# ---- block 1 ----
File: config.mk
export PLATFORM = sky130hd
export DESIGN_NAME = grp_wr_arbiter
export DESIGN_NICKNAME = d
export VERILOG_FILES = /design/src/rtl/grp_wr_arbiter.sv
export SDC_FILE = /design/constraint.sdc
export NUM_CORES = 1
export LEC_CHECK = 0
export CORE_MARGIN = 8
export CORE_UTILIZATION = 37
export DETAILED_ROUTE_END_ITERATION = 16
export PLACE_DENSITY_LB_ADDON = 0.15
export SLEW_MARGIN = 25
export SYNTH_ARGS = -nofsm -noshare
export SYNTH_HDL_FRONTEND = slang
export SYNTH_SLANG_ARGS = --single-unit
File: constraint.sdc
create_clock -name clk -period 4.5 [get_ports clk]
set_input_delay 0.45 -clock clk [delete_from_list [all_inputs] [get_ports clk]]
set_output_delay 0.45 -clock clk [all_outputs]
set_load 0.03 [all_outputs]
File: src/rtl/grp_wr_arbiter.sv
// Group-buffer write arbiter: round-robin ownership of the write path with bank-switch preemption.
// Optional hold watchdog is compiled in with GRP_ARB_TIMEOUT_EN.
module grp_wr_arbiter #(
    parameter int N_REQ    = 5,
    parameter int MAX_HOLD = 1024,
    parameter int GUARD    = 2
) (
    input  logic             clk,
    input  logic             reset,
    input  logic [N_REQ-1:0] req,
    input  logic [N_REQ-1:0] done,
    input  logic             swch_async,
    output logic [N_REQ-1:0] grant,
    output logic [2:0]       owner,
    output logic             busy,
    output logic             bank_sel,
    output logic [N_REQ-1:0] preempt,
    output logic [7:0]       timeout_cnt,
    output logic [1:0]       dbg_state
);

    // Handshake: req is a level held by a writer; grant is registered one-hot ownership that
    // stays up until the owner pulses done for one cycle (or it is preempted), after which
    // grant is low for at least one cycle before the next owner is granted.

    localparam int GW = (GUARD > 1) ? $clog2(GUARD) : 1;

    typedef enum logic [1:0] {
        S_IDLE  = 2'd0,
        S_GRANT = 2'd1,
        S_GUARD = 2'd2
    } state_t;

    if (N_REQ < 2 || N_REQ > 8 || MAX_HOLD < 2 || GUARD < 1) begin : g_bad_cfg
        $error("grp_wr_arbiter: illegal parameter combination");
    end

    state_t           state_q, state_d;
    logic [N_REQ-1:0] grant_q, grant_d;
    logic [N_REQ-1:0] preempt_q, preempt_d;
    logic [2:0]       owner_q, owner_d;
    logic [2:0]       last_owner_q, last_owner_d;
    logic [GW-1:0]    guard_cnt_q, guard_cnt_d;
    logic             arm_q;
    logic             sync1_q, sync2_q, sync3_q;

    logic             switch_evt;
    logic             owner_done;
    logic             hold_expired;
    logic [7:0]       req_ext;
    logic [7:0]       done_ext;
    logic             rr_found;
    logic [2:0]       rr_idx;
    logic [3:0]       rr_sum;

    // Two-flop synchronizer plus a history flop; either edge of the bank level is an event.
    always_ff @(posedge clk or negedge reset) begin
        if (!reset) begin
            sync1_q <= 1'b0;
            sync2_q <= 1'b0;
            sync3_q <= 1'b0;
        end else begin
            sync1_q <= swch_async;
            sync2_q <= sync1_q;
            sync3_q <= sync2_q;
        end
    end

    assign switch_evt = sync2_q ^ sync3_q;
    assign req_ext    = 8'(req);
    assign done_ext   = 8'(done);
    assign owner_done = done_ext[owner_q];

    // Search starts one past the previous owner and wraps modulo N_REQ.
    always_comb begin
        rr_found = 1'b0;
        rr_idx   = '0;
        rr_sum   = '0;
        for (int k = 1; k <= N_REQ; k++) begin
            rr_sum = {1'b0, last_owner_q} + 4'(k);
            if (rr_sum >= 4'(N_REQ)) begin
                rr_sum = rr_sum - 4'(N_REQ);
            end
            if (!rr_found && req_ext[rr_sum[2:0]]) begin
                rr_found = 1'b1;
                rr_idx   = rr_sum[2:0];
            end
        end
    end

    always_comb begin
        state_d      = state_q;
        grant_d      = grant_q;
        owner_d      = owner_q;
        last_owner_d = last_owner_q;
        preempt_d    = '0;
        guard_cnt_d  = guard_cnt_q;
        case (state_q)
            S_IDLE: begin
                if (switch_evt) begin
                    state_d     = S_GUARD;
                    guard_cnt_d = '0;
                end else if (arm_q && rr_found) begin
                    state_d      = S_GRANT;
                    grant_d      = N_REQ'(1) << rr_idx;
                    owner_d      = rr_idx;
                    last_owner_d = rr_idx;
                end
            end
            S_GRANT: begin
                // A done in the same cycle as a switch is an ordinary release.
                if (owner_done) begin
                    grant_d = '0;
                    if (switch_evt) begin
                        state_d     = S_GUARD;
                        guard_cnt_d = '0;
                    end else begin
                        state_d = S_IDLE;
                    end
                end else if (switch_evt || hold_expired) begin
                    grant_d     = '0;
                    preempt_d   = grant_q;
                    state_d     = S_GUARD;
                    guard_cnt_d = '0;
                end
            end
            S_GUARD: begin
                if (switch_evt) begin
                    guard_cnt_d = '0;
                end else if (guard_cnt_q == GW'(GUARD - 1)) begin
                    state_d = S_IDLE;
                end else begin
                    guard_cnt_d = guard_cnt_q + GW'(1);
                end
            end
            default: begin
                state_d = S_IDLE;
                grant_d = '0;
            end
        endcase
    end

    always_ff @(posedge clk or negedge reset) begin
        if (!reset) begin
            state_q      <= S_IDLE;
            grant_q      <= '0;
            preempt_q    <= '0;
            owner_q      <= '0;
            last_owner_q <= 3'(N_REQ - 1);
            guard_cnt_q  <= '0;
            arm_q        <= 1'b0;
        end else begin
            state_q      <= state_d;
            grant_q      <= grant_d;
            preempt_q    <= preempt_d;
            owner_q      <= owner_d;
            last_owner_q <= last_owner_d;
            guard_cnt_q  <= guard_cnt_d;
            arm_q        <= 1'b1;
        end
    end

`ifdef GRP_ARB_TIMEOUT_EN
    localparam int HW = $clog2(MAX_HOLD + 1);

    logic [HW-1:0] hold_cnt_q;
    logic [7:0]    timeout_q;

    assign hold_expired = (state_q == S_GRANT) && (hold_cnt_q == HW'(MAX_HOLD - 1));

    // Held at zero outside GRANT so every new ownership starts a fresh count.
    always_ff @(posedge clk or negedge reset) begin
        if (!reset) begin
            hold_cnt_q <= '0;
            timeout_q  <= '0;
        end else begin
            hold_cnt_q <= (state_q == S_GRANT) ? hold_cnt_q + HW'(1) : '0;
            if (hold_expired && !owner_done && timeout_q != 8'hFF) begin
                timeout_q <= timeout_q + 8'd1;
            end
        end
    end

    assign timeout_cnt = timeout_q;
`else
    assign hold_expired = 1'b0;
    assign timeout_cnt  = 8'd0;
`endif

    assign grant     = grant_q;
    assign preempt   = preempt_q;
    assign owner     = owner_q;
    assign busy      = |grant_q;
    assign bank_sel  = sync3_q;
    assign dbg_state = state_q;

endmodule

# ---- block 2 ----
## config.mk

```make
export PLATFORM = sky130hd
export DESIGN_NAME = sine_lut_arb
export DESIGN_NICKNAME = d
export VERILOG_FILES = /design/src/rtl/sine_lut_arb.sv
export SDC_FILE = /design/constraint.sdc
export NUM_CORES = 1
export LEC_CHECK = 0
export CAP_MARGIN = 20
export CORE_AREA = 8 8 97 99
export DETAILED_ROUTE_END_ITERATION = 8
export DIE_AREA = 0 0 105 107
export HOLD_SLACK_MARGIN = 0.05
export PLACE_DENSITY = 0.93
export SLEW_MARGIN = 30
export SYNTH_ARGS = -nofsm -noshare
export SYNTH_HDL_FRONTEND = slang
export SYNTH_SLANG_ARGS = --single-unit
```

## constraint.sdc

```tcl
create_clock -name clk_f -period 6.35 [get_ports clk_f]
set_clock_uncertainty 0.15 [all_clocks]
set_input_delay 1.27 -clock clk_f [delete_from_list [all_inputs] [get_ports clk_f]]
set_output_delay 1.27 -clock clk_f [all_outputs]
set_load 0.05 [all_outputs]
```

## src/rtl/sine_lut_arb.sv

```systemverilog
// Round-robin arbiter that lets N_REQ requesters share one combinational sine LUT.
// A granted request drives the LUT address in the same cycle. The LUT result is
// registered into that requester's response slot, so the response arrives one cycle later.
// Optional feature: define SINE_ARB_QWAVE_EN to enable quarter-wave folding.
// With folding enabled, the LUT holds one quadrant and the other three are rebuilt
// by mirroring the index and negating the sample.
module sine_lut_arb #(
  parameter int unsigned N_REQ   = 4,
  parameter int unsigned ADDR_WD = 10,
  parameter int unsigned GEN_WD  = 16,
`ifdef SINE_ARB_QWAVE_EN
  localparam int unsigned LW     = ADDR_WD - 2
`else
  localparam int unsigned LW     = ADDR_WD
`endif
) (
  input  logic                      clk_f,
  input  logic                      rst_ni,
  input  logic [N_REQ-1:0]          req_valid_i,
  input  logic [N_REQ*ADDR_WD-1:0]  req_addr_i,
  output logic [N_REQ-1:0]          req_ready_o,
  output logic [LW-1:0]             lut_addr_o,
  input  logic [GEN_WD-1:0]         lut_data_i,
  output logic [N_REQ-1:0]          rsp_valid_o,
  output logic [N_REQ*GEN_WD-1:0]   rsp_data_o
);

  localparam int unsigned PW = (N_REQ > 1) ? $clog2(N_REQ) : 1;

  logic [PW-1:0]           ptr_q, ptr_d;
  logic [PW-1:0]           cand;
  logic [PW-1:0]           grant_idx;
  logic                    grant_vld;
  logic [N_REQ-1:0]        grant;
  logic [ADDR_WD-1:0]      sel_addr;
  logic [LW-1:0]           fold_addr;
  logic [LW-1:0]           last_addr_q;
  logic [GEN_WD-1:0]       sample;
  logic [N_REQ-1:0]        rsp_valid_q;
  logic [N_REQ*GEN_WD-1:0] rsp_data_q;

  // Round-robin search from ptr upwards with wrap; the first valid index wins.
  always_comb begin
    grant_vld = 1'b0;
    grant_idx = '0;
    cand      = '0;
    for (int unsigned i = 0; i < N_REQ; i++) begin
      cand = PW'((32'(ptr_q) + i) % N_REQ);
      if (!grant_vld && req_valid_i[cand]) begin
        grant_vld = 1'b1;
        grant_idx = cand;
      end
    end
    // No grant can be issued while reset is held.
    if (!rst_ni) begin
      grant_vld = 1'b0;
    end
  end

  // Expand the granted index to a one-hot ready vector.
  always_comb begin
    grant = '0;
    if (grant_vld) begin
      grant[grant_idx] = 1'b1;
    end
  end

  // Pointer moves one past the winner; it holds when there is no handshake.
  always_comb begin
    ptr_d = ptr_q;
    if (grant_vld) begin
      ptr_d = (32'(grant_idx) == N_REQ - 1) ? '0 : grant_idx + PW'(1);
    end
  end

`ifdef SINE_ARB_QWAVE_EN
  logic [1:0]    quad;
  logic [LW-1:0] quad_idx;

  // Fold the phase into one quadrant; odd quadrants run the index backwards and
  // the lower half-wave is negated on the way into the response register.
  always_comb begin
    sel_addr  = req_addr_i[grant_idx*ADDR_WD +: ADDR_WD];
    quad      = sel_addr[ADDR_WD-1 -: 2];
    quad_idx  = sel_addr[LW-1:0];
    fold_addr = quad[0] ? ~quad_idx : quad_idx;
    sample    = quad[1] ? ({GEN_WD{1'b0}} - lut_data_i) : lut_data_i;
  end
`else
  // Pass the granted phase straight to the LUT and keep the data unchanged.
  always_comb begin
    sel_addr  = req_addr_i[grant_idx*ADDR_WD +: ADDR_WD];
    fold_addr = sel_addr;
    sample    = lut_data_i;
  end
`endif

  // Drive the LUT from the winner. With no winner, repeat the last address so
  // the LUT input does not toggle.
  always_comb begin
    lut_addr_o = grant_vld ? fold_addr : last_addr_q;
  end

  // State update: pointer, held LUT address, response strobe and sample slots.
  always_ff @(posedge clk_f or negedge rst_ni) begin
    if (!rst_ni) begin
      ptr_q       <= '0;
      last_addr_q <= '0;
      rsp_valid_q <= '0;
      rsp_data_q  <= '0;
    end else begin
      ptr_q       <= ptr_d;
      rsp_valid_q <= grant;
      if (grant_vld) begin
        last_addr_q                               <= fold_addr;
        rsp_data_q[grant_idx*GEN_WD +: GEN_WD]    <= sample;
      end
    end
  end

  assign req_ready_o = grant;
  assign rsp_valid_o = rsp_valid_q;
  assign rsp_data_o  = rsp_data_q;

endmodule

```

# ---- block 3 ----
File: config.mk
export PLATFORM = sky130hd
export DESIGN_NAME = oob_ctrl
export DESIGN_NICKNAME = d
export VERILOG_FILES = /design/src/rtl/oob_ctrl.sv
export SDC_FILE = /design/constraint.sdc
export NUM_CORES = 1
export LEC_CHECK = 0
export CAP_MARGIN = 20
export CORE_MARGIN = 2
export CORE_UTILIZATION = 40
export CTS_BUF_LIST = sky130_fd_sc_hd__clkbuf_16
export DETAILED_ROUTE_END_ITERATION = 7
export SYNTH_ARGS = -nofsm -noshare
export SYNTH_HDL_FRONTEND = slang
export SYNTH_SLANG_ARGS = --single-unit
File: constraint.sdc
create_clock -name clk -period 4.3 [get_ports clk]
set_input_delay 1.29 -clock clk [delete_from_list [all_inputs] [get_ports clk]]
set_output_delay 1.29 -clock clk [all_outputs]
set_load 0.02 [all_outputs]
File: src/rtl/oob_ctrl.sv
// oob_ctrl: link-level sequencer in front of the SATA OOB unit.
// Waits for transceiver readiness, launches host OOB, arbitrates device
// COMINIT, retries failures after a backoff delay and restarts OOB when the
// link is lost for longer than the glitch filter.
//
// state      | meaning
// -----------+-------------------------------------------------------------
// RESET_WAIT | waiting for gtx_ready
// IDLE       | ready; answer device COMINIT or launch host OOB when not busy
// START      | one-cycle oob_start pulse
// WAIT_OOB   | OOB running; watchdog counting, waiting for done/failure
// BACKOFF    | delay between a failed/lost attempt and the next start
// LINK       | link up, phy_ready asserted, link_down filtered
// FAIL       | retries exhausted; parked until link_reset or rst
module oob_ctrl #(
  parameter logic [15:0] RETRY_DELAY     = 16'd1000,
  parameter logic [3:0]  MAX_RETRIES     = 4'd8,
  parameter logic [7:0]  LINKDOWN_FILTER = 8'd32,
  parameter logic [19:0] WAIT_TIMEOUT    = 20'd600000
) (
  input  logic       clk,
  input  logic       rst,
  input  logic       gtx_ready,
  input  logic       link_reset,
  output logic       oob_start,
  input  logic       oob_busy,
  input  logic       oob_done,
  input  logic       oob_error,
  input  logic       oob_silence,
  input  logic       oob_incompatible,
  input  logic       link_down,
  input  logic       cominit_req,
  output logic       cominit_allow,
  output logic       phy_ready,
  output logic       ctrl_fail,
  output logic [3:0] retry_cnt,
  output logic [7:0] err_silence_cnt,
  output logic [7:0] err_incompat_cnt
);

  localparam logic [2:0] S_RESET_WAIT = 3'd0;
  localparam logic [2:0] S_IDLE       = 3'd1;
  localparam logic [2:0] S_START      = 3'd2;
  localparam logic [2:0] S_WAIT_OOB   = 3'd3;
  localparam logic [2:0] S_BACKOFF    = 3'd4;
  localparam logic [2:0] S_LINK       = 3'd5;
  localparam logic [2:0] S_FAIL       = 3'd6;

  logic [2:0]  state;
  logic [2:0]  state_nxt;
  logic [19:0] wd_cnt;
  logic [15:0] bo_cnt;
  logic [7:0]  ld_cnt;
  logic [3:0]  retry_inc;
  logic        gtx_lost;
  logic        wd_expired;
  logic        fail_evt;
  logic        ld_trip;
  logic        cominit_take;
  logic        wait_active;

  // gtx_ready dropping only matters once the sequence has left RESET_WAIT;
  // FAIL stays parked regardless so software sees the failure.
  assign gtx_lost   = !gtx_ready && (state != S_RESET_WAIT) && (state != S_FAIL);
  assign wd_expired = (wd_cnt == WAIT_TIMEOUT);
  assign fail_evt   = oob_incompatible | oob_silence | oob_error | wd_expired;
  assign ld_trip    = link_down && (ld_cnt == LINKDOWN_FILTER - 8'd1);
  assign retry_inc  = (retry_cnt == 4'hF) ? retry_cnt : retry_cnt + 4'd1;
  // WAIT_OOB events only count when nothing with higher priority is pending
  assign wait_active = (state == S_WAIT_OOB) && !rst && !link_reset && !gtx_lost;

  // next-state selection; link_reset and gtx loss override every local event
  always_comb begin
    state_nxt    = state;
    cominit_take = 1'b0;
    if (rst || link_reset || gtx_lost) begin
      state_nxt = S_RESET_WAIT;
    end else begin
      case (state)
        S_RESET_WAIT: if (gtx_ready) state_nxt = S_IDLE;
        S_IDLE: begin
          if (cominit_req) begin
            cominit_take = 1'b1;
            state_nxt    = S_WAIT_OOB;
          end else if (!oob_busy) begin
            state_nxt = S_START;
          end
        end
        S_START: state_nxt = S_WAIT_OOB;
        S_WAIT_OOB: begin
          if (oob_done)      state_nxt = S_LINK;
          else if (fail_evt) state_nxt = (retry_inc >= MAX_RETRIES) ? S_FAIL : S_BACKOFF;
        end
        S_BACKOFF: begin
          if (cominit_req) begin
            cominit_take = 1'b1;
            state_nxt    = S_WAIT_OOB;
          end else if (bo_cnt == RETRY_DELAY - 16'd1) begin
            state_nxt = S_START;
          end
        end
        S_LINK: begin
          if (cominit_req) begin
            cominit_take = 1'b1;
            state_nxt    = S_WAIT_OOB;
          end else if (ld_trip) begin
            state_nxt = S_BACKOFF;
          end
        end
        S_FAIL:  state_nxt = S_FAIL;
        default: state_nxt = S_RESET_WAIT;
      endcase
    end
  end

  assign oob_start     = (state == S_START);
  assign cominit_allow = cominit_take;
  assign phy_ready     = (state == S_LINK);
  assign ctrl_fail     = (state == S_FAIL);

  // state register
  always_ff @(posedge clk) begin
    if (rst) state <= S_RESET_WAIT;
    else     state <= state_nxt;
  end

  // per-state timers; each one restarts from zero whenever its state is entered
  always_ff @(posedge clk) begin
    if (rst) begin
      wd_cnt <= '0;
      bo_cnt <= '0;
      ld_cnt <= '0;
    end else begin
      wd_cnt <= (state == S_WAIT_OOB) ? wd_cnt + 20'd1 : 20'd0;
      bo_cnt <= (state == S_BACKOFF) ? bo_cnt + 16'd1 : 16'd0;
      ld_cnt <= (state == S_LINK && link_down) ? ld_cnt + 8'd1 : 8'd0;
    end
  end

  // retry and error bookkeeping; error counters survive link_reset
  always_ff @(posedge clk) begin
    if (rst) begin
      retry_cnt        <= '0;
      err_silence_cnt  <= '0;
      err_incompat_cnt <= '0;
    end else begin
      if (link_reset) begin
        retry_cnt <= '0;
      end else if (wait_active) begin
        if (oob_done)      retry_cnt <= '0;
        else if (fail_evt) retry_cnt <= retry_inc;
      end
      if (wait_active && !oob_done) begin
        if (oob_incompatible) begin
          if (err_incompat_cnt != 8'hFF) err_incompat_cnt <= err_incompat_cnt + 8'd1;
        end else if (oob_silence) begin
          if (err_silence_cnt != 8'hFF) err_silence_cnt <= err_silence_cnt + 8'd1;
        end
      end
    end
  end

endmodule

# ---- block 4 ----
===== config.mk =====
export PLATFORM = sky130hd
export DESIGN_NAME = sc_lanectrl_flat
export DESIGN_NICKNAME = d
export VERILOG_FILES = /design/src/rtl/sc_lanectrl_if.sv /design/src/rtl/sc_lanectrl.sv /design/src/flat_wrapper.sv
export SDC_FILE = /design/constraint.sdc
export NUM_CORES = 1
export LEC_CHECK = 0
export ABC_CLOCK_PERIOD_IN_PS = 5000
export CAP_MARGIN = 15
export CORE_MARGIN = 3
export CORE_UTILIZATION = 56
export DETAILED_ROUTE_END_ITERATION = 12
export PLACE_DENSITY_LB_ADDON = 0.08
export SLEW_MARGIN = 20
export SYNTH_ARGS = -nofsm -noshare
export SYNTH_HDL_FRONTEND = slang
export SYNTH_SLANG_ARGS = --single-unit

===== constraint.sdc =====
create_clock -name SC_LANECTRL_CLOCK -period 5 [get_ports SC_LANECTRL_CLOCK]
set_clock_uncertainty 0.15 [all_clocks]
set_input_delay 1.25 -clock SC_LANECTRL_CLOCK [delete_from_list [all_inputs] [get_ports SC_LANECTRL_CLOCK]]
set_output_delay 1.25 -clock SC_LANECTRL_CLOCK [all_outputs]
set_load 0.005 [all_outputs]

===== src/rtl/sc_lanectrl_if.sv =====
`default_nettype none
// ============================================================================
// Module      : sc_lanectrl_if
// Description : Control/status bundle between the game sequencer and the
//               vehicle-lane controller.
//                 master : game sequencer (drives START/PAUSE/COLLISION/LEVEL)
//                 slave  : sc_lanectrl (drives LOAD_SHIFT/VEL/PATTERN/RUNNING)
// Signals     : SC_LANECTRL_START_In      1   (re)start request
//               SC_LANECTRL_PAUSE_In      1   freeze level
//               SC_LANECTRL_COLLISION_In  1   frog-hit event
//               SC_LANECTRL_LEVEL_In      2   game level 0..3
//               SC_LANECTRL_LOAD_SHIFT_Out 1  parallel-load strobe
//               SC_LANECTRL_VEL_Out       1   shift tick
//               SC_LANECTRL_PATTERN_Out   DATAWIDTH_BUS  lane bitmap
//               SC_LANECTRL_RUNNING_Out   1   high while in RUN
// Revision    : 1.0 - initial release
// ============================================================================
interface sc_lanectrl_if #(
    parameter int DATAWIDTH_BUS = 8
);
    logic                     SC_LANECTRL_START_In;
    logic                     SC_LANECTRL_PAUSE_In;
    logic                     SC_LANECTRL_COLLISION_In;
    logic [1:0]               SC_LANECTRL_LEVEL_In;
    logic                     SC_LANECTRL_LOAD_SHIFT_Out;
    logic                     SC_LANECTRL_VEL_Out;
    logic [DATAWIDTH_BUS-1:0] SC_LANECTRL_PATTERN_Out;
    logic                     SC_LANECTRL_RUNNING_Out;

    modport master (
        output SC_LANECTRL_START_In,
        output SC_LANECTRL_PAUSE_In,
        output SC_LANECTRL_COLLISION_In,
        output SC_LANECTRL_LEVEL_In,
        input  SC_LANECTRL_LOAD_SHIFT_Out,
        input  SC_LANECTRL_VEL_Out,
        input  SC_LANECTRL_PATTERN_Out,
        input  SC_LANECTRL_RUNNING_Out
    );

    modport slave (
        input  SC_LANECTRL_START_In,
        input  SC_LANECTRL_PAUSE_In,
        input  SC_LANECTRL_COLLISION_In,
        input  SC_LANECTRL_LEVEL_In,
        output SC_LANECTRL_LOAD_SHIFT_Out,
        output SC_LANECTRL_VEL_Out,
        output SC_LANECTRL_PATTERN_Out,
        output SC_LANECTRL_RUNNING_Out
    );
endinterface
`default_nettype wire


===== src/rtl/sc_lanectrl.sv =====
`default_nettype none
// ============================================================================
// Module      : sc_lanectrl
// Description : Upstream controller for the vehicle-lane shift register.
//               On START it issues a one-cycle parallel-load strobe with the
//               level's initial lane bitmap, then produces a periodic shift
//               tick whose period is BASE_PERIOD >> level (minimum 2).
//               PAUSE freezes the prescaler without losing phase; COLLISION
//               halts the lane until the next START.
// Ports       : SC_LANECTRL_CLOCK        in   system clock
//               SC_LANECTRL_RESET_InLow  in   asynchronous active-low reset
//               bus (sc_lanectrl_if.slave) control inputs / lane outputs
// Revision    : 1.0 - initial release
// ============================================================================
module sc_lanectrl #(
    parameter int                      DATAWIDTH_BUS = 8,
    parameter int                      PERIOD_WIDTH  = 24,
    parameter logic [PERIOD_WIDTH-1:0] BASE_PERIOD   = 24'd5000000
) (
    input  wire logic     SC_LANECTRL_CLOCK,
    input  wire logic     SC_LANECTRL_RESET_InLow,
    sc_lanectrl_if.slave  bus
);

    typedef enum logic [2:0] {
        ST_IDLE   = 3'd0,
        ST_LOAD   = 3'd1,
        ST_RUN    = 3'd2,
        ST_PAUSED = 3'd3,
        ST_HALT   = 3'd4
    } state_t;

    localparam logic [PERIOD_WIDTH-1:0] c_MIN_PERIOD = PERIOD_WIDTH'(2);

    state_t                   r_state;
    state_t                   w_next;
    logic [PERIOD_WIDTH-1:0]  r_count;
    logic [PERIOD_WIDTH-1:0]  w_count_next;
    logic [1:0]               r_level;
    logic [DATAWIDTH_BUS-1:0] r_pattern;
    logic [DATAWIDTH_BUS-1:0] w_pattern_lut;
    logic [PERIOD_WIDTH-1:0]  w_shifted;
    logic [PERIOD_WIDTH-1:0]  w_period;
    logic [PERIOD_WIDTH-1:0]  w_last;
    logic                     w_latch;
    logic                     w_vel;
    logic                     w_load;

    // Tick period from the latched level; clamped so a tick can never be
    // back-to-back with itself at the fastest levels.
    assign w_shifted = BASE_PERIOD >> r_level;
    assign w_period  = (w_shifted < c_MIN_PERIOD) ? c_MIN_PERIOD : w_shifted;
    assign w_last    = w_period - PERIOD_WIDTH'(1);

    // Initial lane bitmap for the level being latched by START.
    always_comb begin
        w_pattern_lut = DATAWIDTH_BUS'(8'hC0);
        case (bus.SC_LANECTRL_LEVEL_In)
            2'd0:    w_pattern_lut = DATAWIDTH_BUS'(8'hC0);
            2'd1:    w_pattern_lut = DATAWIDTH_BUS'(8'hCC);
            2'd2:    w_pattern_lut = DATAWIDTH_BUS'(8'hDA);
            default: w_pattern_lut = DATAWIDTH_BUS'(8'hEE);
        endcase
    end

    // Next-state, counter and tick decode.
    always_comb begin
        w_next       = r_state;
        w_count_next = r_count;
        w_vel        = 1'b0;
        w_latch      = 1'b0;
        case (r_state)
            ST_IDLE, ST_HALT: begin
                if (bus.SC_LANECTRL_START_In) begin
                    w_next       = ST_LOAD;
                    w_latch      = 1'b1;
                    w_count_next = '0;
                end
            end
            ST_LOAD: begin
                w_count_next = '0;
                if (bus.SC_LANECTRL_START_In) begin
                    w_next  = ST_LOAD;
                    w_latch = 1'b1;
                end else begin
                    w_next = ST_RUN;
                end
            end
            ST_RUN: begin
                if (bus.SC_LANECTRL_COLLISION_In) begin
                    w_next       = ST_HALT;
                    w_count_next = '0;
                end else if (bus.SC_LANECTRL_START_In) begin
                    w_next       = ST_LOAD;
                    w_latch      = 1'b1;
                    w_count_next = '0;
                end else if (bus.SC_LANECTRL_PAUSE_In) begin
                    // Counter holds so the tick phase survives the pause.
                    w_next = ST_PAUSED;
                end else if (r_count == w_last) begin
                    w_vel        = 1'b1;
                    w_count_next = '0;
                end else begin
                    w_count_next = r_count + PERIOD_WIDTH'(1);
                end
            end
            ST_PAUSED: begin
                if (bus.SC_LANECTRL_COLLISION_In) begin
                    w_next       = ST_HALT;
                    w_count_next = '0;
                end else if (bus.SC_LANECTRL_START_In) begin
                    w_next       = ST_LOAD;
                    w_latch      = 1'b1;
                    w_count_next = '0;
                end else if (!bus.SC_LANECTRL_PAUSE_In) begin
                    w_next = ST_RUN;
                end
            end
            default: begin
                w_next       = ST_IDLE;
                w_count_next = '0;
            end
        endcase
    end

    assign w_load = (r_state == ST_LOAD);

    always_ff @(posedge SC_LANECTRL_CLOCK or negedge SC_LANECTRL_RESET_InLow) begin
        if (!SC_LANECTRL_RESET_InLow) begin
            r_state   <= ST_IDLE;
            r_count   <= '0;
            r_level   <= 2'd0;
            r_pattern <= '0;
        end else begin
            r_state <= w_next;
            r_count <= w_count_next;
            if (w_latch) begin
                r_level   <= bus.SC_LANECTRL_LEVEL_In;
                r_pattern <= w_pattern_lut;
            end
        end
    end

    // All outputs decode from registered state, so they drop with reset.
    assign bus.SC_LANECTRL_LOAD_SHIFT_Out = w_load;
    assign bus.SC_LANECTRL_VEL_Out        = w_vel;
    assign bus.SC_LANECTRL_PATTERN_Out    = r_pattern;
    assign bus.SC_LANECTRL_RUNNING_Out    = (r_state == ST_RUN);

endmodule
`default_nettype wire


===== src/flat_wrapper.sv =====
// flat-port wrapper written by rule: the top's interface ports become plain ports
module sc_lanectrl_flat 
#(
    parameter int                      DATAWIDTH_BUS = 8,
    parameter int                      PERIOD_WIDTH  = 24,
    parameter logic [PERIOD_WIDTH-1:0] BASE_PERIOD   = 24'd5000000
)
  (SC_LANECTRL_CLOCK, SC_LANECTRL_RESET_InLow, bus_SC_LANECTRL_START_In, bus_SC_LANECTRL_PAUSE_In, bus_SC_LANECTRL_COLLISION_In, bus_SC_LANECTRL_LEVEL_In, bus_SC_LANECTRL_LOAD_SHIFT_Out, bus_SC_LANECTRL_VEL_Out, bus_SC_LANECTRL_PATTERN_Out, bus_SC_LANECTRL_RUNNING_Out);
  sc_lanectrl_if #(.DATAWIDTH_BUS(DATAWIDTH_BUS)) bus_i ();
  input  wire logic SC_LANECTRL_CLOCK;
  input  wire logic SC_LANECTRL_RESET_InLow;
  input wire logic [$bits(bus_i.SC_LANECTRL_START_In)-1:0] bus_SC_LANECTRL_START_In;
  input wire logic [$bits(bus_i.SC_LANECTRL_PAUSE_In)-1:0] bus_SC_LANECTRL_PAUSE_In;
  input wire logic [$bits(bus_i.SC_LANECTRL_COLLISION_In)-1:0] bus_SC_LANECTRL_COLLISION_In;
  input wire logic [$bits(bus_i.SC_LANECTRL_LEVEL_In)-1:0] bus_SC_LANECTRL_LEVEL_In;
  output wire logic [$bits(bus_i.SC_LANECTRL_LOAD_SHIFT_Out)-1:0] bus_SC_LANECTRL_LOAD_SHIFT_Out;
  output wire logic [$bits(bus_i.SC_LANECTRL_VEL_Out)-1:0] bus_SC_LANECTRL_VEL_Out;
  output wire logic [$bits(bus_i.SC_LANECTRL_PATTERN_Out)-1:0] bus_SC_LANECTRL_PATTERN_Out;
  output wire logic [$bits(bus_i.SC_LANECTRL_RUNNING_Out)-1:0] bus_SC_LANECTRL_RUNNING_Out;
  assign bus_i.SC_LANECTRL_START_In = bus_SC_LANECTRL_START_In;
  assign bus_i.SC_LANECTRL_PAUSE_In = bus_SC_LANECTRL_PAUSE_In;
  assign bus_i.SC_LANECTRL_COLLISION_In = bus_SC_LANECTRL_COLLISION_In;
  assign bus_i.SC_LANECTRL_LEVEL_In = bus_SC_LANECTRL_LEVEL_In;
  assign bus_SC_LANECTRL_LOAD_SHIFT_Out = bus_i.SC_LANECTRL_LOAD_SHIFT_Out;
  assign bus_SC_LANECTRL_VEL_Out = bus_i.SC_LANECTRL_VEL_Out;
  assign bus_SC_LANECTRL_PATTERN_Out = bus_i.SC_LANECTRL_PATTERN_Out;
  assign bus_SC_LANECTRL_RUNNING_Out = bus_i.SC_LANECTRL_RUNNING_Out;
  sc_lanectrl #(.DATAWIDTH_BUS(DATAWIDTH_BUS), .PERIOD_WIDTH(PERIOD_WIDTH), .BASE_PERIOD(BASE_PERIOD)) u_core (.SC_LANECTRL_CLOCK(SC_LANECTRL_CLOCK), .SC_LANECTRL_RESET_InLow(SC_LANECTRL_RESET_InLow), .bus(bus_i));
endmodule

**Block 3: cell classes on the final placement**

(6 px per micron)
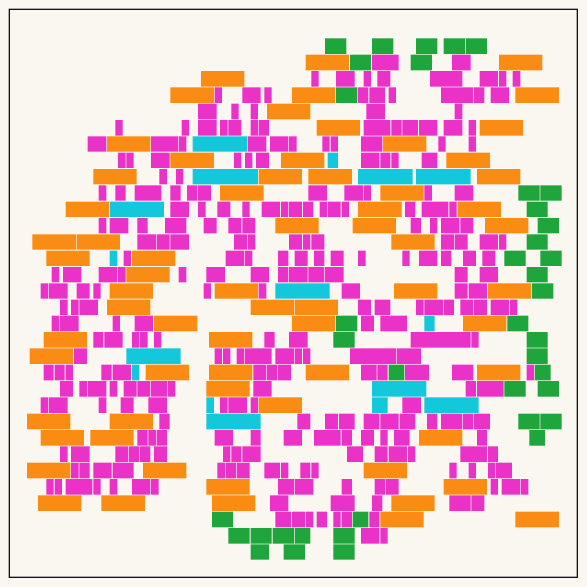
combinational and other logic: in magenta, cells 295. remaining buffers and delay cells: in green, cells 39. clock drivers and dummy loads: in cyan, cells 16. sequential cells: in orange, cells 67.
utilization after layout: 51.4%
final design instance area without fill: 4010 sq um

==> design notes, block 3 <==
The flow inserted 102 tap cells. The run gives 67 for the flop and latch count out of synthesis. The tools report the worst clock skew as 0.00568 ns. Counting every net in the synthesized netlist gives 392. The report puts the hold buffer count at CTS at 0. Cells with a size suffix above 1 make up 6.95% of the layout.

The tools report the largest net degree at the start of global routing as 23. Global routing used 20.6% of the available met1 tracks. Number of input and output port buffers inserted: 34. Signal routing reaches up to met4.

Across all stage logs, warnings added up to 27. The share of the core area taken by cells at floorplan is 41.9%. The mux contribution to synthesized area was 0.918%. The met1 wire length is 3.26 mm, and the setup violation total in the final timing report is 0. The post-synthesis instance area is 3270 sq um.

The most popular library cell in the synthesized design by count was sky130_fd_sc_hd__dfxtp_1. The synthesized-area fraction occupied by xor and xnor cells was 13.4%. After detailed placement, the design holds a cell count of 503. The final hold violation count recorded for this run is 0. The cell-mix breakdown from Yosys lists the compound-gate area share as 7.46%. Counting plain and timing-repair buffers in the layout gives 39. Per the CTS log, the root buffer master is sky130_fd_sc_hd__clkbuf_16. The period utilization is 93.8%, and the logic share of the area is 45.8%. The tools report the post-place setup slack as -0.0557 ns. STA classifies the critical path startpoint as a primary input. The largest buffer count on any clock path is 2. The delay of the slowest cell on the worst path came out at 0.43 ns.

The footprint of the multi-input gates is 1840 sq um. The cell group occupying the most layout area was logic gates. The number of max-slew violations in the final report was 0. The flow ran to the end, and the final reports show no timing, DRC or antenna violations.

Once iteration 0 of detailed routing completed, the report listed 88 DRC markers. The logs give 1 for the number of gates resized after CTS and 0 ns for the summed negative setup slack over all endpoints. The clock buffer instance count of the final layout came out at 9.
## block 3: path summary, 6_finish.rpt
path	startpoint	endpoint
worst max register to register	state[0]	err_silence_cnt[7]
worst max-delay path	rst	cominit_allow
worst min-delay path	ld_cnt[0]	ld_cnt[0]
worst min register to register	ld_cnt[0]	ld_cnt[0]
## block 3: state kept, by name, indices dropped and copies added (netlist names)
| register | cells |
|---|---|
| bo_cnt | 16 |
| err_incompat_cnt | 8 |
| err_silence_cnt | 8 |
| ld_cnt | 8 |
| retry_cnt | 4 |
| state | 3 |
| wd_cnt | 20 |
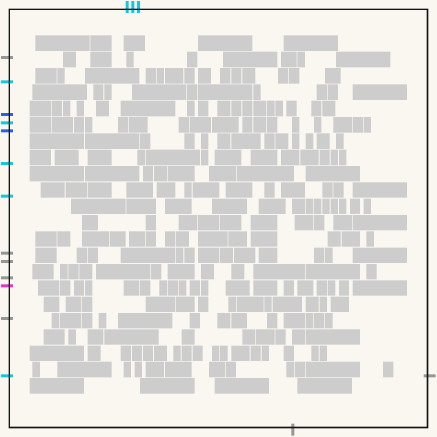
**Above:** block 4 (pin map).
(6 px per micron) Pins as bars across the die edge, other pins in grey.
`bus_SC_LANECTRL_PATTERN_Out`: in cyan, pins 8, direction output, edge 5 left, 3 top. `bus_SC_LANECTRL_PAUSE_In`: in magenta, pins 1, direction input, edge left. `bus_SC_LANECTRL_LEVEL_In`: in blue, pins 2, direction input, edge left.
All pins by edge: 13 left, 3 top, 1 right, 1 bottom.
Chip Height: 69.5 microns
die width: 69.5 microns
number of port buffers: 16

==> design notes, block 4 <==
The synthesized area per cell works out to 8.98 sq um. The run gives 19 for the non-clock buffer total of the final layout. The number of clock buffers added by TritonCTS is 5. The flow ran to the end, and the final reports show no timing, DRC or antenna violations.

On the critical path the data arrives at 2.87 ns. Per Yosys stat, the portion of area used by sequential elements is 38.8%. In the CTS report, the clock slew at the register clock pins of the worst setup and hold paths is listed as 0.07 ns. The largest net degree at the start of global routing came out at 36.

For this design, Yosys synthesis ends with a cell count of 251. The run gives 2250 sq um for the post-synthesis instance area. Checking hold timing, the worst path is listed with class reg2reg.

The final weighted congestion in routability-driven placement is 0.835. The chip occupies 4820 sq um. The transition time recorded at the tightest slew-check pin is 0.770 ns. TritonCTS built the clock tree. For the final worst-path setup slack, the log shows 0.725 ns.

For the synthesized instance count, the log shows 251. The floorplan step records an initial core utilization of 59.8%. The finished layout holds 316 standard cells, fillers aside.

In the layout the commonest cells are sky130_fd_sc_hd__dfrtp_1 (35), sky130_fd_sc_hd__nand2_1 (29), sky130_fd_sc_hd__nand3_1 (17), sky130_fd_sc_hd__o21ai_0 (17), sky130_fd_sc_hd__clkdlybuf4s50_1 (15). The tools report the total routing resource utilization after global routing as 19.4%. For this run, the number of Yosys warnings is 0. Counting instances in the post-synthesis netlist gives the leading cell types as sky130_fd_sc_hd__dfrtp_1 (35), sky130_fd_sc_hd__nand2_1 (29), sky130_fd_sc_hd__nand3_1 (17), sky130_fd_sc_hd__o21ai_0 (17), sky130_fd_sc_hd__nor2_1 (14). The delay of the slowest cell on the worst path was 0.52 ns.

Walking the worst path, the cells encountered are inv_1, ha_1, nor3_4, mux2_1, o211ai_2, nand3_1, nor2_1, clkdlybuf4s50_1. The tools report the hold path startpoint as u_core.bus.SC_LANECTRL_PATTERN_Out[6]. The period utilization is 85.5%, and the hold-fix buffer count after cts is 0.

Sequential cells make up 34.7% of the cell area. Sink count of the clock tree: 35. Per the post-place timing report, worst setup slack is 0.777 ns. The clock tree synthesis step divided the H-tree into 2 levels.

Per the layout area report, the combinational fraction of cell area is 50.6%. Across all checked pins, the minimum headroom to the slew limit is 48.7%. The final critical path time including I/O delays and setup was 4.27 ns; the number of inserted filler cells in the final layout was 303. According to the timing report, the critical path is captured at bus_SC_LANECTRL_VEL_Out. With the via count of the first global-routing pass at 1,688, the inverter count of the layout excluding clock inverters is 13. The wire length of the first global-routing pass is 7.59 mm. For this run, the share of the core covered by cells in the final layout is 66.9%.
block 4: metal layers:
layer	GRT usage (%)	wire length, microns	up-vias
met1	25.5	2120	842
met4	7.16	89	0
met2	31.1	2030	35
met5	0	0	-
met3	4.49	188	11
li1	-	-	921
block 4: kinds of logic after synthesis:
family / Yosys count
AND/OR/NAND/NOR: 105
AND-OR/OR-AND: 60
flip-flops: 35
buffers and inverters: 23
XOR/XNOR: 12
adder cells (fa/ha/maj): 9
multiplexers: 6
other: 1
**Block 1: cell classes on the final placement**

(6 px per micron)
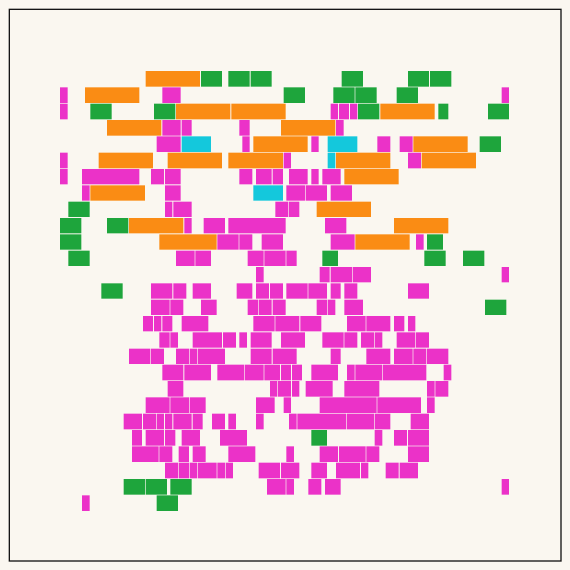
remaining buffers and delay cells: in green, cells 32. clock drivers and dummy loads: in cyan, cells 4. combinational and other logic: in magenta, cells 192. sequential cells: in orange, cells 21.
utilization after layout: 44.3%
Cell Rows: 27
area of the placeable core: 5510 sq um
register fraction of the total cell area: 21.6%

==> design notes, block 1 <==
The flow ran to the end, and the final reports show no timing, DRC or antenna violations. The tools report the via count of the first global-routing pass as 1,814. The mux contribution to synthesized area is 11.9%.

Once synthesis finished, the tally of register bits stood at 21. For this floorplan the total number of well-tap instances is 72. In the final layout, the share of cells above drive strength 1 is 14.1%.

Summing the sequential cell areas from Yosys gives 24.8% of the chip area. The layout buffering overhead excluding clock cells is 12.6%, and the arrival time reported for the critical path endpoint is 3.58 ns. The number of antenna violations at the first check in global routing came out at 0. The initial DRC count was 130; the area growth from synthesis to layout was 15.0%. The multi-input combinational cells in the finished layout cover a total of 1420 sq um.

For this run the aggregate overflow at the end of global routing stands at 0. The number of gates resized after CTS is 0. The tightest hold path in the finished design has a slack of 0.132 ns.

Startpoint type of the worst setup path: a register. With the setup slack of the most critical reg-to-reg path at 1.07 ns, the non-clock buffer total of the final layout is 32. The post-place setup slack is 1.07 ns, and the number of flops mapped to enable cells by yosys is 0.

The startpoint of the worst-slack reg-to-reg timing path is last_owner_q[2]. Yosys shows that the main logic family after synthesis is AND-OR/OR-AND gates. The number of cells in the yosys synthesis report came out at 226.

Clock tree synthesis found a total of 21 sinks. Capture point of the worst path: owner[1]. Summing over every cut layer, the via total after detailed routing is 1,749. The width of the chip came out at 91.7 microns. The die outline area is 8410 sq um, and the logic share of the area is 58.3%. Counting the buffers created by CTS gives 3.

The critical-path cell with the highest stage delay was sky130_fd_sc_hd__dfstp_2. Cell with the most instances on the worst path: sky130_fd_sc_hd__mux2_2.

The area fraction in compound gates after synthesis is 22.4%. The floorplan report gives the top-level pin count as 38. The number of antenna diodes in the final layout is 0.

The post-synthesis share of cell area spent on and, or, nand and nor gates was 21.8%. The cell sequence reported for the critical path is inv_1, ha_1, a21boi_2, mux2_2, o32a_1, and3_1, a311oi_4, mux2_2.
## block 1: synthesized netlist by cell type (all sizes together) (3+ instances only)
cell and n:
mux2 6, a32oi 3, or2 3, a22o 3, nand2b 9, mux2i 11, o32ai 3, a32o 4
nor2b 5, o2bb2ai 3, a211oi 3, and2 6, xnor2 5, o211ai 3, ha 10, nand2 15
nor2 12, inv 11, dfrtp 20, nor3 7, buf 18, a21o 4, mux4 3, a21oi 6
o21ai 7
## block 1: metal layers
layer / global-route usage (%) / part of all wire, %
met1: 17.2 / 48
met3: 2.28 / 4.6
met2: 20.2 / 46
met4: 3.22 / 1.5
met5: 0 / 0
**Block 2: metal 3**

(4 px per micron)
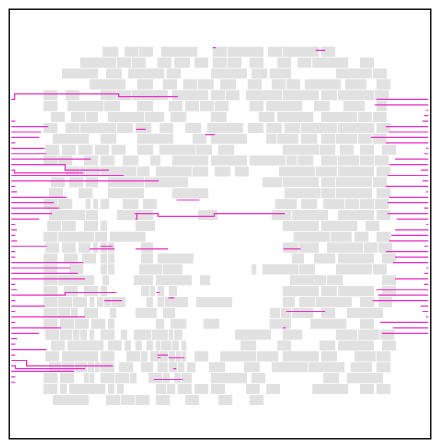
The layer holds 8.8% of the routed length. The wires run mostly horizontal. The longest straight run is 36.6 microns. 104 nets have wire on it.
total length of routed wires: 10.0 mm
total vias in the final route: 2,652
global-route track usage on met3: 7.08%

**Block 2: pin map**

(4 px per micron) Pins as bars across the die edge, other pins in grey.
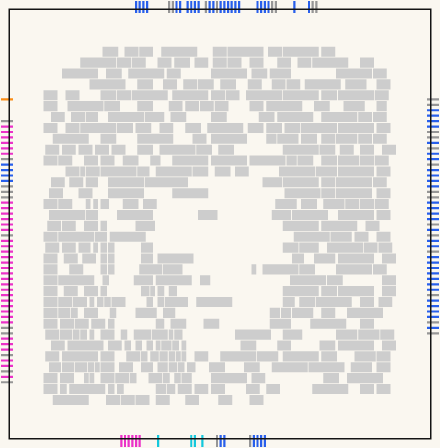
`clk_f`: in orange, pins 1, direction input, edge left. `req_valid_i`: in cyan, pins 4, direction input, edge bottom. `rsp_data_o`: in blue, pins 64, direction output, edge 30 right, 24 top, 6 bottom, 4 left. `req_addr_i`: in magenta, pins 40, direction input, edge 34 left, 6 bottom.
All pins by edge: 50 left, 44 right, 32 top, 18 bottom.
number of port buffers: 143
Chip Height: 107 microns

==> design notes, block 2 <==
The run finished with clean final reports. Grouping non-sequential cells by family puts the most area in multiplexers. The tools report the I/O pin count as 144.

After layout, the worst setup slack is 0.721 ns. Tap insertion was completed with 105 tapcells. The width of the chip works out to 105 microns. The number of buffers and inverters on the critical path is 2. The top cell type in the final layout, fill and taps aside, is sky130_fd_sc_hd__clkdlybuf4s50_1.

The final sequential cell count is 80. The clock buffer instance count of the final layout was 9. In the setup report, the worst path falls into the class in2out. Buffers outside the clock tree occupy 27.9% of the routed design's cell area.

-- block 2: registers in the layout, indices dropped and copies added, names as in the netlist --
| register | cells |
|---|---|
| rsp_data_o | 64 |
| ptr_q | 2 |
| last_addr_q | 10 |
| rsp_valid_o | 4 |
-- block 2: cells by family after synthesis --
logic type             count (synthesis)
AND-OR/OR-AND                         53
buffers and inverters                 16
flip-flops                            80
multiplexers                          68
AND/OR/NAND/NOR                       36
-- block 2: routing by layer --
layer	global-route usage (%)	vias up	part of all wire, %
met5	0	-	0
met4	7.03	0	2.0
met3	7.08	15	8.8
met2	30.5	122	50
met1	19.7	1300	40
li1	-	1215	-

# ---- block 5 ----
**Block 5: the clock network**

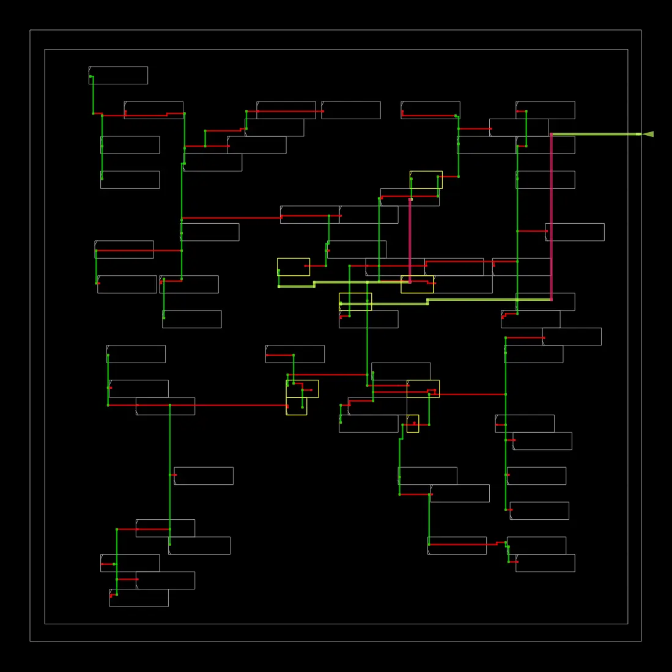

### src/rtl/wrb_dec_arb.sv
// Round-robin arbiter sharing the writeback->decode register-file write channel among NREQ sources.
// Optional build macro WRB_DEC_ARB_R0_FILTER_EN drops granted packets whose rd is x0.
module wrb_dec_arb #(
  parameter int NREQ  = 3,
  parameter int PKT_W = 37,
  parameter int CNT_W = 16
) (
  input  logic                  clk,
  input  logic                  resetn,
  input  logic [NREQ-1:0]       req_vld,
  input  logic [NREQ*PKT_W-1:0] req_pkt,
  output logic [NREQ-1:0]       req_rdy,
  output logic                  wrb_dec_vld,
  output logic [PKT_W-1:0]      wrb_dec_pkt,
  output logic [CNT_W-1:0]      wrb_conflict_cnt,
  input  logic                  cnt_clr
);

  localparam int LG_W = (NREQ > 1) ? $clog2(NREQ) : 1;

  logic [LG_W-1:0]  r_last_grant;
  logic             r_vld;
  logic [PKT_W-1:0] r_pkt;
  logic [CNT_W-1:0] r_cnt;

  logic             w_any;
  logic [LG_W-1:0]  w_gnt_idx;
  logic [LG_W-1:0]  w_idx;
  logic [NREQ-1:0]  w_gnt;
  logic [PKT_W-1:0] w_sel_pkt;
  logic             w_fwd;
  logic             w_multi;

  // Search starts one past the last winner and wraps, so every requester is reached within NREQ slots.
  always_comb begin
    w_any     = 1'b0;
    w_gnt_idx = r_last_grant;
    w_idx     = '0;
    for (int k = 1; k <= NREQ; k++) begin
      w_idx = LG_W'((int'(r_last_grant) + k) % NREQ);
      if (!w_any && req_vld[w_idx]) begin
        w_any     = 1'b1;
        w_gnt_idx = w_idx;
      end
    end
  end

  always_comb begin
    w_gnt     = '0;
    w_sel_pkt = '0;
    for (int i = 0; i < NREQ; i++) begin
      w_gnt[i] = w_any && (w_gnt_idx == LG_W'(i));
      if (w_gnt[i]) w_sel_pkt = req_pkt[i*PKT_W +: PKT_W];
    end
  end

`ifdef WRB_DEC_ARB_R0_FILTER_EN
  // Writes to x0 are consumed here so decode never sees them.
  assign w_fwd = w_any && (w_sel_pkt[PKT_W-1 -: 5] != 5'd0);
`else
  assign w_fwd = w_any;
`endif

  // Clearing the lowest set bit leaves a nonzero vector exactly when two or more are set.
  assign w_multi = |(req_vld & (req_vld - NREQ'(1)));

  assign req_rdy = resetn ? w_gnt : '0;

  always_ff @(posedge clk or negedge resetn) begin
    if (!resetn) begin
      r_vld        <= 1'b0;
      r_pkt        <= '0;
      r_cnt        <= '0;
      r_last_grant <= LG_W'(NREQ - 1);
    end else begin
      r_vld <= w_fwd;
      if (w_fwd) r_pkt <= w_sel_pkt;
      if (w_any) r_last_grant <= w_gnt_idx;
      if (cnt_clr)
        r_cnt <= '0;
      else if (w_multi && !(&r_cnt))
        r_cnt <= r_cnt + CNT_W'(1);
    end
  end

  assign wrb_dec_vld      = r_vld;
  assign wrb_dec_pkt      = r_pkt;
  assign wrb_conflict_cnt = r_cnt;

endmodule

### config.mk
export PLATFORM = sky130hd
export DESIGN_NAME = wrb_dec_arb
export DESIGN_NICKNAME = d
export VERILOG_FILES = /design/src/rtl/wrb_dec_arb.sv
export SDC_FILE = /design/constraint.sdc
export NUM_CORES = 1
export LEC_CHECK = 0
export CORE_MARGIN = 2
export CORE_UTILIZATION = 41
export CTS_CLUSTER_DIAMETER = 60
export CTS_CLUSTER_SIZE = 30
export DETAILED_ROUTE_END_ITERATION = 12
export GPL_ROUTABILITY_DRIVEN = 0
export PLACE_DENSITY = 0.82
export SYNTH_ARGS = -nofsm -noshare
export SYNTH_HDL_FRONTEND = slang
export SYNTH_SLANG_ARGS = --single-unit
### constraint.sdc
create_clock -name clk -period 3.85 [get_ports clk]
set_input_delay 1.155 -clock clk [delete_from_list [all_inputs] [get_ports clk]]
set_output_delay 1.155 -clock clk [all_outputs]
set_load 0.1 [all_outputs]
# ---- block 6 ----
===== src/rtl/fifo_arbiter.sv =====
// Two-requester burst arbiter in front of a shared FIFO, with read strobe,
// one-cycle read-valid and a running occupancy count.
module fifo_arbiter #(
  parameter int unsigned DATAWIDTH  = 24,
  parameter int unsigned ADDR_WIDTH = 10,
  parameter int unsigned BURST      = 4
) (
  input  logic                 clk,
  input  logic                 reset,
  input  logic                 req0_valid,
  input  logic [DATAWIDTH-1:0] req0_data,
  output logic                 req0_ready,
  input  logic                 req1_valid,
  input  logic [DATAWIDTH-1:0] req1_data,
  output logic                 req1_ready,
  input  logic                 fifo_full,
  input  logic                 fifo_empty,
  output logic                 fifo_wr,
  output logic [DATAWIDTH-1:0] fifo_w_data,
  input  logic                 rd_req,
  output logic                 fifo_rd,
  output logic                 out_valid,
  output logic                 grant_id,
  output logic [ADDR_WIDTH:0]  level
);

  localparam int unsigned BEAT_W = (BURST > 1) ? $clog2(BURST) : 1;
  localparam int unsigned LVL_W  = ADDR_WIDTH + 1;
  localparam logic [BEAT_W-1:0] LAST_BEAT = BEAT_W'(BURST - 1);

  typedef enum logic [1:0] {
    IDLE   = 2'd0,
    SERVE0 = 2'd1,
    SERVE1 = 2'd2
  } state_t;

  state_t                 state_q;
  logic                   last_q;
  logic [BEAT_W-1:0]      beat_q;
  logic [DATAWIDTH-1:0]   wdata_q;
  logic                   out_valid_q;
  logic [LVL_W-1:0]       level_q;
  logic [LVL_W-1:0]       level_d;
  logic                   xfer0;
  logic                   xfer1;

  // Handshake, write/read strobes and write-data mux; reset forces all strobes low.
  always_comb begin
    req0_ready  = 1'b0;
    req1_ready  = 1'b0;
    xfer0       = 1'b0;
    xfer1       = 1'b0;
    fifo_wr     = 1'b0;
    fifo_w_data = wdata_q;
    fifo_rd     = 1'b0;
    req0_ready  = (state_q == SERVE0) && !fifo_full && !reset;
    req1_ready  = (state_q == SERVE1) && !fifo_full && !reset;
    xfer0       = req0_valid && req0_ready;
    xfer1       = req1_valid && req1_ready;
    fifo_wr     = xfer0 || xfer1;
    if (xfer0) begin
      fifo_w_data = req0_data;
    end else if (xfer1) begin
      fifo_w_data = req1_data;
    end
    fifo_rd     = rd_req && !fifo_empty && !reset;
  end

  // Occupancy next value: writes and reads cancel when simultaneous.
  always_comb begin
    level_d = level_q;
    case ({fifo_wr, fifo_rd})
      2'b10:   level_d = level_q + LVL_W'(1);
      2'b01:   level_d = level_q - LVL_W'(1);
      default: level_d = level_q;
    endcase
  end

  // Arbitration FSM: round-robin between requesters, up to BURST words per grant.
  always_ff @(posedge clk) begin
    if (reset) begin
      state_q <= IDLE;
      last_q  <= 1'b1;
      beat_q  <= '0;
    end else begin
      case (state_q)
        IDLE: begin
          if (req0_valid && (last_q || !req1_valid)) begin
            state_q <= SERVE0;
            beat_q  <= '0;
          end else if (req1_valid) begin
            state_q <= SERVE1;
            beat_q  <= '0;
          end
        end
        SERVE0: begin
          if (!fifo_full) begin
            if (req0_valid) begin
              if (beat_q == LAST_BEAT) begin
                last_q  <= 1'b0;
                beat_q  <= '0;
                state_q <= req1_valid ? SERVE1 : IDLE;
              end else begin
                beat_q <= beat_q + BEAT_W'(1);
              end
            end else begin
              last_q  <= 1'b0;
              state_q <= IDLE;
            end
          end
        end
        SERVE1: begin
          if (!fifo_full) begin
            if (req1_valid) begin
              if (beat_q == LAST_BEAT) begin
                last_q  <= 1'b1;
                beat_q  <= '0;
                state_q <= req0_valid ? SERVE0 : IDLE;
              end else begin
                beat_q <= beat_q + BEAT_W'(1);
              end
            end else begin
              last_q  <= 1'b1;
              state_q <= IDLE;
            end
          end
        end
        default: state_q <= IDLE;
      endcase
    end
  end

  // Held write data, read-valid pipeline and occupancy register.
  always_ff @(posedge clk) begin
    if (reset) begin
      wdata_q     <= '0;
      out_valid_q <= 1'b0;
      level_q     <= '0;
    end else begin
      if (fifo_wr) begin
        wdata_q <= fifo_w_data;
      end
      out_valid_q <= fifo_rd;
      level_q     <= level_d;
    end
  end

  assign grant_id  = (state_q == SERVE1);
  assign out_valid = out_valid_q;
  assign level     = level_q;

endmodule


===== config.mk =====
export PLATFORM = sky130hd
export DESIGN_NAME = fifo_arbiter
export DESIGN_NICKNAME = d
export VERILOG_FILES = /design/src/rtl/fifo_arbiter.sv
export SDC_FILE = /design/constraint.sdc
export NUM_CORES = 1
export LEC_CHECK = 0
export ABC_AREA = 1
export CAP_MARGIN = 40
export CELL_PAD_IN_SITES_DETAIL_PLACEMENT = 0
export CELL_PAD_IN_SITES_GLOBAL_PLACEMENT = 2
export CORE_UTILIZATION = 24
export DETAILED_ROUTE_END_ITERATION = 10
export PLACE_DENSITY = 0.85
export REMOVE_ABC_BUFFERS = 1
export SYNTH_ARGS = -nofsm -noshare
export SYNTH_HDL_FRONTEND = slang
export SYNTH_SLANG_ARGS = --single-unit

===== constraint.sdc =====
create_clock -name clk -period 6.9 [get_ports clk]
set_input_delay 1.38 -clock clk [delete_from_list [all_inputs] [get_ports clk]]
set_output_delay 1.38 -clock clk [all_outputs]
set_load 0.02 [all_outputs]

# ---- block 7 ----
--- config.mk ---
export PLATFORM = sky130hd
export DESIGN_NAME = alu_op_sequencer
export DESIGN_NICKNAME = d
export VERILOG_FILES = /design/src/rtl/alu_seq_pkg.sv /design/src/rtl/alu_seq_regfile.sv /design/src/rtl/alu_op_sequencer.sv
export SDC_FILE = /design/constraint.sdc
export NUM_CORES = 1
export LEC_CHECK = 0
export CAP_MARGIN = 20
export CORE_MARGIN = 5
export CORE_UTILIZATION = 40
export CTS_CLUSTER_DIAMETER = 150
export DETAILED_ROUTE_END_ITERATION = 10
export PLACE_DENSITY_LB_ADDON = 0.3
export SLEW_MARGIN = 20
export SYNTH_ARGS = -nofsm -noshare
export SYNTH_HDL_FRONTEND = slang
export SYNTH_SLANG_ARGS = --single-unit
export TNS_END_PERCENT = 5
--- constraint.sdc ---
create_clock -name clk -period 2.1 [get_ports clk]
set_input_delay 0.315 -clock clk [delete_from_list [all_inputs] [get_ports clk]]
set_output_delay 0.315 -clock clk [all_outputs]
set_load 0.005 [all_outputs]
--- src/rtl/alu_seq_pkg.sv ---
// alu_seq_pkg: opcodes, instruction field positions, FSM states and opcode legality for alu_op_sequencer
package alu_seq_pkg;
  localparam logic [3:0] OP_ADD = 4'b1111;
  localparam logic [3:0] OP_SUB = 4'b1110;
  localparam logic [3:0] OP_INC = 4'b1101;
  localparam logic [3:0] OP_DEC = 4'b1100;
  localparam logic [3:0] OP_AND = 4'b0111;
  localparam logic [3:0] OP_OR  = 4'b0110;
  localparam logic [3:0] OP_NOT = 4'b0101;
  localparam logic [3:0] OP_XOR = 4'b0100;
  localparam logic [3:0] OP_LDI = 4'b0000;
  localparam int OP_MSB  = 15;
  localparam int OP_LSB  = 12;
  localparam int RD_MSB  = 11;
  localparam int RD_LSB  = 10;
  localparam int RS1_MSB = 9;
  localparam int RS1_LSB = 8;
  localparam int RS2_MSB = 7;
  localparam int RS2_LSB = 6;
  localparam int CIN_BIT = 5;
  localparam int IMM_MSB = 7;
  localparam int IMM_LSB = 0;
  typedef enum logic [1:0] {ST_IDLE, ST_ISSUE, ST_WB} state_t;
  function automatic logic is_legal_op(input logic [3:0] op);
    case (op)
      OP_ADD, OP_SUB, OP_INC, OP_DEC, OP_AND, OP_OR, OP_NOT, OP_XOR, OP_LDI: return 1'b1;
      default: return 1'b0;
    endcase
  endfunction
endpackage

--- src/rtl/alu_seq_regfile.sv ---
// alu_seq_regfile: 4x8 register file, two async read ports, one sync write port
module alu_seq_regfile (
  input  logic       clk,
  input  logic       rst_n,
  input  logic       i_we,
  input  logic [1:0] i_wa,
  input  logic [7:0] i_wd,
  input  logic [1:0] i_ra1,
  input  logic [1:0] i_ra2,
  output logic [7:0] o_rd1,
  output logic [7:0] o_rd2
);
  logic [7:0] r_mem [4];
  always_ff @(posedge clk or negedge rst_n)
    if (!rst_n) begin
      for (int i = 0; i < 4; i++) r_mem[i] <= 8'h00;
    end else if (i_we) begin
      r_mem[i_wa] <= i_wd;
    end
  assign o_rd1 = r_mem[i_ra1];
  assign o_rd2 = r_mem[i_ra2];
endmodule

--- src/rtl/alu_op_sequencer.sv ---
// alu_op_sequencer: accepts instruction words, drives an external combinational ALU
// and writes its result and carry back to a local register file
module alu_op_sequencer
  import alu_seq_pkg::*;
(
  input  logic        clk,
  input  logic        rst_n,
  input  logic        instr_valid,
  output logic        instr_ready,
  input  logic [15:0] instr,
  output logic [7:0]  alu_a,
  output logic [7:0]  alu_b,
  output logic        alu_cin,
  output logic [3:0]  alu_opcode,
  input  logic [7:0]  alu_out,
  input  logic        alu_cout,
  output logic        res_valid,
  output logic [7:0]  res_data,
  output logic [1:0]  res_rd,
  output logic        res_err,
  output logic        carry_flag,
  output logic [15:0] instr_count
);
  state_t      r_state, w_next;
  logic [7:0]  r_alu_a, r_alu_b, r_res_data;
  logic [3:0]  r_alu_opcode;
  logic        r_alu_cin, r_res_err, r_carry;
  logic [1:0]  r_res_rd;
  logic [15:0] r_count;
  logic [3:0]  w_op;
  logic [1:0]  w_rd, w_rs1, w_rs2, w_wa;
  logic [7:0]  w_imm, w_rdata1, w_rdata2, w_wd;
  logic        w_cin_sel, w_accept, w_is_ldi, w_legal, w_is_alu, w_issue, w_we;
  assign w_op      = instr[OP_MSB:OP_LSB];
  assign w_rd      = instr[RD_MSB:RD_LSB];
  assign w_rs1     = instr[RS1_MSB:RS1_LSB];
  assign w_rs2     = instr[RS2_MSB:RS2_LSB];
  assign w_cin_sel = instr[CIN_BIT];
  assign w_imm     = instr[IMM_MSB:IMM_LSB];
  assign w_accept  = instr_valid && r_state == ST_IDLE;
  assign w_is_ldi  = w_op == OP_LDI;
  assign w_legal   = is_legal_op(w_op);
  assign w_is_alu  = w_legal && !w_is_ldi;
  assign w_issue   = r_state == ST_ISSUE;
  // LDI writes on the accept edge; ALU results write at the end of ISSUE
  assign w_we = (w_accept && w_is_ldi) || w_issue;
  assign w_wa = w_issue ? r_res_rd : w_rd;
  assign w_wd = w_issue ? alu_out : w_imm;
  alu_seq_regfile u_rf (
    .clk   (clk),
    .rst_n (rst_n),
    .i_we  (w_we),
    .i_wa  (w_wa),
    .i_wd  (w_wd),
    .i_ra1 (w_rs1),
    .i_ra2 (w_rs2),
    .o_rd1 (w_rdata1),
    .o_rd2 (w_rdata2)
  );
  always_ff @(posedge clk or negedge rst_n)
    if (!rst_n) r_state <= ST_IDLE;
    else r_state <= w_next;
  always_comb begin
    w_next = r_state == ST_IDLE  ? (instr_valid ? (w_is_alu ? ST_ISSUE : ST_WB) : ST_IDLE) :
             r_state == ST_ISSUE ? ST_WB : ST_IDLE;
  end
  always_comb begin
    instr_ready = r_state == ST_IDLE;
    res_valid   = r_state == ST_WB;
  end
  always_ff @(posedge clk or negedge rst_n)
    if (!rst_n) begin
      r_alu_a      <= 8'h00;
      r_alu_b      <= 8'h00;
      r_alu_cin    <= 1'b0;
      r_alu_opcode <= OP_LDI;
      r_res_data   <= 8'h00;
      r_res_rd     <= 2'd0;
      r_res_err    <= 1'b0;
      r_carry      <= 1'b0;
      r_count      <= 16'h0000;
    end else begin
      if (w_accept) begin
        r_res_rd   <= w_rd;
        r_res_err  <= !w_legal;
        r_res_data <= w_is_ldi ? w_imm : 8'h00;
        if (w_is_alu) begin
          r_alu_a      <= w_rdata1;
          r_alu_b      <= w_rdata2;
          r_alu_cin    <= w_cin_sel && r_carry;
          r_alu_opcode <= w_op;
        end
      end
      if (w_issue) begin
        r_res_data   <= alu_out;
        r_carry      <= alu_cout;
        r_alu_opcode <= OP_LDI;
      end
      if (w_next == ST_WB) r_count <= r_count + 16'd1;
    end
  assign alu_a       = r_alu_a;
  assign alu_b       = r_alu_b;
  assign alu_cin     = r_alu_cin;
  assign alu_opcode  = r_alu_opcode;
  assign res_data    = r_res_data;
  assign res_rd      = r_res_rd;
  assign res_err     = r_res_err;
  assign carry_flag  = r_carry;
  assign instr_count = r_count;
endmodule

# ---- block 8 ----
$ cat src/rtl/riscv_pipe_skid_buffer_pkg.sv
// Shared definitions for the elastic pipeline stage: data width, bundle
// size and the state encoding reused by other elastic stages.
package riscv_pipe_skid_buffer_pkg;

  localparam int unsigned XLEN   = 32;
  localparam int unsigned NWORDS = 6;
  localparam int unsigned OCC_W  = 2;

  typedef enum logic [1:0] {
    ST_EMPTY = 2'd0,
    ST_BUSY  = 2'd1,
    ST_FULL  = 2'd2
  } skid_state_e;

  // Number of bundles held in a given state.
  function automatic logic [OCC_W-1:0] state_occupancy(input skid_state_e s);
    case (s)
      ST_BUSY: state_occupancy = OCC_W'(1);
      ST_FULL: state_occupancy = OCC_W'(2);
      default: state_occupancy = OCC_W'(0);
    endcase
  endfunction

endpackage

$ cat src/rtl/riscv_pipe_word_bank.sv
// One bank of NWORDS x WIDTH registers with a common load enable.
// Ports: i_clk, i_rstn (async active-low, resets to REGISTER_INIT),
//        i_load (capture i_data), i_data / o_data (bundle words).
module riscv_pipe_word_bank
  import riscv_pipe_skid_buffer_pkg::*;
#(
  parameter int unsigned      WIDTH         = XLEN,
  parameter logic [WIDTH-1:0] REGISTER_INIT = '0
) (
  input  logic                          i_clk,
  input  logic                          i_rstn,
  input  logic                          i_load,
  input  logic [NWORDS-1:0][WIDTH-1:0]  i_data,
  output logic [NWORDS-1:0][WIDTH-1:0]  o_data
);

  logic [NWORDS-1:0][WIDTH-1:0] r_words;

  always_ff @(posedge i_clk or negedge i_rstn) begin
    if (!i_rstn) begin
      r_words <= {NWORDS{REGISTER_INIT}};
    end else if (i_load) begin
      r_words <= i_data;
    end
  end

  assign o_data = r_words;

endmodule

$ cat src/rtl/riscv_pipe_skid_buffer.sv
// Two-entry elastic pipeline stage (main + skid) carrying six words with
// valid/ready on both sides and a synchronous flush.
// Ports: i_clk, i_rstn (async active-low), i_flush (squash held bundles),
//        i_valid/o_ready/i_data_0..5 (upstream), o_valid/i_ready/o_data_0..5
//        (downstream, from main entry), o_occupancy (bundles held).
module riscv_pipe_skid_buffer
  import riscv_pipe_skid_buffer_pkg::*;
#(
  parameter int unsigned      WIDTH         = XLEN,
  parameter logic [WIDTH-1:0] REGISTER_INIT = '0
) (
  input  logic             i_clk,
  input  logic             i_rstn,
  input  logic             i_flush,
  input  logic             i_valid,
  output logic             o_ready,
  input  logic [WIDTH-1:0] i_data_0,
  input  logic [WIDTH-1:0] i_data_1,
  input  logic [WIDTH-1:0] i_data_2,
  input  logic [WIDTH-1:0] i_data_3,
  input  logic [WIDTH-1:0] i_data_4,
  input  logic [WIDTH-1:0] i_data_5,
  output logic             o_valid,
  input  logic             i_ready,
  output logic [WIDTH-1:0] o_data_0,
  output logic [WIDTH-1:0] o_data_1,
  output logic [WIDTH-1:0] o_data_2,
  output logic [WIDTH-1:0] o_data_3,
  output logic [WIDTH-1:0] o_data_4,
  output logic [WIDTH-1:0] o_data_5,
  output logic [OCC_W-1:0] o_occupancy
);

  skid_state_e r_state;
  skid_state_e w_state_nxt;

  logic w_in_fire;
  logic w_out_fire;
  logic w_main_load;
  logic w_skid_load;
  logic w_main_from_skid;

  logic [NWORDS-1:0][WIDTH-1:0] w_in_words;
  logic [NWORDS-1:0][WIDTH-1:0] w_main_d;
  logic [NWORDS-1:0][WIDTH-1:0] w_main_q;
  logic [NWORDS-1:0][WIDTH-1:0] w_skid_q;

  assign w_in_words = {i_data_5, i_data_4, i_data_3, i_data_2, i_data_1, i_data_0};

  // Handshake status is decoded purely from the state register.
  assign o_ready     = (r_state != ST_FULL);
  assign o_valid     = (r_state != ST_EMPTY);
  assign o_occupancy = state_occupancy(r_state);

  assign w_in_fire  = i_valid & o_ready;
  assign w_out_fire = o_valid & i_ready;

  // State register.
  always_ff @(posedge i_clk or negedge i_rstn) begin
    if (!i_rstn) begin
      r_state <= ST_EMPTY;
    end else begin
      r_state <= w_state_nxt;
    end
  end

  // Next state and bank enables; flush overrides everything and drops loads.
  always_comb begin
    w_state_nxt      = r_state;
    w_main_load      = 1'b0;
    w_skid_load      = 1'b0;
    w_main_from_skid = 1'b0;
    if (i_flush) begin
      w_state_nxt = ST_EMPTY;
    end else begin
      case (r_state)
        ST_EMPTY: begin
          if (w_in_fire) begin
            w_main_load = 1'b1;
            w_state_nxt = ST_BUSY;
          end
        end
        ST_BUSY: begin
          if (w_in_fire && w_out_fire) begin
            w_main_load = 1'b1;
          end else if (w_in_fire) begin
            // Downstream stalled: park the in-flight bundle in the skid entry.
            w_skid_load = 1'b1;
            w_state_nxt = ST_FULL;
          end else if (w_out_fire) begin
            w_state_nxt = ST_EMPTY;
          end
        end
        ST_FULL: begin
          if (w_out_fire) begin
            w_main_load      = 1'b1;
            w_main_from_skid = 1'b1;
            w_state_nxt      = ST_BUSY;
          end
        end
        default: w_state_nxt = ST_EMPTY;
      endcase
    end
  end

  assign w_main_d = w_main_from_skid ? w_skid_q : w_in_words;

  riscv_pipe_word_bank #(
    .WIDTH         (WIDTH),
    .REGISTER_INIT (REGISTER_INIT)
  ) u_main_bank (
    .i_clk  (i_clk),
    .i_rstn (i_rstn),
    .i_load (w_main_load),
    .i_data (w_main_d),
    .o_data (w_main_q)
  );

  riscv_pipe_word_bank #(
    .WIDTH         (WIDTH),
    .REGISTER_INIT (REGISTER_INIT)
  ) u_skid_bank (
    .i_clk  (i_clk),
    .i_rstn (i_rstn),
    .i_load (w_skid_load),
    .i_data (w_in_words),
    .o_data (w_skid_q)
  );

  assign o_data_0 = w_main_q[0];
  assign o_data_1 = w_main_q[1];
  assign o_data_2 = w_main_q[2];
  assign o_data_3 = w_main_q[3];
  assign o_data_4 = w_main_q[4];
  assign o_data_5 = w_main_q[5];

endmodule

$ cat config.mk
export PLATFORM = sky130hd
export DESIGN_NAME = riscv_pipe_skid_buffer
export DESIGN_NICKNAME = d
export VERILOG_FILES = /design/src/rtl/riscv_pipe_skid_buffer_pkg.sv /design/src/rtl/riscv_pipe_word_bank.sv /design/src/rtl/riscv_pipe_skid_buffer.sv
export SDC_FILE = /design/constraint.sdc
export NUM_CORES = 1
export LEC_CHECK = 0
export ABC_CLOCK_PERIOD_IN_PS = 2400
export CAP_MARGIN = 20
export CORE_UTILIZATION = 52
export CTS_BUF_LIST = sky130_fd_sc_hd__clkbuf_4
export DETAILED_ROUTE_END_ITERATION = 16
export PLACE_DENSITY = 0.83
export SYNTH_ARGS = -nofsm -noshare
export SYNTH_HDL_FRONTEND = slang
export SYNTH_SLANG_ARGS = --single-unit
$ cat constraint.sdc
create_clock -name i_clk -period 2.4 [get_ports i_clk]
set_clock_uncertainty 0.05 [all_clocks]
set_input_delay 0.48 -clock i_clk [delete_from_list [all_inputs] [get_ports i_clk]]
set_output_delay 0.48 -clock i_clk [all_outputs]
set_load 0.01 [all_outputs]
# ---- block 9 ----
## config.mk

```make
export PLATFORM = sky130hd
export DESIGN_NAME = brush_painter
export DESIGN_NICKNAME = d
export VERILOG_FILES = /design/src/rtl/brush_painter.sv
export SDC_FILE = /design/constraint.sdc
export NUM_CORES = 1
export LEC_CHECK = 0
export CORE_MARGIN = 2
export CORE_UTILIZATION = 53
export DETAILED_ROUTE_END_ITERATION = 16
export GPL_ROUTABILITY_DRIVEN = 0
export PLACE_DENSITY = 0.81
export SYNTH_ARGS = -nofsm -noshare
export SYNTH_HDL_FRONTEND = slang
export SYNTH_SLANG_ARGS = --single-unit
```

## constraint.sdc

```tcl
create_clock -name clk -period 2.78 [get_ports clk]
set_clock_uncertainty 0.1 [all_clocks]
set_input_delay 0.556 -clock clk [delete_from_list [all_inputs] [get_ports clk]]
set_output_delay 0.556 -clock clk [all_outputs]
set_load 0.005 [all_outputs]
```

## src/rtl/brush_painter.sv

```systemverilog
// Brush painter: turns paint/clear commands into a stream of single-pixel
// writes for the pixel store, one write per clock, with off-canvas clipping.
module brush_painter #(
    parameter int         CANVAS      = 128,
    parameter int         MAX_RADIUS  = 3,
    parameter logic [2:0] ERASE_COLOR = 3'b000
) (
    input  logic       clk,
    input  logic       reset,
    input  logic       cmd_valid,
    output logic       cmd_ready,
    input  logic       cmd_clear,
    input  logic [6:0] cmd_x,
    input  logic [6:0] cmd_y,
    input  logic [1:0] cmd_size,
    input  logic [2:0] cmd_color,
    output logic       brush,
    output logic [2:0] newColor,
    output logic [7:0] wx,
    output logic [7:0] wy,
    output logic       busy,
    output logic       done
);

    localparam logic [1:0] S_IDLE  = 2'd0;
    localparam logic [1:0] S_PAINT = 2'd1;
    localparam logic [1:0] S_CLEAR = 2'd2;

    localparam logic [1:0] MAX_R     = (MAX_RADIUS >= 3) ? 2'd3 : 2'(MAX_RADIUS);
    localparam logic [6:0] LAST_POS  = 7'(CANVAS - 1);
    localparam logic [7:0] CANVAS_8  = 8'(CANVAS);

    logic [1:0] state_q, state_d;
    logic [6:0] x_q, x_d;
    logic [6:0] y_q, y_d;
    logic [2:0] color_q, color_d;
    logic [1:0] r_q, r_d;
    logic [3:0] dx_q, dx_d;
    logic [3:0] dy_q, dy_d;
    logic       done_q, done_d;

    logic [1:0] r_sat;
    logic [3:0] r_pos;
    logic [3:0] r_neg;
    logic [3:0] cmd_r_neg;
    logic [8:0] px;
    logic [8:0] py;
    logic       px_in;
    logic       py_in;

    // dx/dy are 4-bit two's complement offsets in -3..+3.
    assign r_sat     = (cmd_size > MAX_R) ? MAX_R : cmd_size;
    assign r_pos     = {2'b00, r_q};
    assign r_neg     = 4'd0 - r_pos;
    assign cmd_r_neg = 4'd0 - {2'b00, r_sat};

    assign px = {2'b00, x_q} + {{5{dx_q[3]}}, dx_q};
    assign py = {2'b00, y_q} + {{5{dy_q[3]}}, dy_q};

    assign px_in = !px[8] && (px[7:0] < CANVAS_8);
    assign py_in = !py[8] && (py[7:0] < CANVAS_8);

    // NOTE: every variable gets a default first so no path leaves it unassigned and infers a latch.
    always_comb begin
        state_d = state_q;
        x_d     = x_q;
        y_d     = y_q;
        color_d = color_q;
        r_d     = r_q;
        dx_d    = dx_q;
        dy_d    = dy_q;
        done_d  = 1'b0;

        case (state_q)
            S_IDLE: begin
                if (cmd_valid) begin
                    if (cmd_clear) begin
                        // Clear reuses x/y as raster counters with zero offsets.
                        state_d = S_CLEAR;
                        x_d     = 7'd0;
                        y_d     = 7'd0;
                        dx_d    = 4'd0;
                        dy_d    = 4'd0;
                    end else begin
                        state_d = S_PAINT;
                        x_d     = cmd_x;
                        y_d     = cmd_y;
                        color_d = cmd_color;
                        r_d     = r_sat;
                        dx_d    = cmd_r_neg;
                        dy_d    = cmd_r_neg;
                    end
                end
            end

            S_PAINT: begin
                if (dx_q == r_pos) begin
                    dx_d = r_neg;
                    if (dy_q == r_pos) begin
                        state_d = S_IDLE;
                        done_d  = 1'b1;
                    end else begin
                        dy_d = dy_q + 4'd1;
                    end
                end else begin
                    dx_d = dx_q + 4'd1;
                end
            end

            S_CLEAR: begin
                if (x_q == LAST_POS) begin
                    x_d = 7'd0;
                    if (y_q == LAST_POS) begin
                        state_d = S_IDLE;
                        done_d  = 1'b1;
                    end else begin
                        y_d = y_q + 7'd1;
                    end
                end else begin
                    x_d = x_q + 7'd1;
                end
            end

            default: begin
                state_d = S_IDLE;
            end
        endcase
    end

    // NOTE: sequential state uses non-blocking assignments so all flops update together.
    always_ff @(posedge clk or negedge reset) begin
        if (!reset) begin
            state_q <= S_IDLE;
            x_q     <= 7'd0;
            y_q     <= 7'd0;
            color_q <= 3'd0;
            r_q     <= 2'd0;
            dx_q    <= 4'd0;
            dy_q    <= 4'd0;
            done_q  <= 1'b0;
        end else begin
            state_q <= state_d;
            x_q     <= x_d;
            y_q     <= y_d;
            color_q <= color_d;
            r_q     <= r_d;
            dx_q    <= dx_d;
            dy_q    <= dy_d;
            done_q  <= done_d;
        end
    end

    // Outputs depend only on registered state, never on cmd_* inputs.
    assign cmd_ready = (state_q == S_IDLE);
    assign busy      = (state_q == S_PAINT) || (state_q == S_CLEAR);
    assign done      = done_q;
    assign brush     = (state_q == S_CLEAR) || ((state_q == S_PAINT) && px_in && py_in);
    assign newColor  = (state_q == S_CLEAR) ? ERASE_COLOR : color_q;
    assign wx        = {1'b0, px[6:0]};
    assign wy        = {1'b0, py[6:0]};

endmodule

```


## Gallery

Metal 3.
shot_01.png
(4 px per micron)
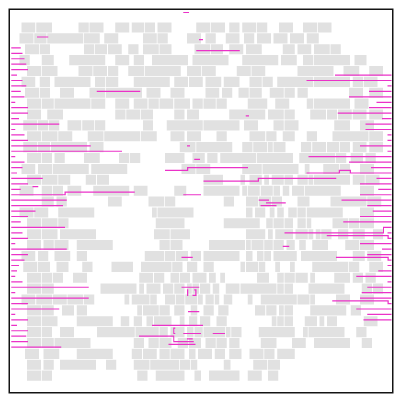
shot_02.png
(2 px per micron)
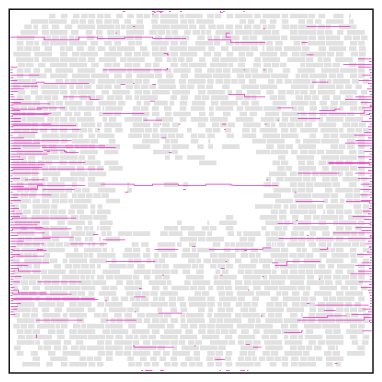
shot_03.png
(6 px per micron)
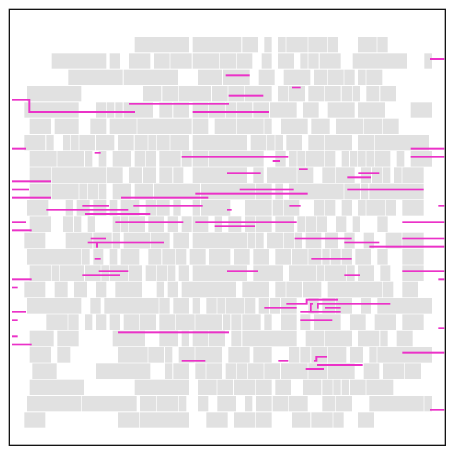
shot_04.png
(4 px per micron)
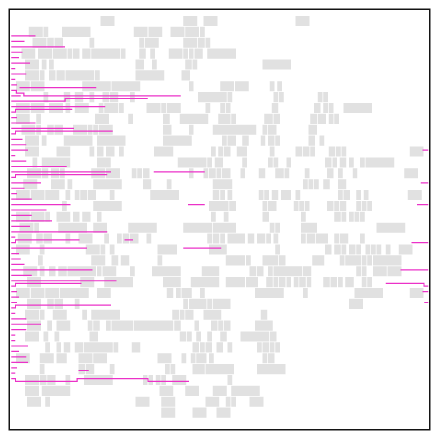
shot_05.png
(4 px per micron)
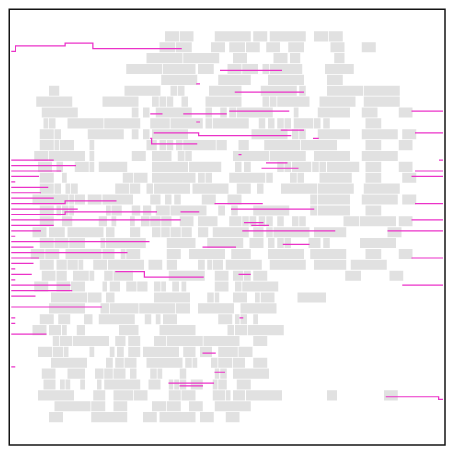
| picture | from |
|---|---|
| shot_05.png | block 7 |
| shot_02.png | block 8 |
| shot_03.png | block 9 |
| shot_01.png | block 5 |
| shot_04.png | block 6 |
Of these, largest die: shot_02.png
Of these, smallest die: shot_03.png

**Block 5: a small window of the routed layout**

Region (45, 45) to (95, 95) microns. Cells in grey, sequential cells in the stronger grey; small squares are vias.
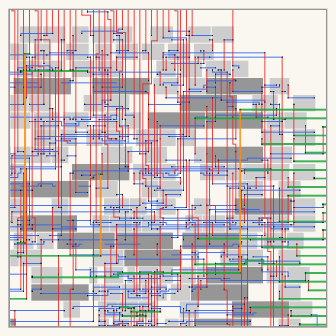
metal 1: in blue. metal 4: in orange. metal 2: in red. metal 3: in green.
Sequential cells in the window: 19. Most frequent: clkdlybuf4s50_1 (43), dfrtp_1 (19), buf_4 (16). 139 logic cells have their middle in the window. Netlist names of flops here include `wrb_dec_pkt` (14), `wrb_conflict_cnt` (5).

## Picture notes: 'the clock network' of block 5
number of sequential cells in the layout: 56
Post-Route Skew: 0.0133 ns
insertion delay at the late pin of the worst-skew pair: 0.31 ns
clock buffers: 6
number of sinks handled by clock tree synthesis: 56

==> design notes, block 5 <==
Endpoint class of the critical path: an output pin. The worst hold path stage count is 2. Ranked by total cell area, the synthesized netlist is headed by sky130_fd_sc_hd__dfrtp_1 (40%), sky130_fd_sc_hd__o221a_1 (12%), sky130_fd_sc_hd__o22a_1 (10%). The run gives 0.964 ns for the slew at the pin closest to its max-slew limit. The run finished with clean final reports. For this run, the number of Yosys warnings is 0.

The clock network burns 6.2% of the power. For the summed negative setup slack over all endpoints, the log shows 0 ns. met1 track demand over resource after global routing is 27.9%.

174 I/O pins were placed. The overall power was 5520 uW. TritonCTS built the clock tree. With the placed cell area at 5240 sq um, the post-synthesis share of cell area spent on and, or, nand and nor gates is 11.3%.

Looking at the global route congestion table, the highest-usage layer is met2. With the headroom to the max-slew limit at 35.5%, the number of input and output port buffers inserted is 173. Together, buffers and inverters on the worst path number 3.

In the final layout, the fill cell count is 660. Multi-input logic gates represent a cell area share of 35.8%. Main combinational cell family by area after synthesis: AND-OR/OR-AND gates. The clock passes through at most 2 buffers.

The highest supply drop recorded on VDD is 0.000681 V. The synthesis report names the predominant flop master as sky130_fd_sc_hd__dfrtp_1. With the total routing resource utilization after global routing at 23.2%, the layout multi-input combinational cell count is 236. The run gives 3.74 ns for the final critical path time including I/O delays and setup.

The synthesized instance count is 325, and the number of cells in the yosys synthesis report is 325. With the placed cell count at 595, the post-route cell area is 5370 sq um. In the layout the commonest cells are sky130_fd_sc_hd__clkdlybuf4s50_1 (118), sky130_fd_sc_hd__buf_4 (71), sky130_fd_sc_hd__dfrtp_1 (55). Switching part of the total: 57.0%.

Grouping stages by cell kind, the critical path spends the most delay in adder cells. The tools report the register area as 1400 sq um. The run gives 0.10 ns for the clock edge transition at the registers on the reported setup and hold paths.

With the sequential group power at 969 uW, the hold-fix buffer count after cts is 0. For the final layout net count, the log shows 619.
[block 5: worst max-delay path by stage]
stage,endpoint,slack [ns],depth (start not counted)
after floorplan,req_rdy[1],-0.02,8
after detailed placement,req_rdy[2],-0.30,8
after global placement,req_rdy[2],-0.28,8
after global routing,req_rdy[2],0.009,9
after CTS,req_rdy[0],0.001,8
final,req_rdy[2],0.11,9
[block 5: flip-flops by register name, summed over array words and instances (netlist names)]
signal / count
wrb_dec_vld: 1
wrb_conflict_cnt: 16
r_last_grant: 2
wrb_dec_pkt: 37
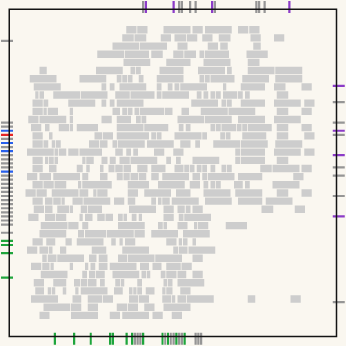
**Above:** block 7 (pin map).
(3 px per micron) Pins as bars across the die edge, other pins in grey.
`alu_a`: in purple, pins 8, direction output, edge 4 right, 4 top. `alu_opcode`: in blue, pins 4, direction output, edge left. `instr_count`: in green, pins 16, direction output, edge 12 bottom, 4 left. `alu_cout`: in red, pins 1, direction input, edge left.
Chip Height: 109 microns
die width: 109 microns
number of port buffers: 78

**Block 7: cell classes on the final placement**

(6 px per micron)
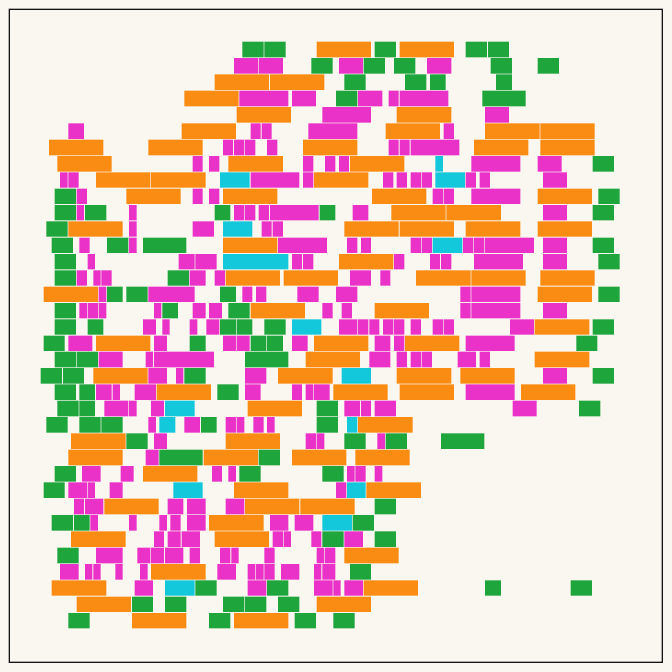
clock drivers and dummy loads: in cyan, cells 15. remaining buffers and delay cells: in green, cells 101. sequential cells: in orange, cells 83. combinational and other logic: in magenta, cells 223.
Cell Rows: 36
utilization after layout: 53.3%
area of the placeable core: 9640 sq um
final design instance area without fill: 5140 sq um

==> design notes, block 7 <==
The first global-routing pass estimated 15.7 mm of wire. In the post-route report, total wirelength is listed as 9.64 mm. The run finished with clean final reports.

Grouping stages by cell kind, the critical path spends the most delay in buffers and inverters. For the total setup buffers inserted after CTS, the log shows 0. The via count of the first global-routing pass is 2,978.

The synthesized design contains 0 enable-type register cells. Recorded from the global router log, the overflow total was 0. TritonCTS built the clock tree.

More flip-flops sit in one register than any other, and that register is u_rf.r_mem. According to the report, the first pass of detailed routing completed in 4 iterations. The logs give 9 for the clock buffer count from CTS and 4.70 mm for the met2 wirelength from detailed routing. The largest net degree at the start of global routing was 59.

In this run the number of H-tree levels came out at 3. Per report_power, the Combinational row totals 1750 uW. The footprint of the multi-input gates came out at 1660 sq um.

Per the Yosys statistics, synthesis produced 327 cells. The routed layout reports a DRC error count of 0. After synthesis, the mean cell area works out to 11.9 sq um. With the ratio of cells with drive above 1 in the final layout at 18.2%, the layout buffering overhead excluding clock cells is 19.8%.

Launch point of the critical path: r_state[0]. The most frequent logic cell in the layout is sky130_fd_sc_hd__dfrtp_1. Summed over all sequential cells, the power is 2580 uW.
block 7: per-stage QoR:
| step | setup slack [ns] | util (%) | setup TNS, ns | power [uW] |
|---|---|---|---|---|
| 6_report | 0.187 | 53.3 | 0 | 5470 |
| 5_1_grt | 0.0785 | 53.3 | 0 | 5820 |
| 4_1_cts | 0.166 | 53.3 | 0 | 5530 |
| 3_5_place_dp | -0.138 | 51.2 | -2.22 | 4370 |
| 3_3_place_gp | -0.0730 | 51.2 | -1.23 | 4290 |
| 2_1_floorplan | 0.323 | - | 0 | 3430 |
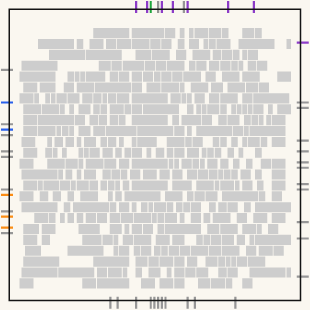
**Above:** block 9 (pin map).
(4 px per micron) Pins as bars across the die edge, other pins in grey.
`cmd_size`: in blue, pins 2, direction input, edge left. `newColor`: in orange, pins 3, direction output, edge left. `done`: in green, pins 1, direction output, edge top. `wy`: in purple, pins 8, direction output, edge 7 top, 1 right.
All pins by edge: 13 left, 12 right, 11 bottom, 10 top.
number of port buffers: 43
die width: 72.4 microns

==> design notes, block 9 <==
The layout report lists the combined flip-flop and latch area as 751 sq um. Per the repair_timing log after CTS, setup buffers inserted total 2. For flop-to-flop paths, the worst setup slack is 0.34 ns. The run gives 2.42 ns as the arrival time reported for the critical path endpoint. The final critical path takes up 111% of the cycle.

The logs give -0.299 ns for the final worst-path setup slack and 5240 sq um for the die outline area. The run finished, with violations left. With the post-synthesis share of cell area spent on and, or, nand and nor gates at 17.8%, the warning total across the stage logs is 32. The tools report the total routing resource utilization after global routing as 28.8%. The end-of-flow timing check tallies setup violations at 2.

The post-placement cell area is 3360 sq um. With the area share of the largest cell type after synthesis at 30.3%, the count of unresolved DRC violations after routing is 0. Summed over all layers, the routed wires come to 7.48 mm. The checks that failed: setup timing. The tools report the post-DP HPWL as 5.24 mm.

In this design, the critical path's most frequently occurring cell is sky130_fd_sc_hd__o31a_1. The run gives 30 for the number of gates resized after CTS. The non-clock inverters instantiated in the layout total 21. The tools report the I/O pin count as 46. In this run, power in the clock network comes to 331 uW. The completed layout was analyzed and its total power is 1670 uW. In this run, synthesis inferred 0 flip-flops with an integrated enable.

After synthesis, the most frequently instantiated cells are sky130_fd_sc_hd__dfrtp_1 (30), sky130_fd_sc_hd__a21oi_1 (25), sky130_fd_sc_hd__ha_1 (25), sky130_fd_sc_hd__nor2_1 (25), sky130_fd_sc_hd__nand2_1 (21). Summed over all nets, the switching power comes to 560 uW. The tools report the number of well taps as 52. The placed cell count came out at 438. The run gives 294 as the number of cells in the yosys synthesis report.
## block 9: layer usage
| layer | global-route usage, % | up-vias |
|---|---|---|
| met5 | 0 | - |
| li1 | - | 1279 |
| met1 | 36.5 | 1287 |
| met2 | 49.8 | 113 |
| met4 | 7.41 | 0 |
| met3 | 6.11 | 12 |
## block 9: worst min path at each step
stage	from	end
6_report	color_q[0]	color_q[0]
5_1_grt	color_q[1]	color_q[1]
4_1_cts	color_q[0]	color_q[0]
3_5_place_dp	color_q[0]	color_q[0]
3_3_place_gp	color_q[2]	color_q[2]
2_1_floorplan	reset	color_q[0]
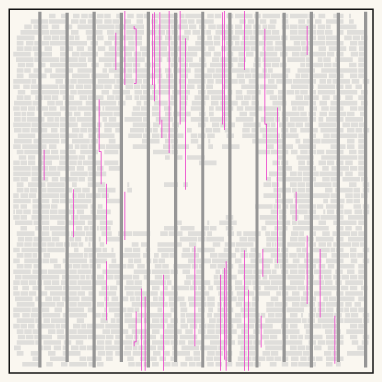
**Above:** block 8 (signal wires on met4).
(2 px per micron) Supply wires on this layer in grey.
The longest straight run is 77.5 microns. The layer holds 3.9% of the routed length. The wires run mostly vertical. 30 nets have wire on it.
total vias in the final route: 10,500
total length of routed wires: 38.6 mm

**Block 8: the clock network**

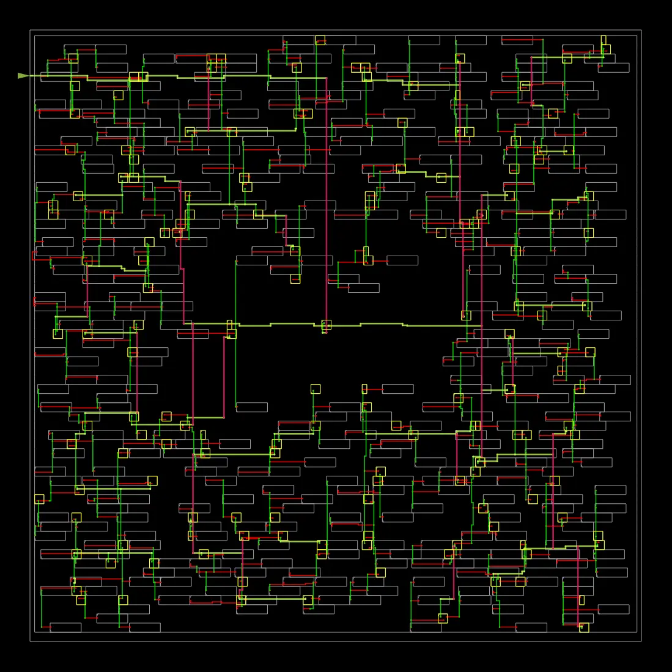
number of sinks handled by clock tree synthesis: 386
Inserted Clock Buffers: 98

==> design notes, block 8 <==
The run finished with clean final reports. The number of placed instances, taps included, is 1,848. The most common logic cell in the final layout is sky130_fd_sc_hd__clkdlybuf4s50_1.

The final tally of hold violations was 0; the initial DRC count was 340. The areal power density over the cells works out to 802 nW/um^2. Power consumed by the clock network: 5250 uW. OpenROAD emitted warnings numbering 26. The tools report the combinational group share of total power as 23.1%. The post-synthesis share of cell area spent on and, or, nand and nor gates is 0.532%. The tools report the share of power burned in the clock network as 28.5%. The sequential cells in the finished layout cover a total of 9660 sq um. For this run, design rule violations remaining after detail routing come to 0.

Synthesized area per cell: 16.0 sq um. The number of antenna violations at the first check in global routing is 7. The slew at the pin closest to its max-slew limit came out at 0.435 ns. The leading power group was registers.

The run gives 52.9% as the initial core utilization. The synthesis report lists the Yosys warning total as 0. The I/O pin count was 393. The capture point of the worst register-to-register path is recorded as u_main_bank.o_data[108]. The leakage power is 0.00974 uW, and the register share after synthesis is 57.9%. The power report lists the combinational group at 4260 uW.

With the mux contribution to synthesized area at 38.8%, the upper clock frequency limit is 454 MHz. The delay of the slowest cell on the worst path is 0.58 ns, and the post-synthesis instance area is 16,700 sq um. For the largest vdd supply drop, the log shows 0.000554 V.

The commonest cells after synthesis are sky130_fd_sc_hd__dfrtp_1 (386), sky130_fd_sc_hd__mux2_2 (290), sky130_fd_sc_hd__mux2_1 (286), sky130_fd_sc_hd__buf_2 (42), sky130_fd_sc_hd__buf_6 (18). During placement, the flow inserted port buffers numbering 392. Setup violation total in the final timing report: 0. The switching part of the total came out at 26.1%. The footprint of the multi-input gates is 6630 sq um, and the summed negative setup slack over all endpoints is 0 ns.

The tools report the capture point of the worst path as o_data_2[25]. In this run the register-to-register setup slack is 0.25 ns. The number of maximum-capacitance violations recorded for the run is 0. For the worst setup path, the data arrival time is 1.67 ns.

The run gives 23,000 sq um for the post-route cell area.
-- block 8: final cells by class --
type | count | area share [%]
Clock buffer | 149 | 4.86
Antenna cell | 7 | 0.0761
Clock inverter | 13 | 0.212
Multi-Input combinational cell | 593 | 28.8
Sequential cell | 386 | 42.0
Inverter | 1 | 0.0163
Timing Repair Buffer | 468 | 21.9
Tap cell | 402 | 2.19
-- block 8: layer usage --
| metal | GRT usage, % | share of wire, % |
|---|---|---|
| met4 | 12.9 | 3.8 |
| met2 | 39.4 | 50 |
| met1 | 28.7 | 39 |
| met3 | 7.16 | 6.7 |
| met5 | 0 | 0 |
**Block 6: pin map**

(4 px per micron) Pins as bars across the die edge, other pins in grey.
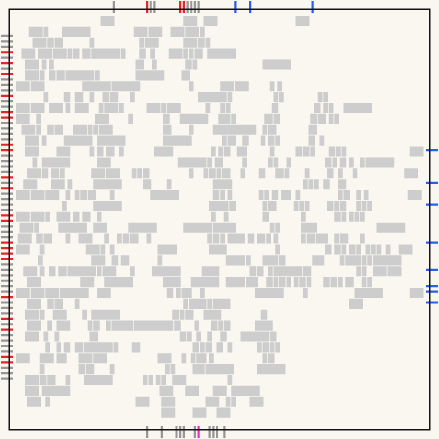
`req0_data`: in red, pins 24, direction input, edge 21 left, 3 top. `req1_ready`: in magenta, pins 1, direction output, edge bottom. `level`: in blue, pins 11, direction output, edge 8 right, 3 top.
die width: 105 microns
Chip Height: 105 microns

**Block 6: a small window of the routed layout**

Region (54, 54) to (104, 104) microns. Cells in grey, sequential cells in the stronger grey; small squares are vias.
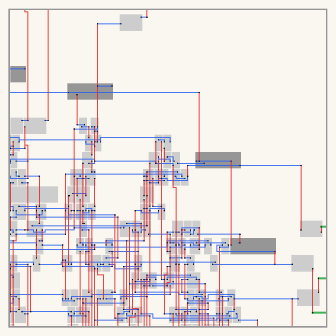
metal 2: in red. metal 3: in green. metal 1: in blue.
93 logic cells have their middle in the window. Most frequent: nand2_1 (27), inv_1 (12), nor2_1 (12). Netlist names of flops here include `level` (3). Sequential cells in the window: 3.

==> design notes, block 6 <==
The cell sequence reported for the critical path is clkdlybuf4s50_1, buf_4, nor3_2, nand2_1, nand2_1, inv_1, buf_16, nand2_1, nand3_1, clkdlybuf4s50_1. Per the layout area report, the register area comes to 821 sq um. Depth of the critical timing path with buffers and inverters included: 10. The tools report the hold-fix buffer count after cts as 0.

The root cell of the clock tree was sky130_fd_sc_hd__clkbuf_8. The largest buffer count on any clock path is 2. The run gives 5 for the clock buffer count from CTS. The run gives 614 as the placed cell count. Per the hold report, the tightest min-delay path originates at beat_q[1].

The post-detailed-route via-to-cell ratio is 4.43, and the count of unresolved DRC violations after routing is 2. TritonCTS built the clock tree. The flop and latch count out of synthesis is 41, and the period utilization is 76.6%. The run gives 284 uW as the net switching component of the power. The run gives 5.75 mm for the post-DP HPWL. With the final sequential cell count at 41, the critical path buffer and inverter count is 5. The cell-mix breakdown from Yosys lists the adder-cell area share as 3.95%. The share of total power dissipated in sequential elements is 35.2%. 96 I/O pins were placed. The run gives 0.00160 uW as the leakage power. The largest register by flop count was wdata_q.

By area the synthesized netlist is led by sky130_fd_sc_hd__dfxtp_1 (32%), sky130_fd_sc_hd__nand2_1 (19%), sky130_fd_sc_hd__nand3_1 (8.1%). With the via count of the first global-routing pass at 2,774, the met3 usage in global routing is 5.61%. The layout buffering overhead excluding clock cells is 26.8%. The worst register-to-register path begins at state_q[0].

The longest incremental delay of any stage on the critical path is reported as 0.65 ns. Summed over all failing endpoints, the final setup total negative slack is 0 ns. Per the cell usage report, the commonest logic cell in the layout is sky130_fd_sc_hd__nand2_1. The checks that failed: DRC.

The tools report the number of unique standard cell types used by synthesis as 31. In the power breakdown, the biggest contributor is combinational cells. The final report lists the setup-violating endpoint count as 0. The run gives 0 for the antenna cell count. The placed cell area came out at 3620 sq um.

The flow ran to the end, but the final reports show violations. For flop-to-flop paths, the worst setup slack is 3.27 ns. The run gives 0 as the number of gates resized after CTS. The total congestion overflow after global routing came out at 0.

For this sky-water flow run, the detailed-routed wirelength per cell is reported as 12.2 microns. The arrival time reported for the critical path endpoint is 3.90 ns, and the post-synthesis share of cell area spent on and, or, nand and nor gates is 37.0%.
==> block 6: synth_stat cells (all sizes together) <==
| cell | count |
|---|---|
| nor2 | 41 |
| dfxtp | 41 |
| nand2 | 131 |
| nor3 | 3 |
| o21bai | 2 |
| clkbuf | 5 |
| ha | 8 |
| nand4 | 2 |
| o21ai | 19 |
| a21oi | 15 |
| a211oi | 1 |
| nand3 | 41 |
| buf | 8 |
| o311ai | 1 |
| clkinv | 1 |
| inv | 41 |
| a31oi | 25 |
| xor2 | 3 |
| xnor2 | 2 |
| nand3b | 1 |
| o31ai | 2 |

# ---- block 10 ----
File: config.mk
export PLATFORM = sky130hd
export DESIGN_NAME = accum_drain
export DESIGN_NICKNAME = d
export VERILOG_FILES = /design/src/rtl/accum_drain.sv
export SDC_FILE = /design/constraint.sdc
export NUM_CORES = 1
export LEC_CHECK = 0
export ABC_AREA = 1
export CAP_MARGIN = 10
export CORE_MARGIN = 2
export CORE_UTILIZATION = 43
export CTS_CLUSTER_DIAMETER = 60
export DETAILED_ROUTE_END_ITERATION = 6
export PLACE_DENSITY = 0.75
export SLEW_MARGIN = 10
export SYNTH_ARGS = -nofsm -noshare
export SYNTH_HDL_FRONTEND = slang
export SYNTH_SLANG_ARGS = --single-unit
export TNS_END_PERCENT = 50
File: constraint.sdc
create_clock -name clock -period 1.6 [get_ports clock]
set_input_delay 0.32 -clock clock [delete_from_list [all_inputs] [get_ports clock]]
set_output_delay 0.32 -clock clock [all_outputs]
set_load 0.005 [all_outputs]
File: src/rtl/accum_drain.sv
`default_nettype none
// ============================================================================
//  Module   : accum_drain
//  Purpose  : Streams one accumulator column out through an optional ReLU,
//             with backpressure, then optionally clears the column.
//  Revision : 1.0
// ============================================================================
module accum_drain #(
    parameter int DEPTH  = 16,
    parameter int ADDR_W = 4,
    parameter int DATA_W = 8
) (
    input  logic              clock,
    input  logic              reset,
    input  logic              io_start,
    input  logic [ADDR_W:0]   io_count,
    input  logic              io_relu_en,
    input  logic              io_clear_after,
    output logic              io_acc_rd_en,
    output logic [ADDR_W-1:0] io_acc_rd_addr,
    input  logic [DATA_W-1:0] io_acc_rd_data,
    output logic              io_acc_clear,
    output logic              io_out_valid,
    input  logic              io_out_ready,
    output logic [DATA_W-1:0] io_out_data,
    output logic [ADDR_W-1:0] io_out_addr,
    output logic              io_out_last,
    output logic              io_busy,
    output logic              io_done
);

    typedef enum logic [2:0] {
        S_IDLE  = 3'd0,
        S_DRAIN = 3'd1,
        S_FLUSH = 3'd2,
        S_CLEAR = 3'd3,
        S_DONE  = 3'd4
    } state_t;

    localparam logic [ADDR_W:0] c_depth = (ADDR_W + 1)'(DEPTH);
    localparam logic [ADDR_W:0] c_one   = (ADDR_W + 1)'(1);

    state_t              r_state;
    state_t              w_next_state;
    logic [ADDR_W:0]     r_ptr;
    logic [ADDR_W:0]     r_count;
    logic                r_relu;
    logic                r_clear_after;
    logic                r_out_valid;
    logic                r_out_last;
    logic [DATA_W-1:0]   r_out_data;
    logic [ADDR_W-1:0]   r_out_addr;

    logic                w_free;
    logic                w_load;
    logic                w_last;
    logic [ADDR_W:0]     w_count_eff;
    logic [DATA_W-1:0]   w_proc_data;

    // A zero or oversized request drains the whole column.
    assign w_count_eff = ((io_count == '0) || (io_count > c_depth)) ? c_depth : io_count;
    assign w_free      = !r_out_valid || io_out_ready;
    assign w_load      = (r_state == S_DRAIN) && w_free && (r_ptr < r_count);
    assign w_last      = (r_ptr == (r_count - c_one));
    assign w_proc_data = (r_relu && io_acc_rd_data[DATA_W-1]) ? '0 : io_acc_rd_data;

    always_ff @(posedge clock) begin
        if (!reset) begin
            r_state       <= S_IDLE;
            r_ptr         <= '0;
            r_count       <= '0;
            r_relu        <= 1'b0;
            r_clear_after <= 1'b0;
            r_out_valid   <= 1'b0;
            r_out_last    <= 1'b0;
            r_out_data    <= '0;
            r_out_addr    <= '0;
        end else begin
            r_state <= w_next_state;
            if ((r_state == S_IDLE) && io_start) begin
                r_count       <= w_count_eff;
                r_relu        <= io_relu_en;
                r_clear_after <= io_clear_after;
                r_ptr         <= '0;
            end else if (w_load) begin
                r_ptr <= r_ptr + c_one;
            end

            if (w_load) begin
                r_out_valid <= 1'b1;
                r_out_data  <= w_proc_data;
                r_out_addr  <= r_ptr[ADDR_W-1:0];
                r_out_last  <= w_last;
            end else if (r_out_valid && io_out_ready) begin
                r_out_valid <= 1'b0;
            end
        end
    end

    always_comb begin
        w_next_state = r_state;
        io_acc_rd_en = 1'b0;
        io_acc_clear = 1'b0;
        io_done      = 1'b0;
        io_busy      = (r_state != S_IDLE);
        case (r_state)
            S_IDLE: begin
                if (io_start) w_next_state = S_DRAIN;
            end
            S_DRAIN: begin
                io_acc_rd_en = w_load;
                if (w_load && w_last) w_next_state = S_FLUSH;
            end
            S_FLUSH: begin
                // Wait for the final beat to leave the output register.
                if (r_out_valid && io_out_ready)
                    w_next_state = r_clear_after ? S_CLEAR : S_DONE;
            end
            S_CLEAR: begin
                io_acc_clear = 1'b1;
                w_next_state = S_DONE;
            end
            S_DONE: begin
                io_done      = 1'b1;
                w_next_state = S_IDLE;
            end
            default: w_next_state = S_IDLE;
        endcase
    end

    assign io_acc_rd_addr = r_ptr[ADDR_W-1:0];
    assign io_out_valid   = r_out_valid;
    assign io_out_data    = r_out_data;
    assign io_out_addr    = r_out_addr;
    assign io_out_last    = r_out_last;

endmodule
`default_nettype wire

# ---- block 11 ----
**config.mk**
```make
export PLATFORM = sky130hd
export DESIGN_NAME = bus_to_bb_bridge
export DESIGN_NICKNAME = d
export VERILOG_FILES = /design/src/rtl/bus_to_bb_bridge_pkg.sv /design/src/rtl/bus_addr_decode.sv /design/src/rtl/bus_to_bb_bridge.sv
export SDC_FILE = /design/constraint.sdc
export NUM_CORES = 1
export LEC_CHECK = 0
export ABC_AREA = 0
export CAP_MARGIN = 5
export CORE_MARGIN = 2
export CORE_UTILIZATION = 37
export DETAILED_ROUTE_END_ITERATION = 7
export PLACE_DENSITY = 0.74
export SYNTH_ARGS = -nofsm -noshare
export SYNTH_HDL_FRONTEND = slang
export SYNTH_SLANG_ARGS = --single-unit
```
**constraint.sdc**
```tcl
create_clock -name clk -period 1.69 [get_ports clk]
set_input_delay 0.338 -clock clk [delete_from_list [all_inputs] [get_ports clk]]
set_output_delay 0.338 -clock clk [all_outputs]
set_load 0.02 [all_outputs]
```
**src/rtl/bus_to_bb_bridge_pkg.sv**
```systemverilog
// rtl/bus_to_bb_bridge_pkg.sv - shared state encodings and default widths for the bus-to-BB bridge
package bus_to_bb_bridge_pkg;

  localparam int BB_ADDR_W      = 12;
  localparam int BUS_ADDR_W     = 16;
  localparam int BUS_MEM_ADDR_W = 12;
  localparam int DATA_W         = 8;
  localparam int TIMEOUT_DEF    = 255;
  // Wide enough for any TIMEOUT in 1..255
  localparam int CNT_W          = 8;

  typedef enum logic [1:0] {
    ST_IDLE = 2'd0,
    ST_WAIT = 2'd1,
    ST_RESP = 2'd2
  } state_e;

endpackage

```
**src/rtl/bus_addr_decode.sv**
```systemverilog
// rtl/bus_addr_decode.sv - inverse mapping of a bus address into the BB window plus legality check
module bus_addr_decode
  import bus_to_bb_bridge_pkg::*;
#(
  parameter int BB_ADDR_WIDTH      = BB_ADDR_W,
  parameter int BUS_ADDR_WIDTH     = BUS_ADDR_W,
  parameter int BUS_MEM_ADDR_WIDTH = BUS_MEM_ADDR_W
) (
  input  logic [BUS_ADDR_WIDTH-1:0] bus_addr,
  output logic [BB_ADDR_WIDTH-1:0]  bb_addr,
  output logic                      legal
);

  // Bank-select bit lives at BUS_MEM_ADDR_WIDTH on the bus, at the BB MSB on the memory side
  assign bb_addr = {bus_addr[BUS_MEM_ADDR_WIDTH], bus_addr[BB_ADDR_WIDTH-2:0]};

  // Anything above the bank bit, or in the gap between the offset and the bank bit, is outside the window
  assign legal = (bus_addr[BUS_ADDR_WIDTH-1:BUS_MEM_ADDR_WIDTH+1] == '0) &&
                 (bus_addr[BUS_MEM_ADDR_WIDTH-1:BB_ADDR_WIDTH-1] == '0);

endmodule

```
**src/rtl/bus_to_bb_bridge.sv**
```systemverilog
// rtl/bus_to_bb_bridge.sv - single-outstanding bus responder executing accesses on the BB port
module bus_to_bb_bridge
  import bus_to_bb_bridge_pkg::*;
#(
  parameter int BB_ADDR_WIDTH      = BB_ADDR_W,
  parameter int BUS_ADDR_WIDTH     = BUS_ADDR_W,
  parameter int BUS_MEM_ADDR_WIDTH = BUS_MEM_ADDR_W,
  parameter int DATA_WIDTH         = DATA_W,
  parameter int TIMEOUT            = TIMEOUT_DEF
) (
  input  logic                      clk,
  input  logic                      rst,
  input  logic                      bus_req_valid,
  output logic                      bus_req_ready,
  input  logic [BUS_ADDR_WIDTH-1:0] bus_addr,
  input  logic                      bus_wen,
  input  logic [DATA_WIDTH-1:0]     bus_wdata,
  output logic                      bus_rsp_valid,
  input  logic                      bus_rsp_ready,
  output logic [DATA_WIDTH-1:0]     bus_rdata,
  output logic                      bus_err,
  output logic                      bb_valid,
  output logic [BB_ADDR_WIDTH-1:0]  bb_addr,
  output logic                      bb_wen,
  output logic [DATA_WIDTH-1:0]     bb_wdata,
  input  logic                      bb_ack,
  input  logic [DATA_WIDTH-1:0]     bb_rdata
);

  // Last counter value before the access is abandoned; bb_valid is then high for TIMEOUT cycles
  localparam logic [CNT_W-1:0] CNT_LAST = CNT_W'(TIMEOUT - 1);

  state_e                    state_q, state_d;
  logic [BB_ADDR_WIDTH-1:0]  addr_q;
  logic                      wen_q;
  logic [DATA_WIDTH-1:0]     wdata_q;
  logic [DATA_WIDTH-1:0]     rdata_q;
  logic                      err_q;
  logic [CNT_W-1:0]          cnt_q;

  logic [BB_ADDR_WIDTH-1:0]  dec_addr;
  logic                      dec_legal;
  logic                      accept;
  logic                      timeout_hit;

  bus_addr_decode #(
    .BB_ADDR_WIDTH      (BB_ADDR_WIDTH),
    .BUS_ADDR_WIDTH     (BUS_ADDR_WIDTH),
    .BUS_MEM_ADDR_WIDTH (BUS_MEM_ADDR_WIDTH)
  ) u_decode (
    .bus_addr (bus_addr),
    .bb_addr  (dec_addr),
    .legal    (dec_legal)
  );

  assign accept      = bus_req_valid && bus_req_ready;
  // An ack in the final cycle takes priority over the timeout
  assign timeout_hit = (cnt_q == CNT_LAST) && !bb_ack;

  // State register
  always_ff @(posedge clk) begin
    if (rst) begin
      state_q <= ST_IDLE;
    end else begin
      state_q <= state_d;
    end
  end

  // Next-state logic: decode misses skip the BB access entirely
  always_comb begin
    state_d = state_q;
    case (state_q)
      ST_IDLE: if (accept)                 state_d = dec_legal ? ST_WAIT : ST_RESP;
      ST_WAIT: if (bb_ack || timeout_hit)  state_d = ST_RESP;
      ST_RESP: if (bus_rsp_ready)          state_d = ST_IDLE;
      default:                             state_d = ST_IDLE;
    endcase
  end

  // Handshake outputs decoded from state; ready is held low while reset is applied
  always_comb begin
    bus_req_ready = (state_q == ST_IDLE) && !rst;
    bb_valid      = (state_q == ST_WAIT);
    bus_rsp_valid = (state_q == ST_RESP);
  end

  // Request capture, timeout counter and response registers
  always_ff @(posedge clk) begin
    if (rst) begin
      addr_q  <= '0;
      wen_q   <= 1'b0;
      wdata_q <= '0;
      rdata_q <= '0;
      err_q   <= 1'b0;
      cnt_q   <= '0;
    end else begin
      case (state_q)
        ST_IDLE: begin
          if (accept) begin
            addr_q  <= dec_addr;
            wen_q   <= bus_wen;
            wdata_q <= bus_wdata;
            cnt_q   <= '0;
            rdata_q <= '0;
            err_q   <= !dec_legal;
          end
        end
        ST_WAIT: begin
          if (bb_ack) begin
            rdata_q <= wen_q ? '0 : bb_rdata;
            err_q   <= 1'b0;
          end else if (timeout_hit) begin
            rdata_q <= '0;
            err_q   <= 1'b1;
          end else begin
            cnt_q   <= cnt_q + CNT_W'(1);
          end
        end
        default: ;
      endcase
    end
  end

  assign bb_addr   = addr_q;
  assign bb_wen    = wen_q;
  assign bb_wdata  = wdata_q;
  assign bus_rdata = rdata_q;
  assign bus_err   = err_q;

endmodule

```
**Block 11: the clock network**

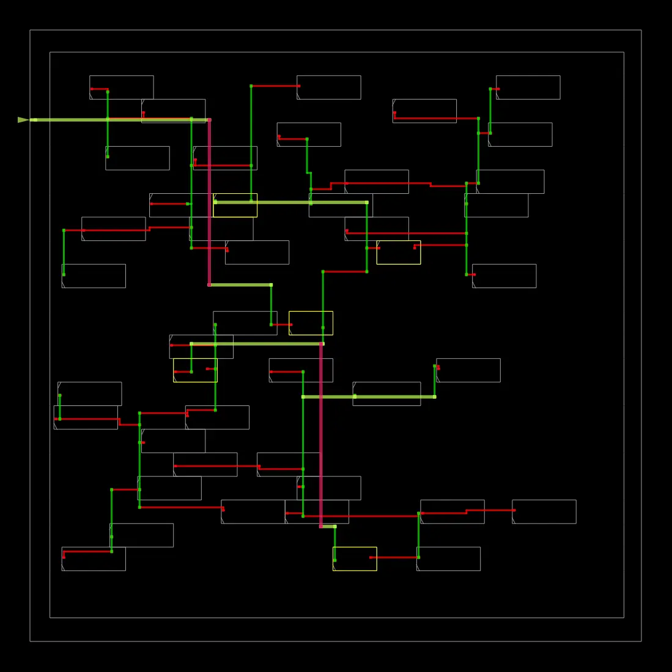
clock buffers: 5
total clock network power: 563 uW
number of sequential cells in the layout: 40
number of sinks handled by clock tree synthesis: 40

==> design notes, block 11 <==
The share of total power dissipated in sequential elements is 52.2%. Synthesis inferred 40 register bits. The clock edge transition at the registers on the reported setup and hold paths works out to 0.07 ns.

The run gives 43 for the largest net degree at the start of global routing. The largest fanout of any net on the critical path came out at 4. Between the synthesized netlist and the finished layout, the area growth was recorded as 64.4%. Detailed placement ended at an HPWL of 3.28 mm. The post-detailed-route via-to-cell ratio is 4.95, and the register area is 803 sq um. The tools report the initial DRC count as 113. The worst hold path was traced through 2 stages.

The tools report the final tally of hold violations as 0. For the iteration tally of the first detailed-router pass, the log shows 4. The hold path startpoint is bb_wdata[5]. After clock tree synthesis, the repair step resized 7 gates.

The number of different library cells used by synthesis comes to 38. The number of core rows was 24. The run gives 1460 uW as the internal power consumption.

The sequential power reported by the tool is 1010 uW. The run finished with clean final reports. The fraction of area in clock buffers and inverters came out at 2.55%.

For the worst setup path, the data arrival time is 1.89 ns. Post-CTS timing repair inserted 0 buffers for setup. For the final routed database, the setup TNS stands at 0 ns.

For the worst reg-to-reg path, the endpoint reported by OpenROAD is cnt_q[3]. Setup repair after global routing could not meet its margin everywhere. In the layout the commonest cells are sky130_fd_sc_hd__clkdlybuf4s50_1 (65), sky130_fd_sc_hd__nand2_1 (50), sky130_fd_sc_hd__dfxtp_1 (38). Logic depth along the worst register-to-register path is recorded as 4. For the clock latency reported for the late side of the worst-skew pair, the log shows 0.28 ns.

The number of max-slew violations in the final report was 0; the net count after synthesis was 234. The register share after synthesis was 48.9%. The layout buffering overhead excluding clock cells is 34.5%. The most critical min-delay path falls under reg2reg.

CTS added clock buffers totalling 5. The via count of the first global-routing pass was 1,629; the area share of the largest cell type after synthesis was 48.9%. The first global-routing pass estimated 7.07 mm of wire. Main combinational cell family by area after synthesis: simple AND/OR/NAND/NOR gates. At the end of routability-driven placement, the weighted congestion stood at 0.893. The slowest stage of the critical path is the sky130_fd_sc_hd__a2111oi_1 cell. The cell group occupying the most layout area was buffers. The footprint of the multi-input gates was 806 sq um. The synthesized design contains 0 enable-type register cells. The tools report the power in combinational cells as 363 uW.
## block 11: per-stage QoR
step                      setup WS, ns  std cells  utilization [%]  power [uW]
after global routing           -0.0197        340             62.3        2030
after CTS                       0.0219        340             61.7        1960
after global placement          -0.331        335             60.2        1400
after floorplan                0.00246        194                -        1170
after detailed placement        -0.373        335             60.2        1400
final                          0.00355        340             62.3        1940
## block 11: per-layer routing
layer / wire length (microns) / track usage [%] / part of all wire, %
met3: 279 / 5.27 / 6.3
met2: 2090 / 28.1 / 47
met5: 0 / 0 / 0
met4: 40 / 6.29 / 0.91
met1: 2010 / 22.6 / 46
**Block 10: metal 3**

(8 px per micron)
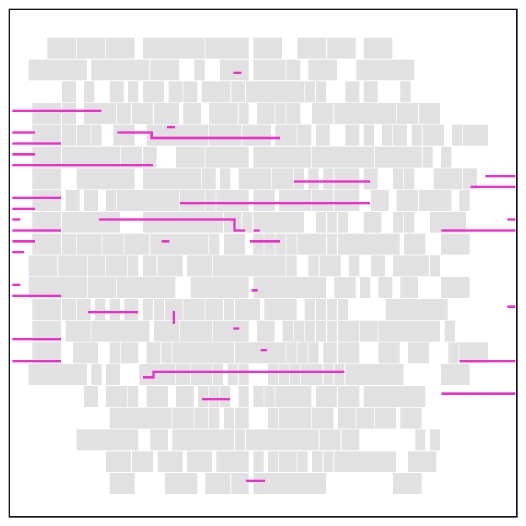
32 nets have wire on it. The wires run mostly horizontal. The layer carries 227 microns of wire. The longest straight run is 23.7 microns. The layer holds 5.1% of the routed length.
total length of routed wires: 4.41 mm
global-route track usage on met3: 6.07%
total vias in the final route: 1,649

**Block 10: the clock network**

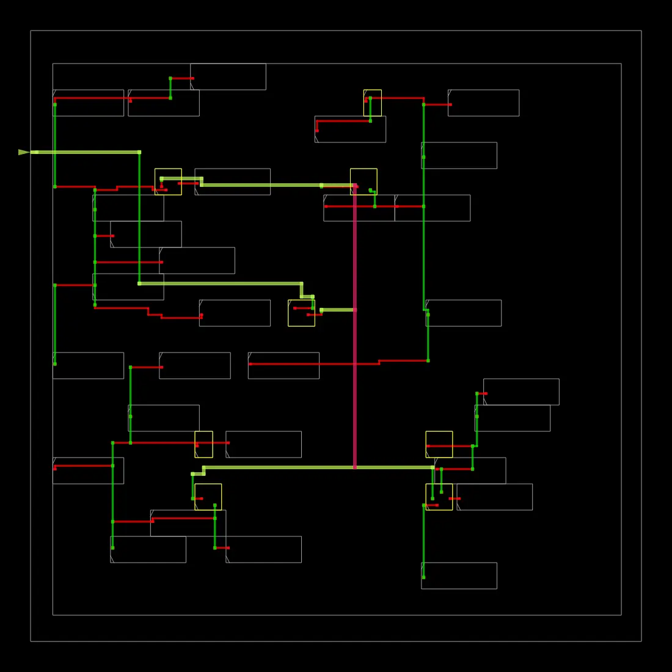
clock buffers: 5
Post-Route Skew: 0.0183 ns

==> design notes, block 10 <==
The run finished, with violations left. The final reports fail on setup timing. Main combinational cell family by area after synthesis: simple AND/OR/NAND/NOR gates.

Startpoint type of the worst setup path: a register. Highest signal layer in the routed design: met4. For the worst setup path, the data required time is 1.28 ns. The proportion of cell area occupied by registers is 23.9%.

Leading power group: combinational cells. Per the timing report, the most critical flop-to-flop path finishes at r_state[0]. The number of core rows was 21. The layout multi-input combinational cell count is 147, and the post-synthesis share of cell area spent on and, or, nand and nor gates is 28.2%.

The pre-antenna-repair detailed-routing pass consisted of 5 iterations. Per the GRT congestion report, total overflow comes to 0. The non-clock buffer total of the final layout works out to 77. In the final layout, excluding clock inverters the inverter count is 31. Across the whole layout, storage elements account for 598 sq um.

The slew at the pin closest to its max-slew limit came out at 0.441 ns. The die is 63.3 microns tall. The most popular library cell in the synthesized design by count is sky130_fd_sc_hd__nand2_1. The run gives 38.4% for the register share after synthesis.

The run gives 23 for the setup violation total in the final timing report. The largest vdd supply drop came out at 0.000732 V. The leakage power is 0.00109 uW, and the delay of the slowest cell on the worst path is 0.37 ns. For reference, compound AND-OR and OR-AND cells occupy 13.8% of the area reported after synthesis.

The logic share of the area is 37.3%, and the power in combinational cells is 1410 uW. The highest clock rate this design can be run at is 528 MHz. In this run the worst path has a maximum fanout of 3. The capture point of the worst path is io_acc_rd_en. Final sequential cell count: 29.

The power report lists the clock group at 444 uW. Final worst-path setup slack: -0.294 ns. The launch point of the worst min-delay path is recorded as io_out_data[3].

Clock tree synthesis selected as its root buffer the cell sky130_fd_sc_hd__clkbuf_4. Areal power density over the cells: 1110 nW/um^2.
block 10: per-stage QoR:
stage               utilization, %  worst slack (ns)  area, sq um  power, uW  setup TNS (ns)
floorplan                        -           0.00316         1540       1520               0
global placement              63.3            -0.335         2130       1920           -5.97
detailed placement            63.3            -0.371         2130       1940           -7.01
CTS                           72.1            -0.216         2420       2660           -3.17
global route                  74.4            -0.371         2500       2970           -7.13
finish                        74.4            -0.294         2500       2780           -5.62
block 10: state kept, by name (all words and copies together) (netlist names):
register	count
io_out_last	1
r_count	5
r_state	3
io_out_valid	1
io_out_addr	4
r_clear_after	1
r_relu	1
r_ptr	5
io_out_data	8

==> screenshots <==
Pin map.
(6 px per micron) Pins as bars across the die edge, other pins in grey.
(a)
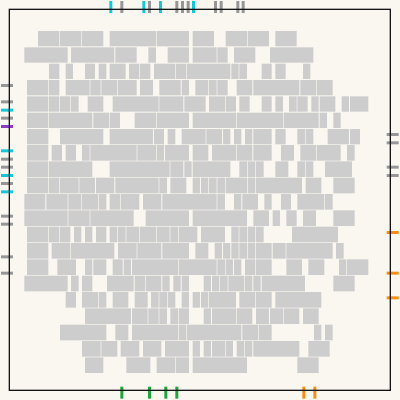
(b)
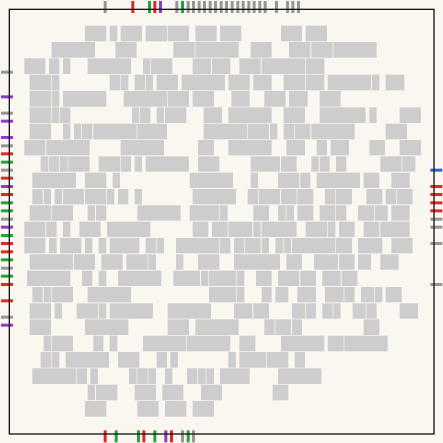
For block 10, see (a).
For block 11, see (b).
The one with the largest die is (b).
The one with the most pins is (b).

Key to (a):
`io_count`: in orange, pins 5, direction input, edge 3 right, 2 bottom. `io_acc_rd_addr`: in green, pins 4, direction output, edge bottom. `io_acc_rd_en`: in purple, pins 1, direction output, edge left. `io_out_data`: in cyan, pins 8, direction output, edge 4 left, 4 top.
All pins by edge: 15 left, 13 top, 7 right, 6 bottom.



==> layout pictures side by side <==
Metal 3.
panel A
(4 px per micron)
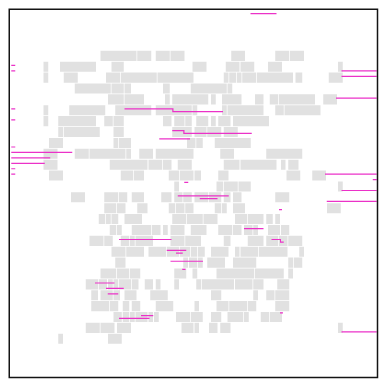
panel B
(4 px per micron)
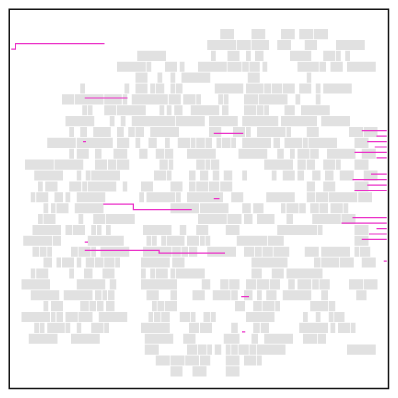
panel C
(6 px per micron)
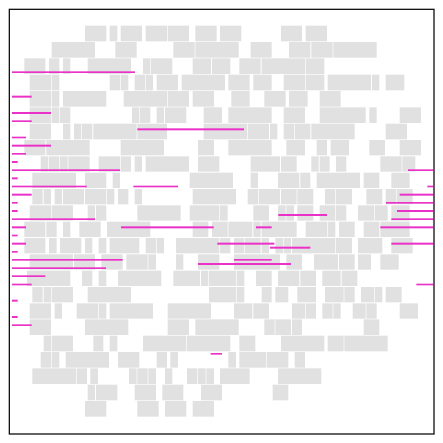
panel D
(6 px per micron)
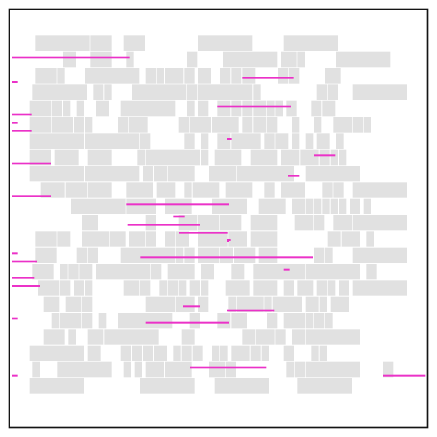
| picture | from |
|---|---|
| panel B | block 3 |
| panel A | block 1 |
| panel D | block 4 |
| panel C | block 11 |

Key to panel C:
42 nets have wire on it. The wires run mostly horizontal. The longest straight run is 20.2 microns.


==> screenshots <==
The clock network.
image #1
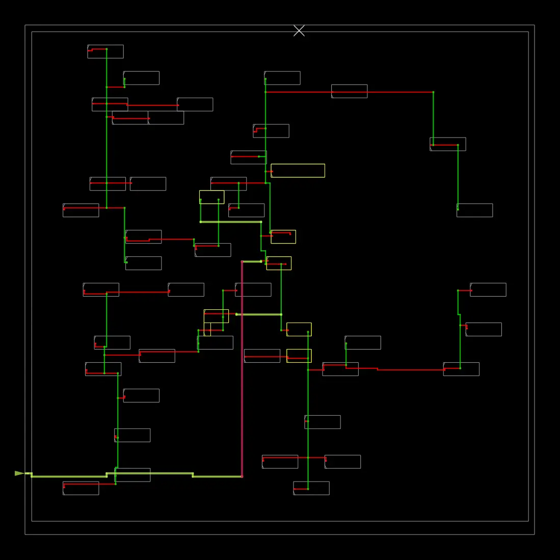
image #2
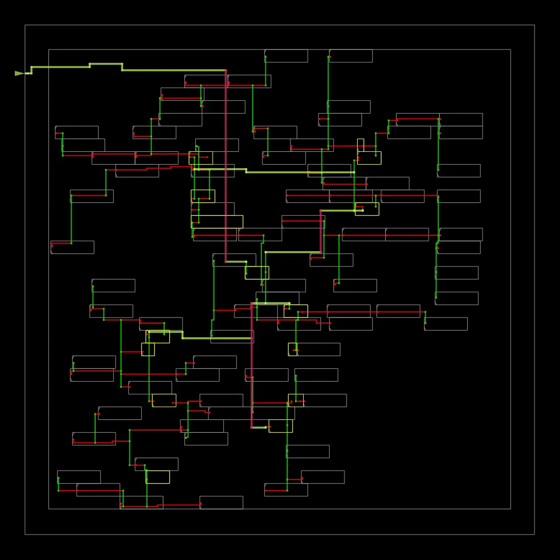
image #3
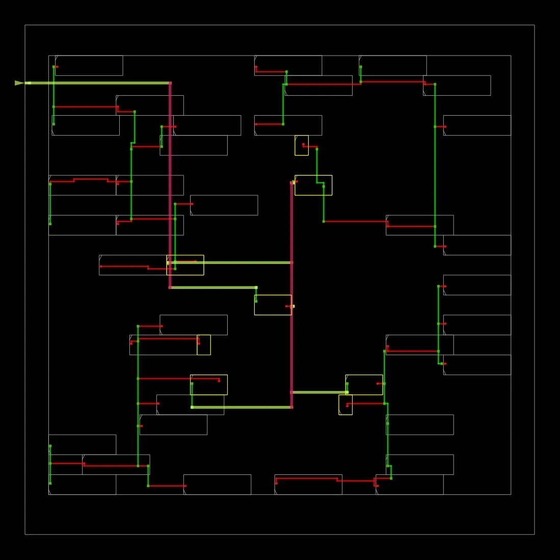
image #4
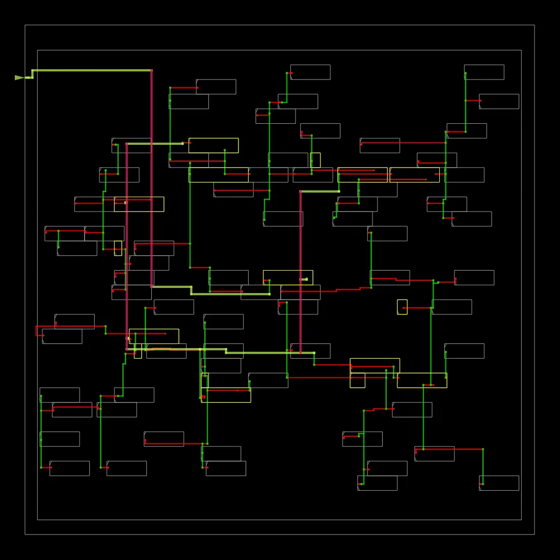
image #5
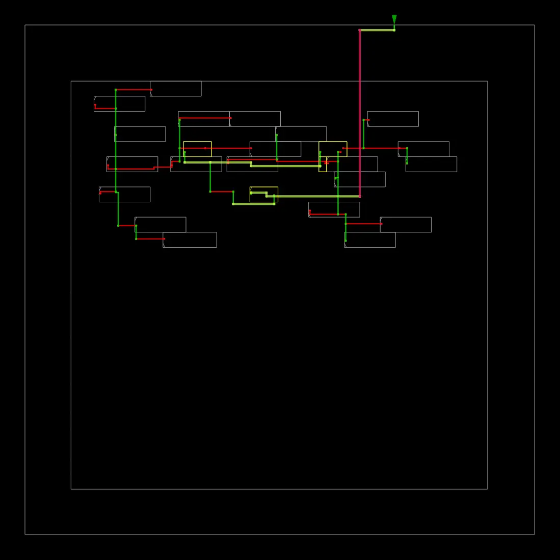
image #6
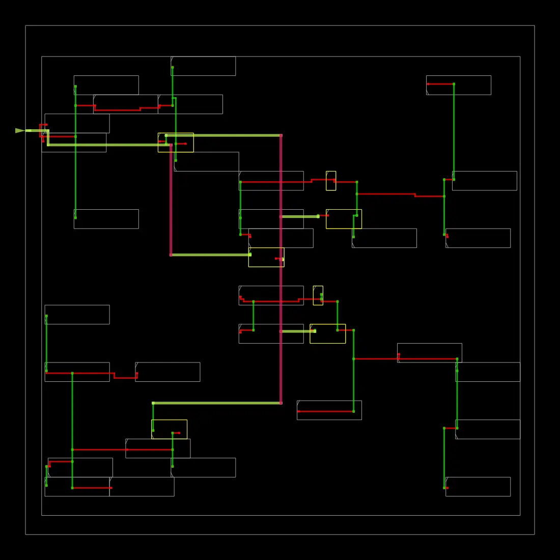
| from | picture |
|---|---|
| block 4 | image #3 |
| block 6 | image #1 |
| block 7 | image #2 |
| block 1 | image #5 |
| block 3 | image #4 |
| block 9 | image #6 |
- most sequential cells: image #2

Power and IR drop assume default switching activity.
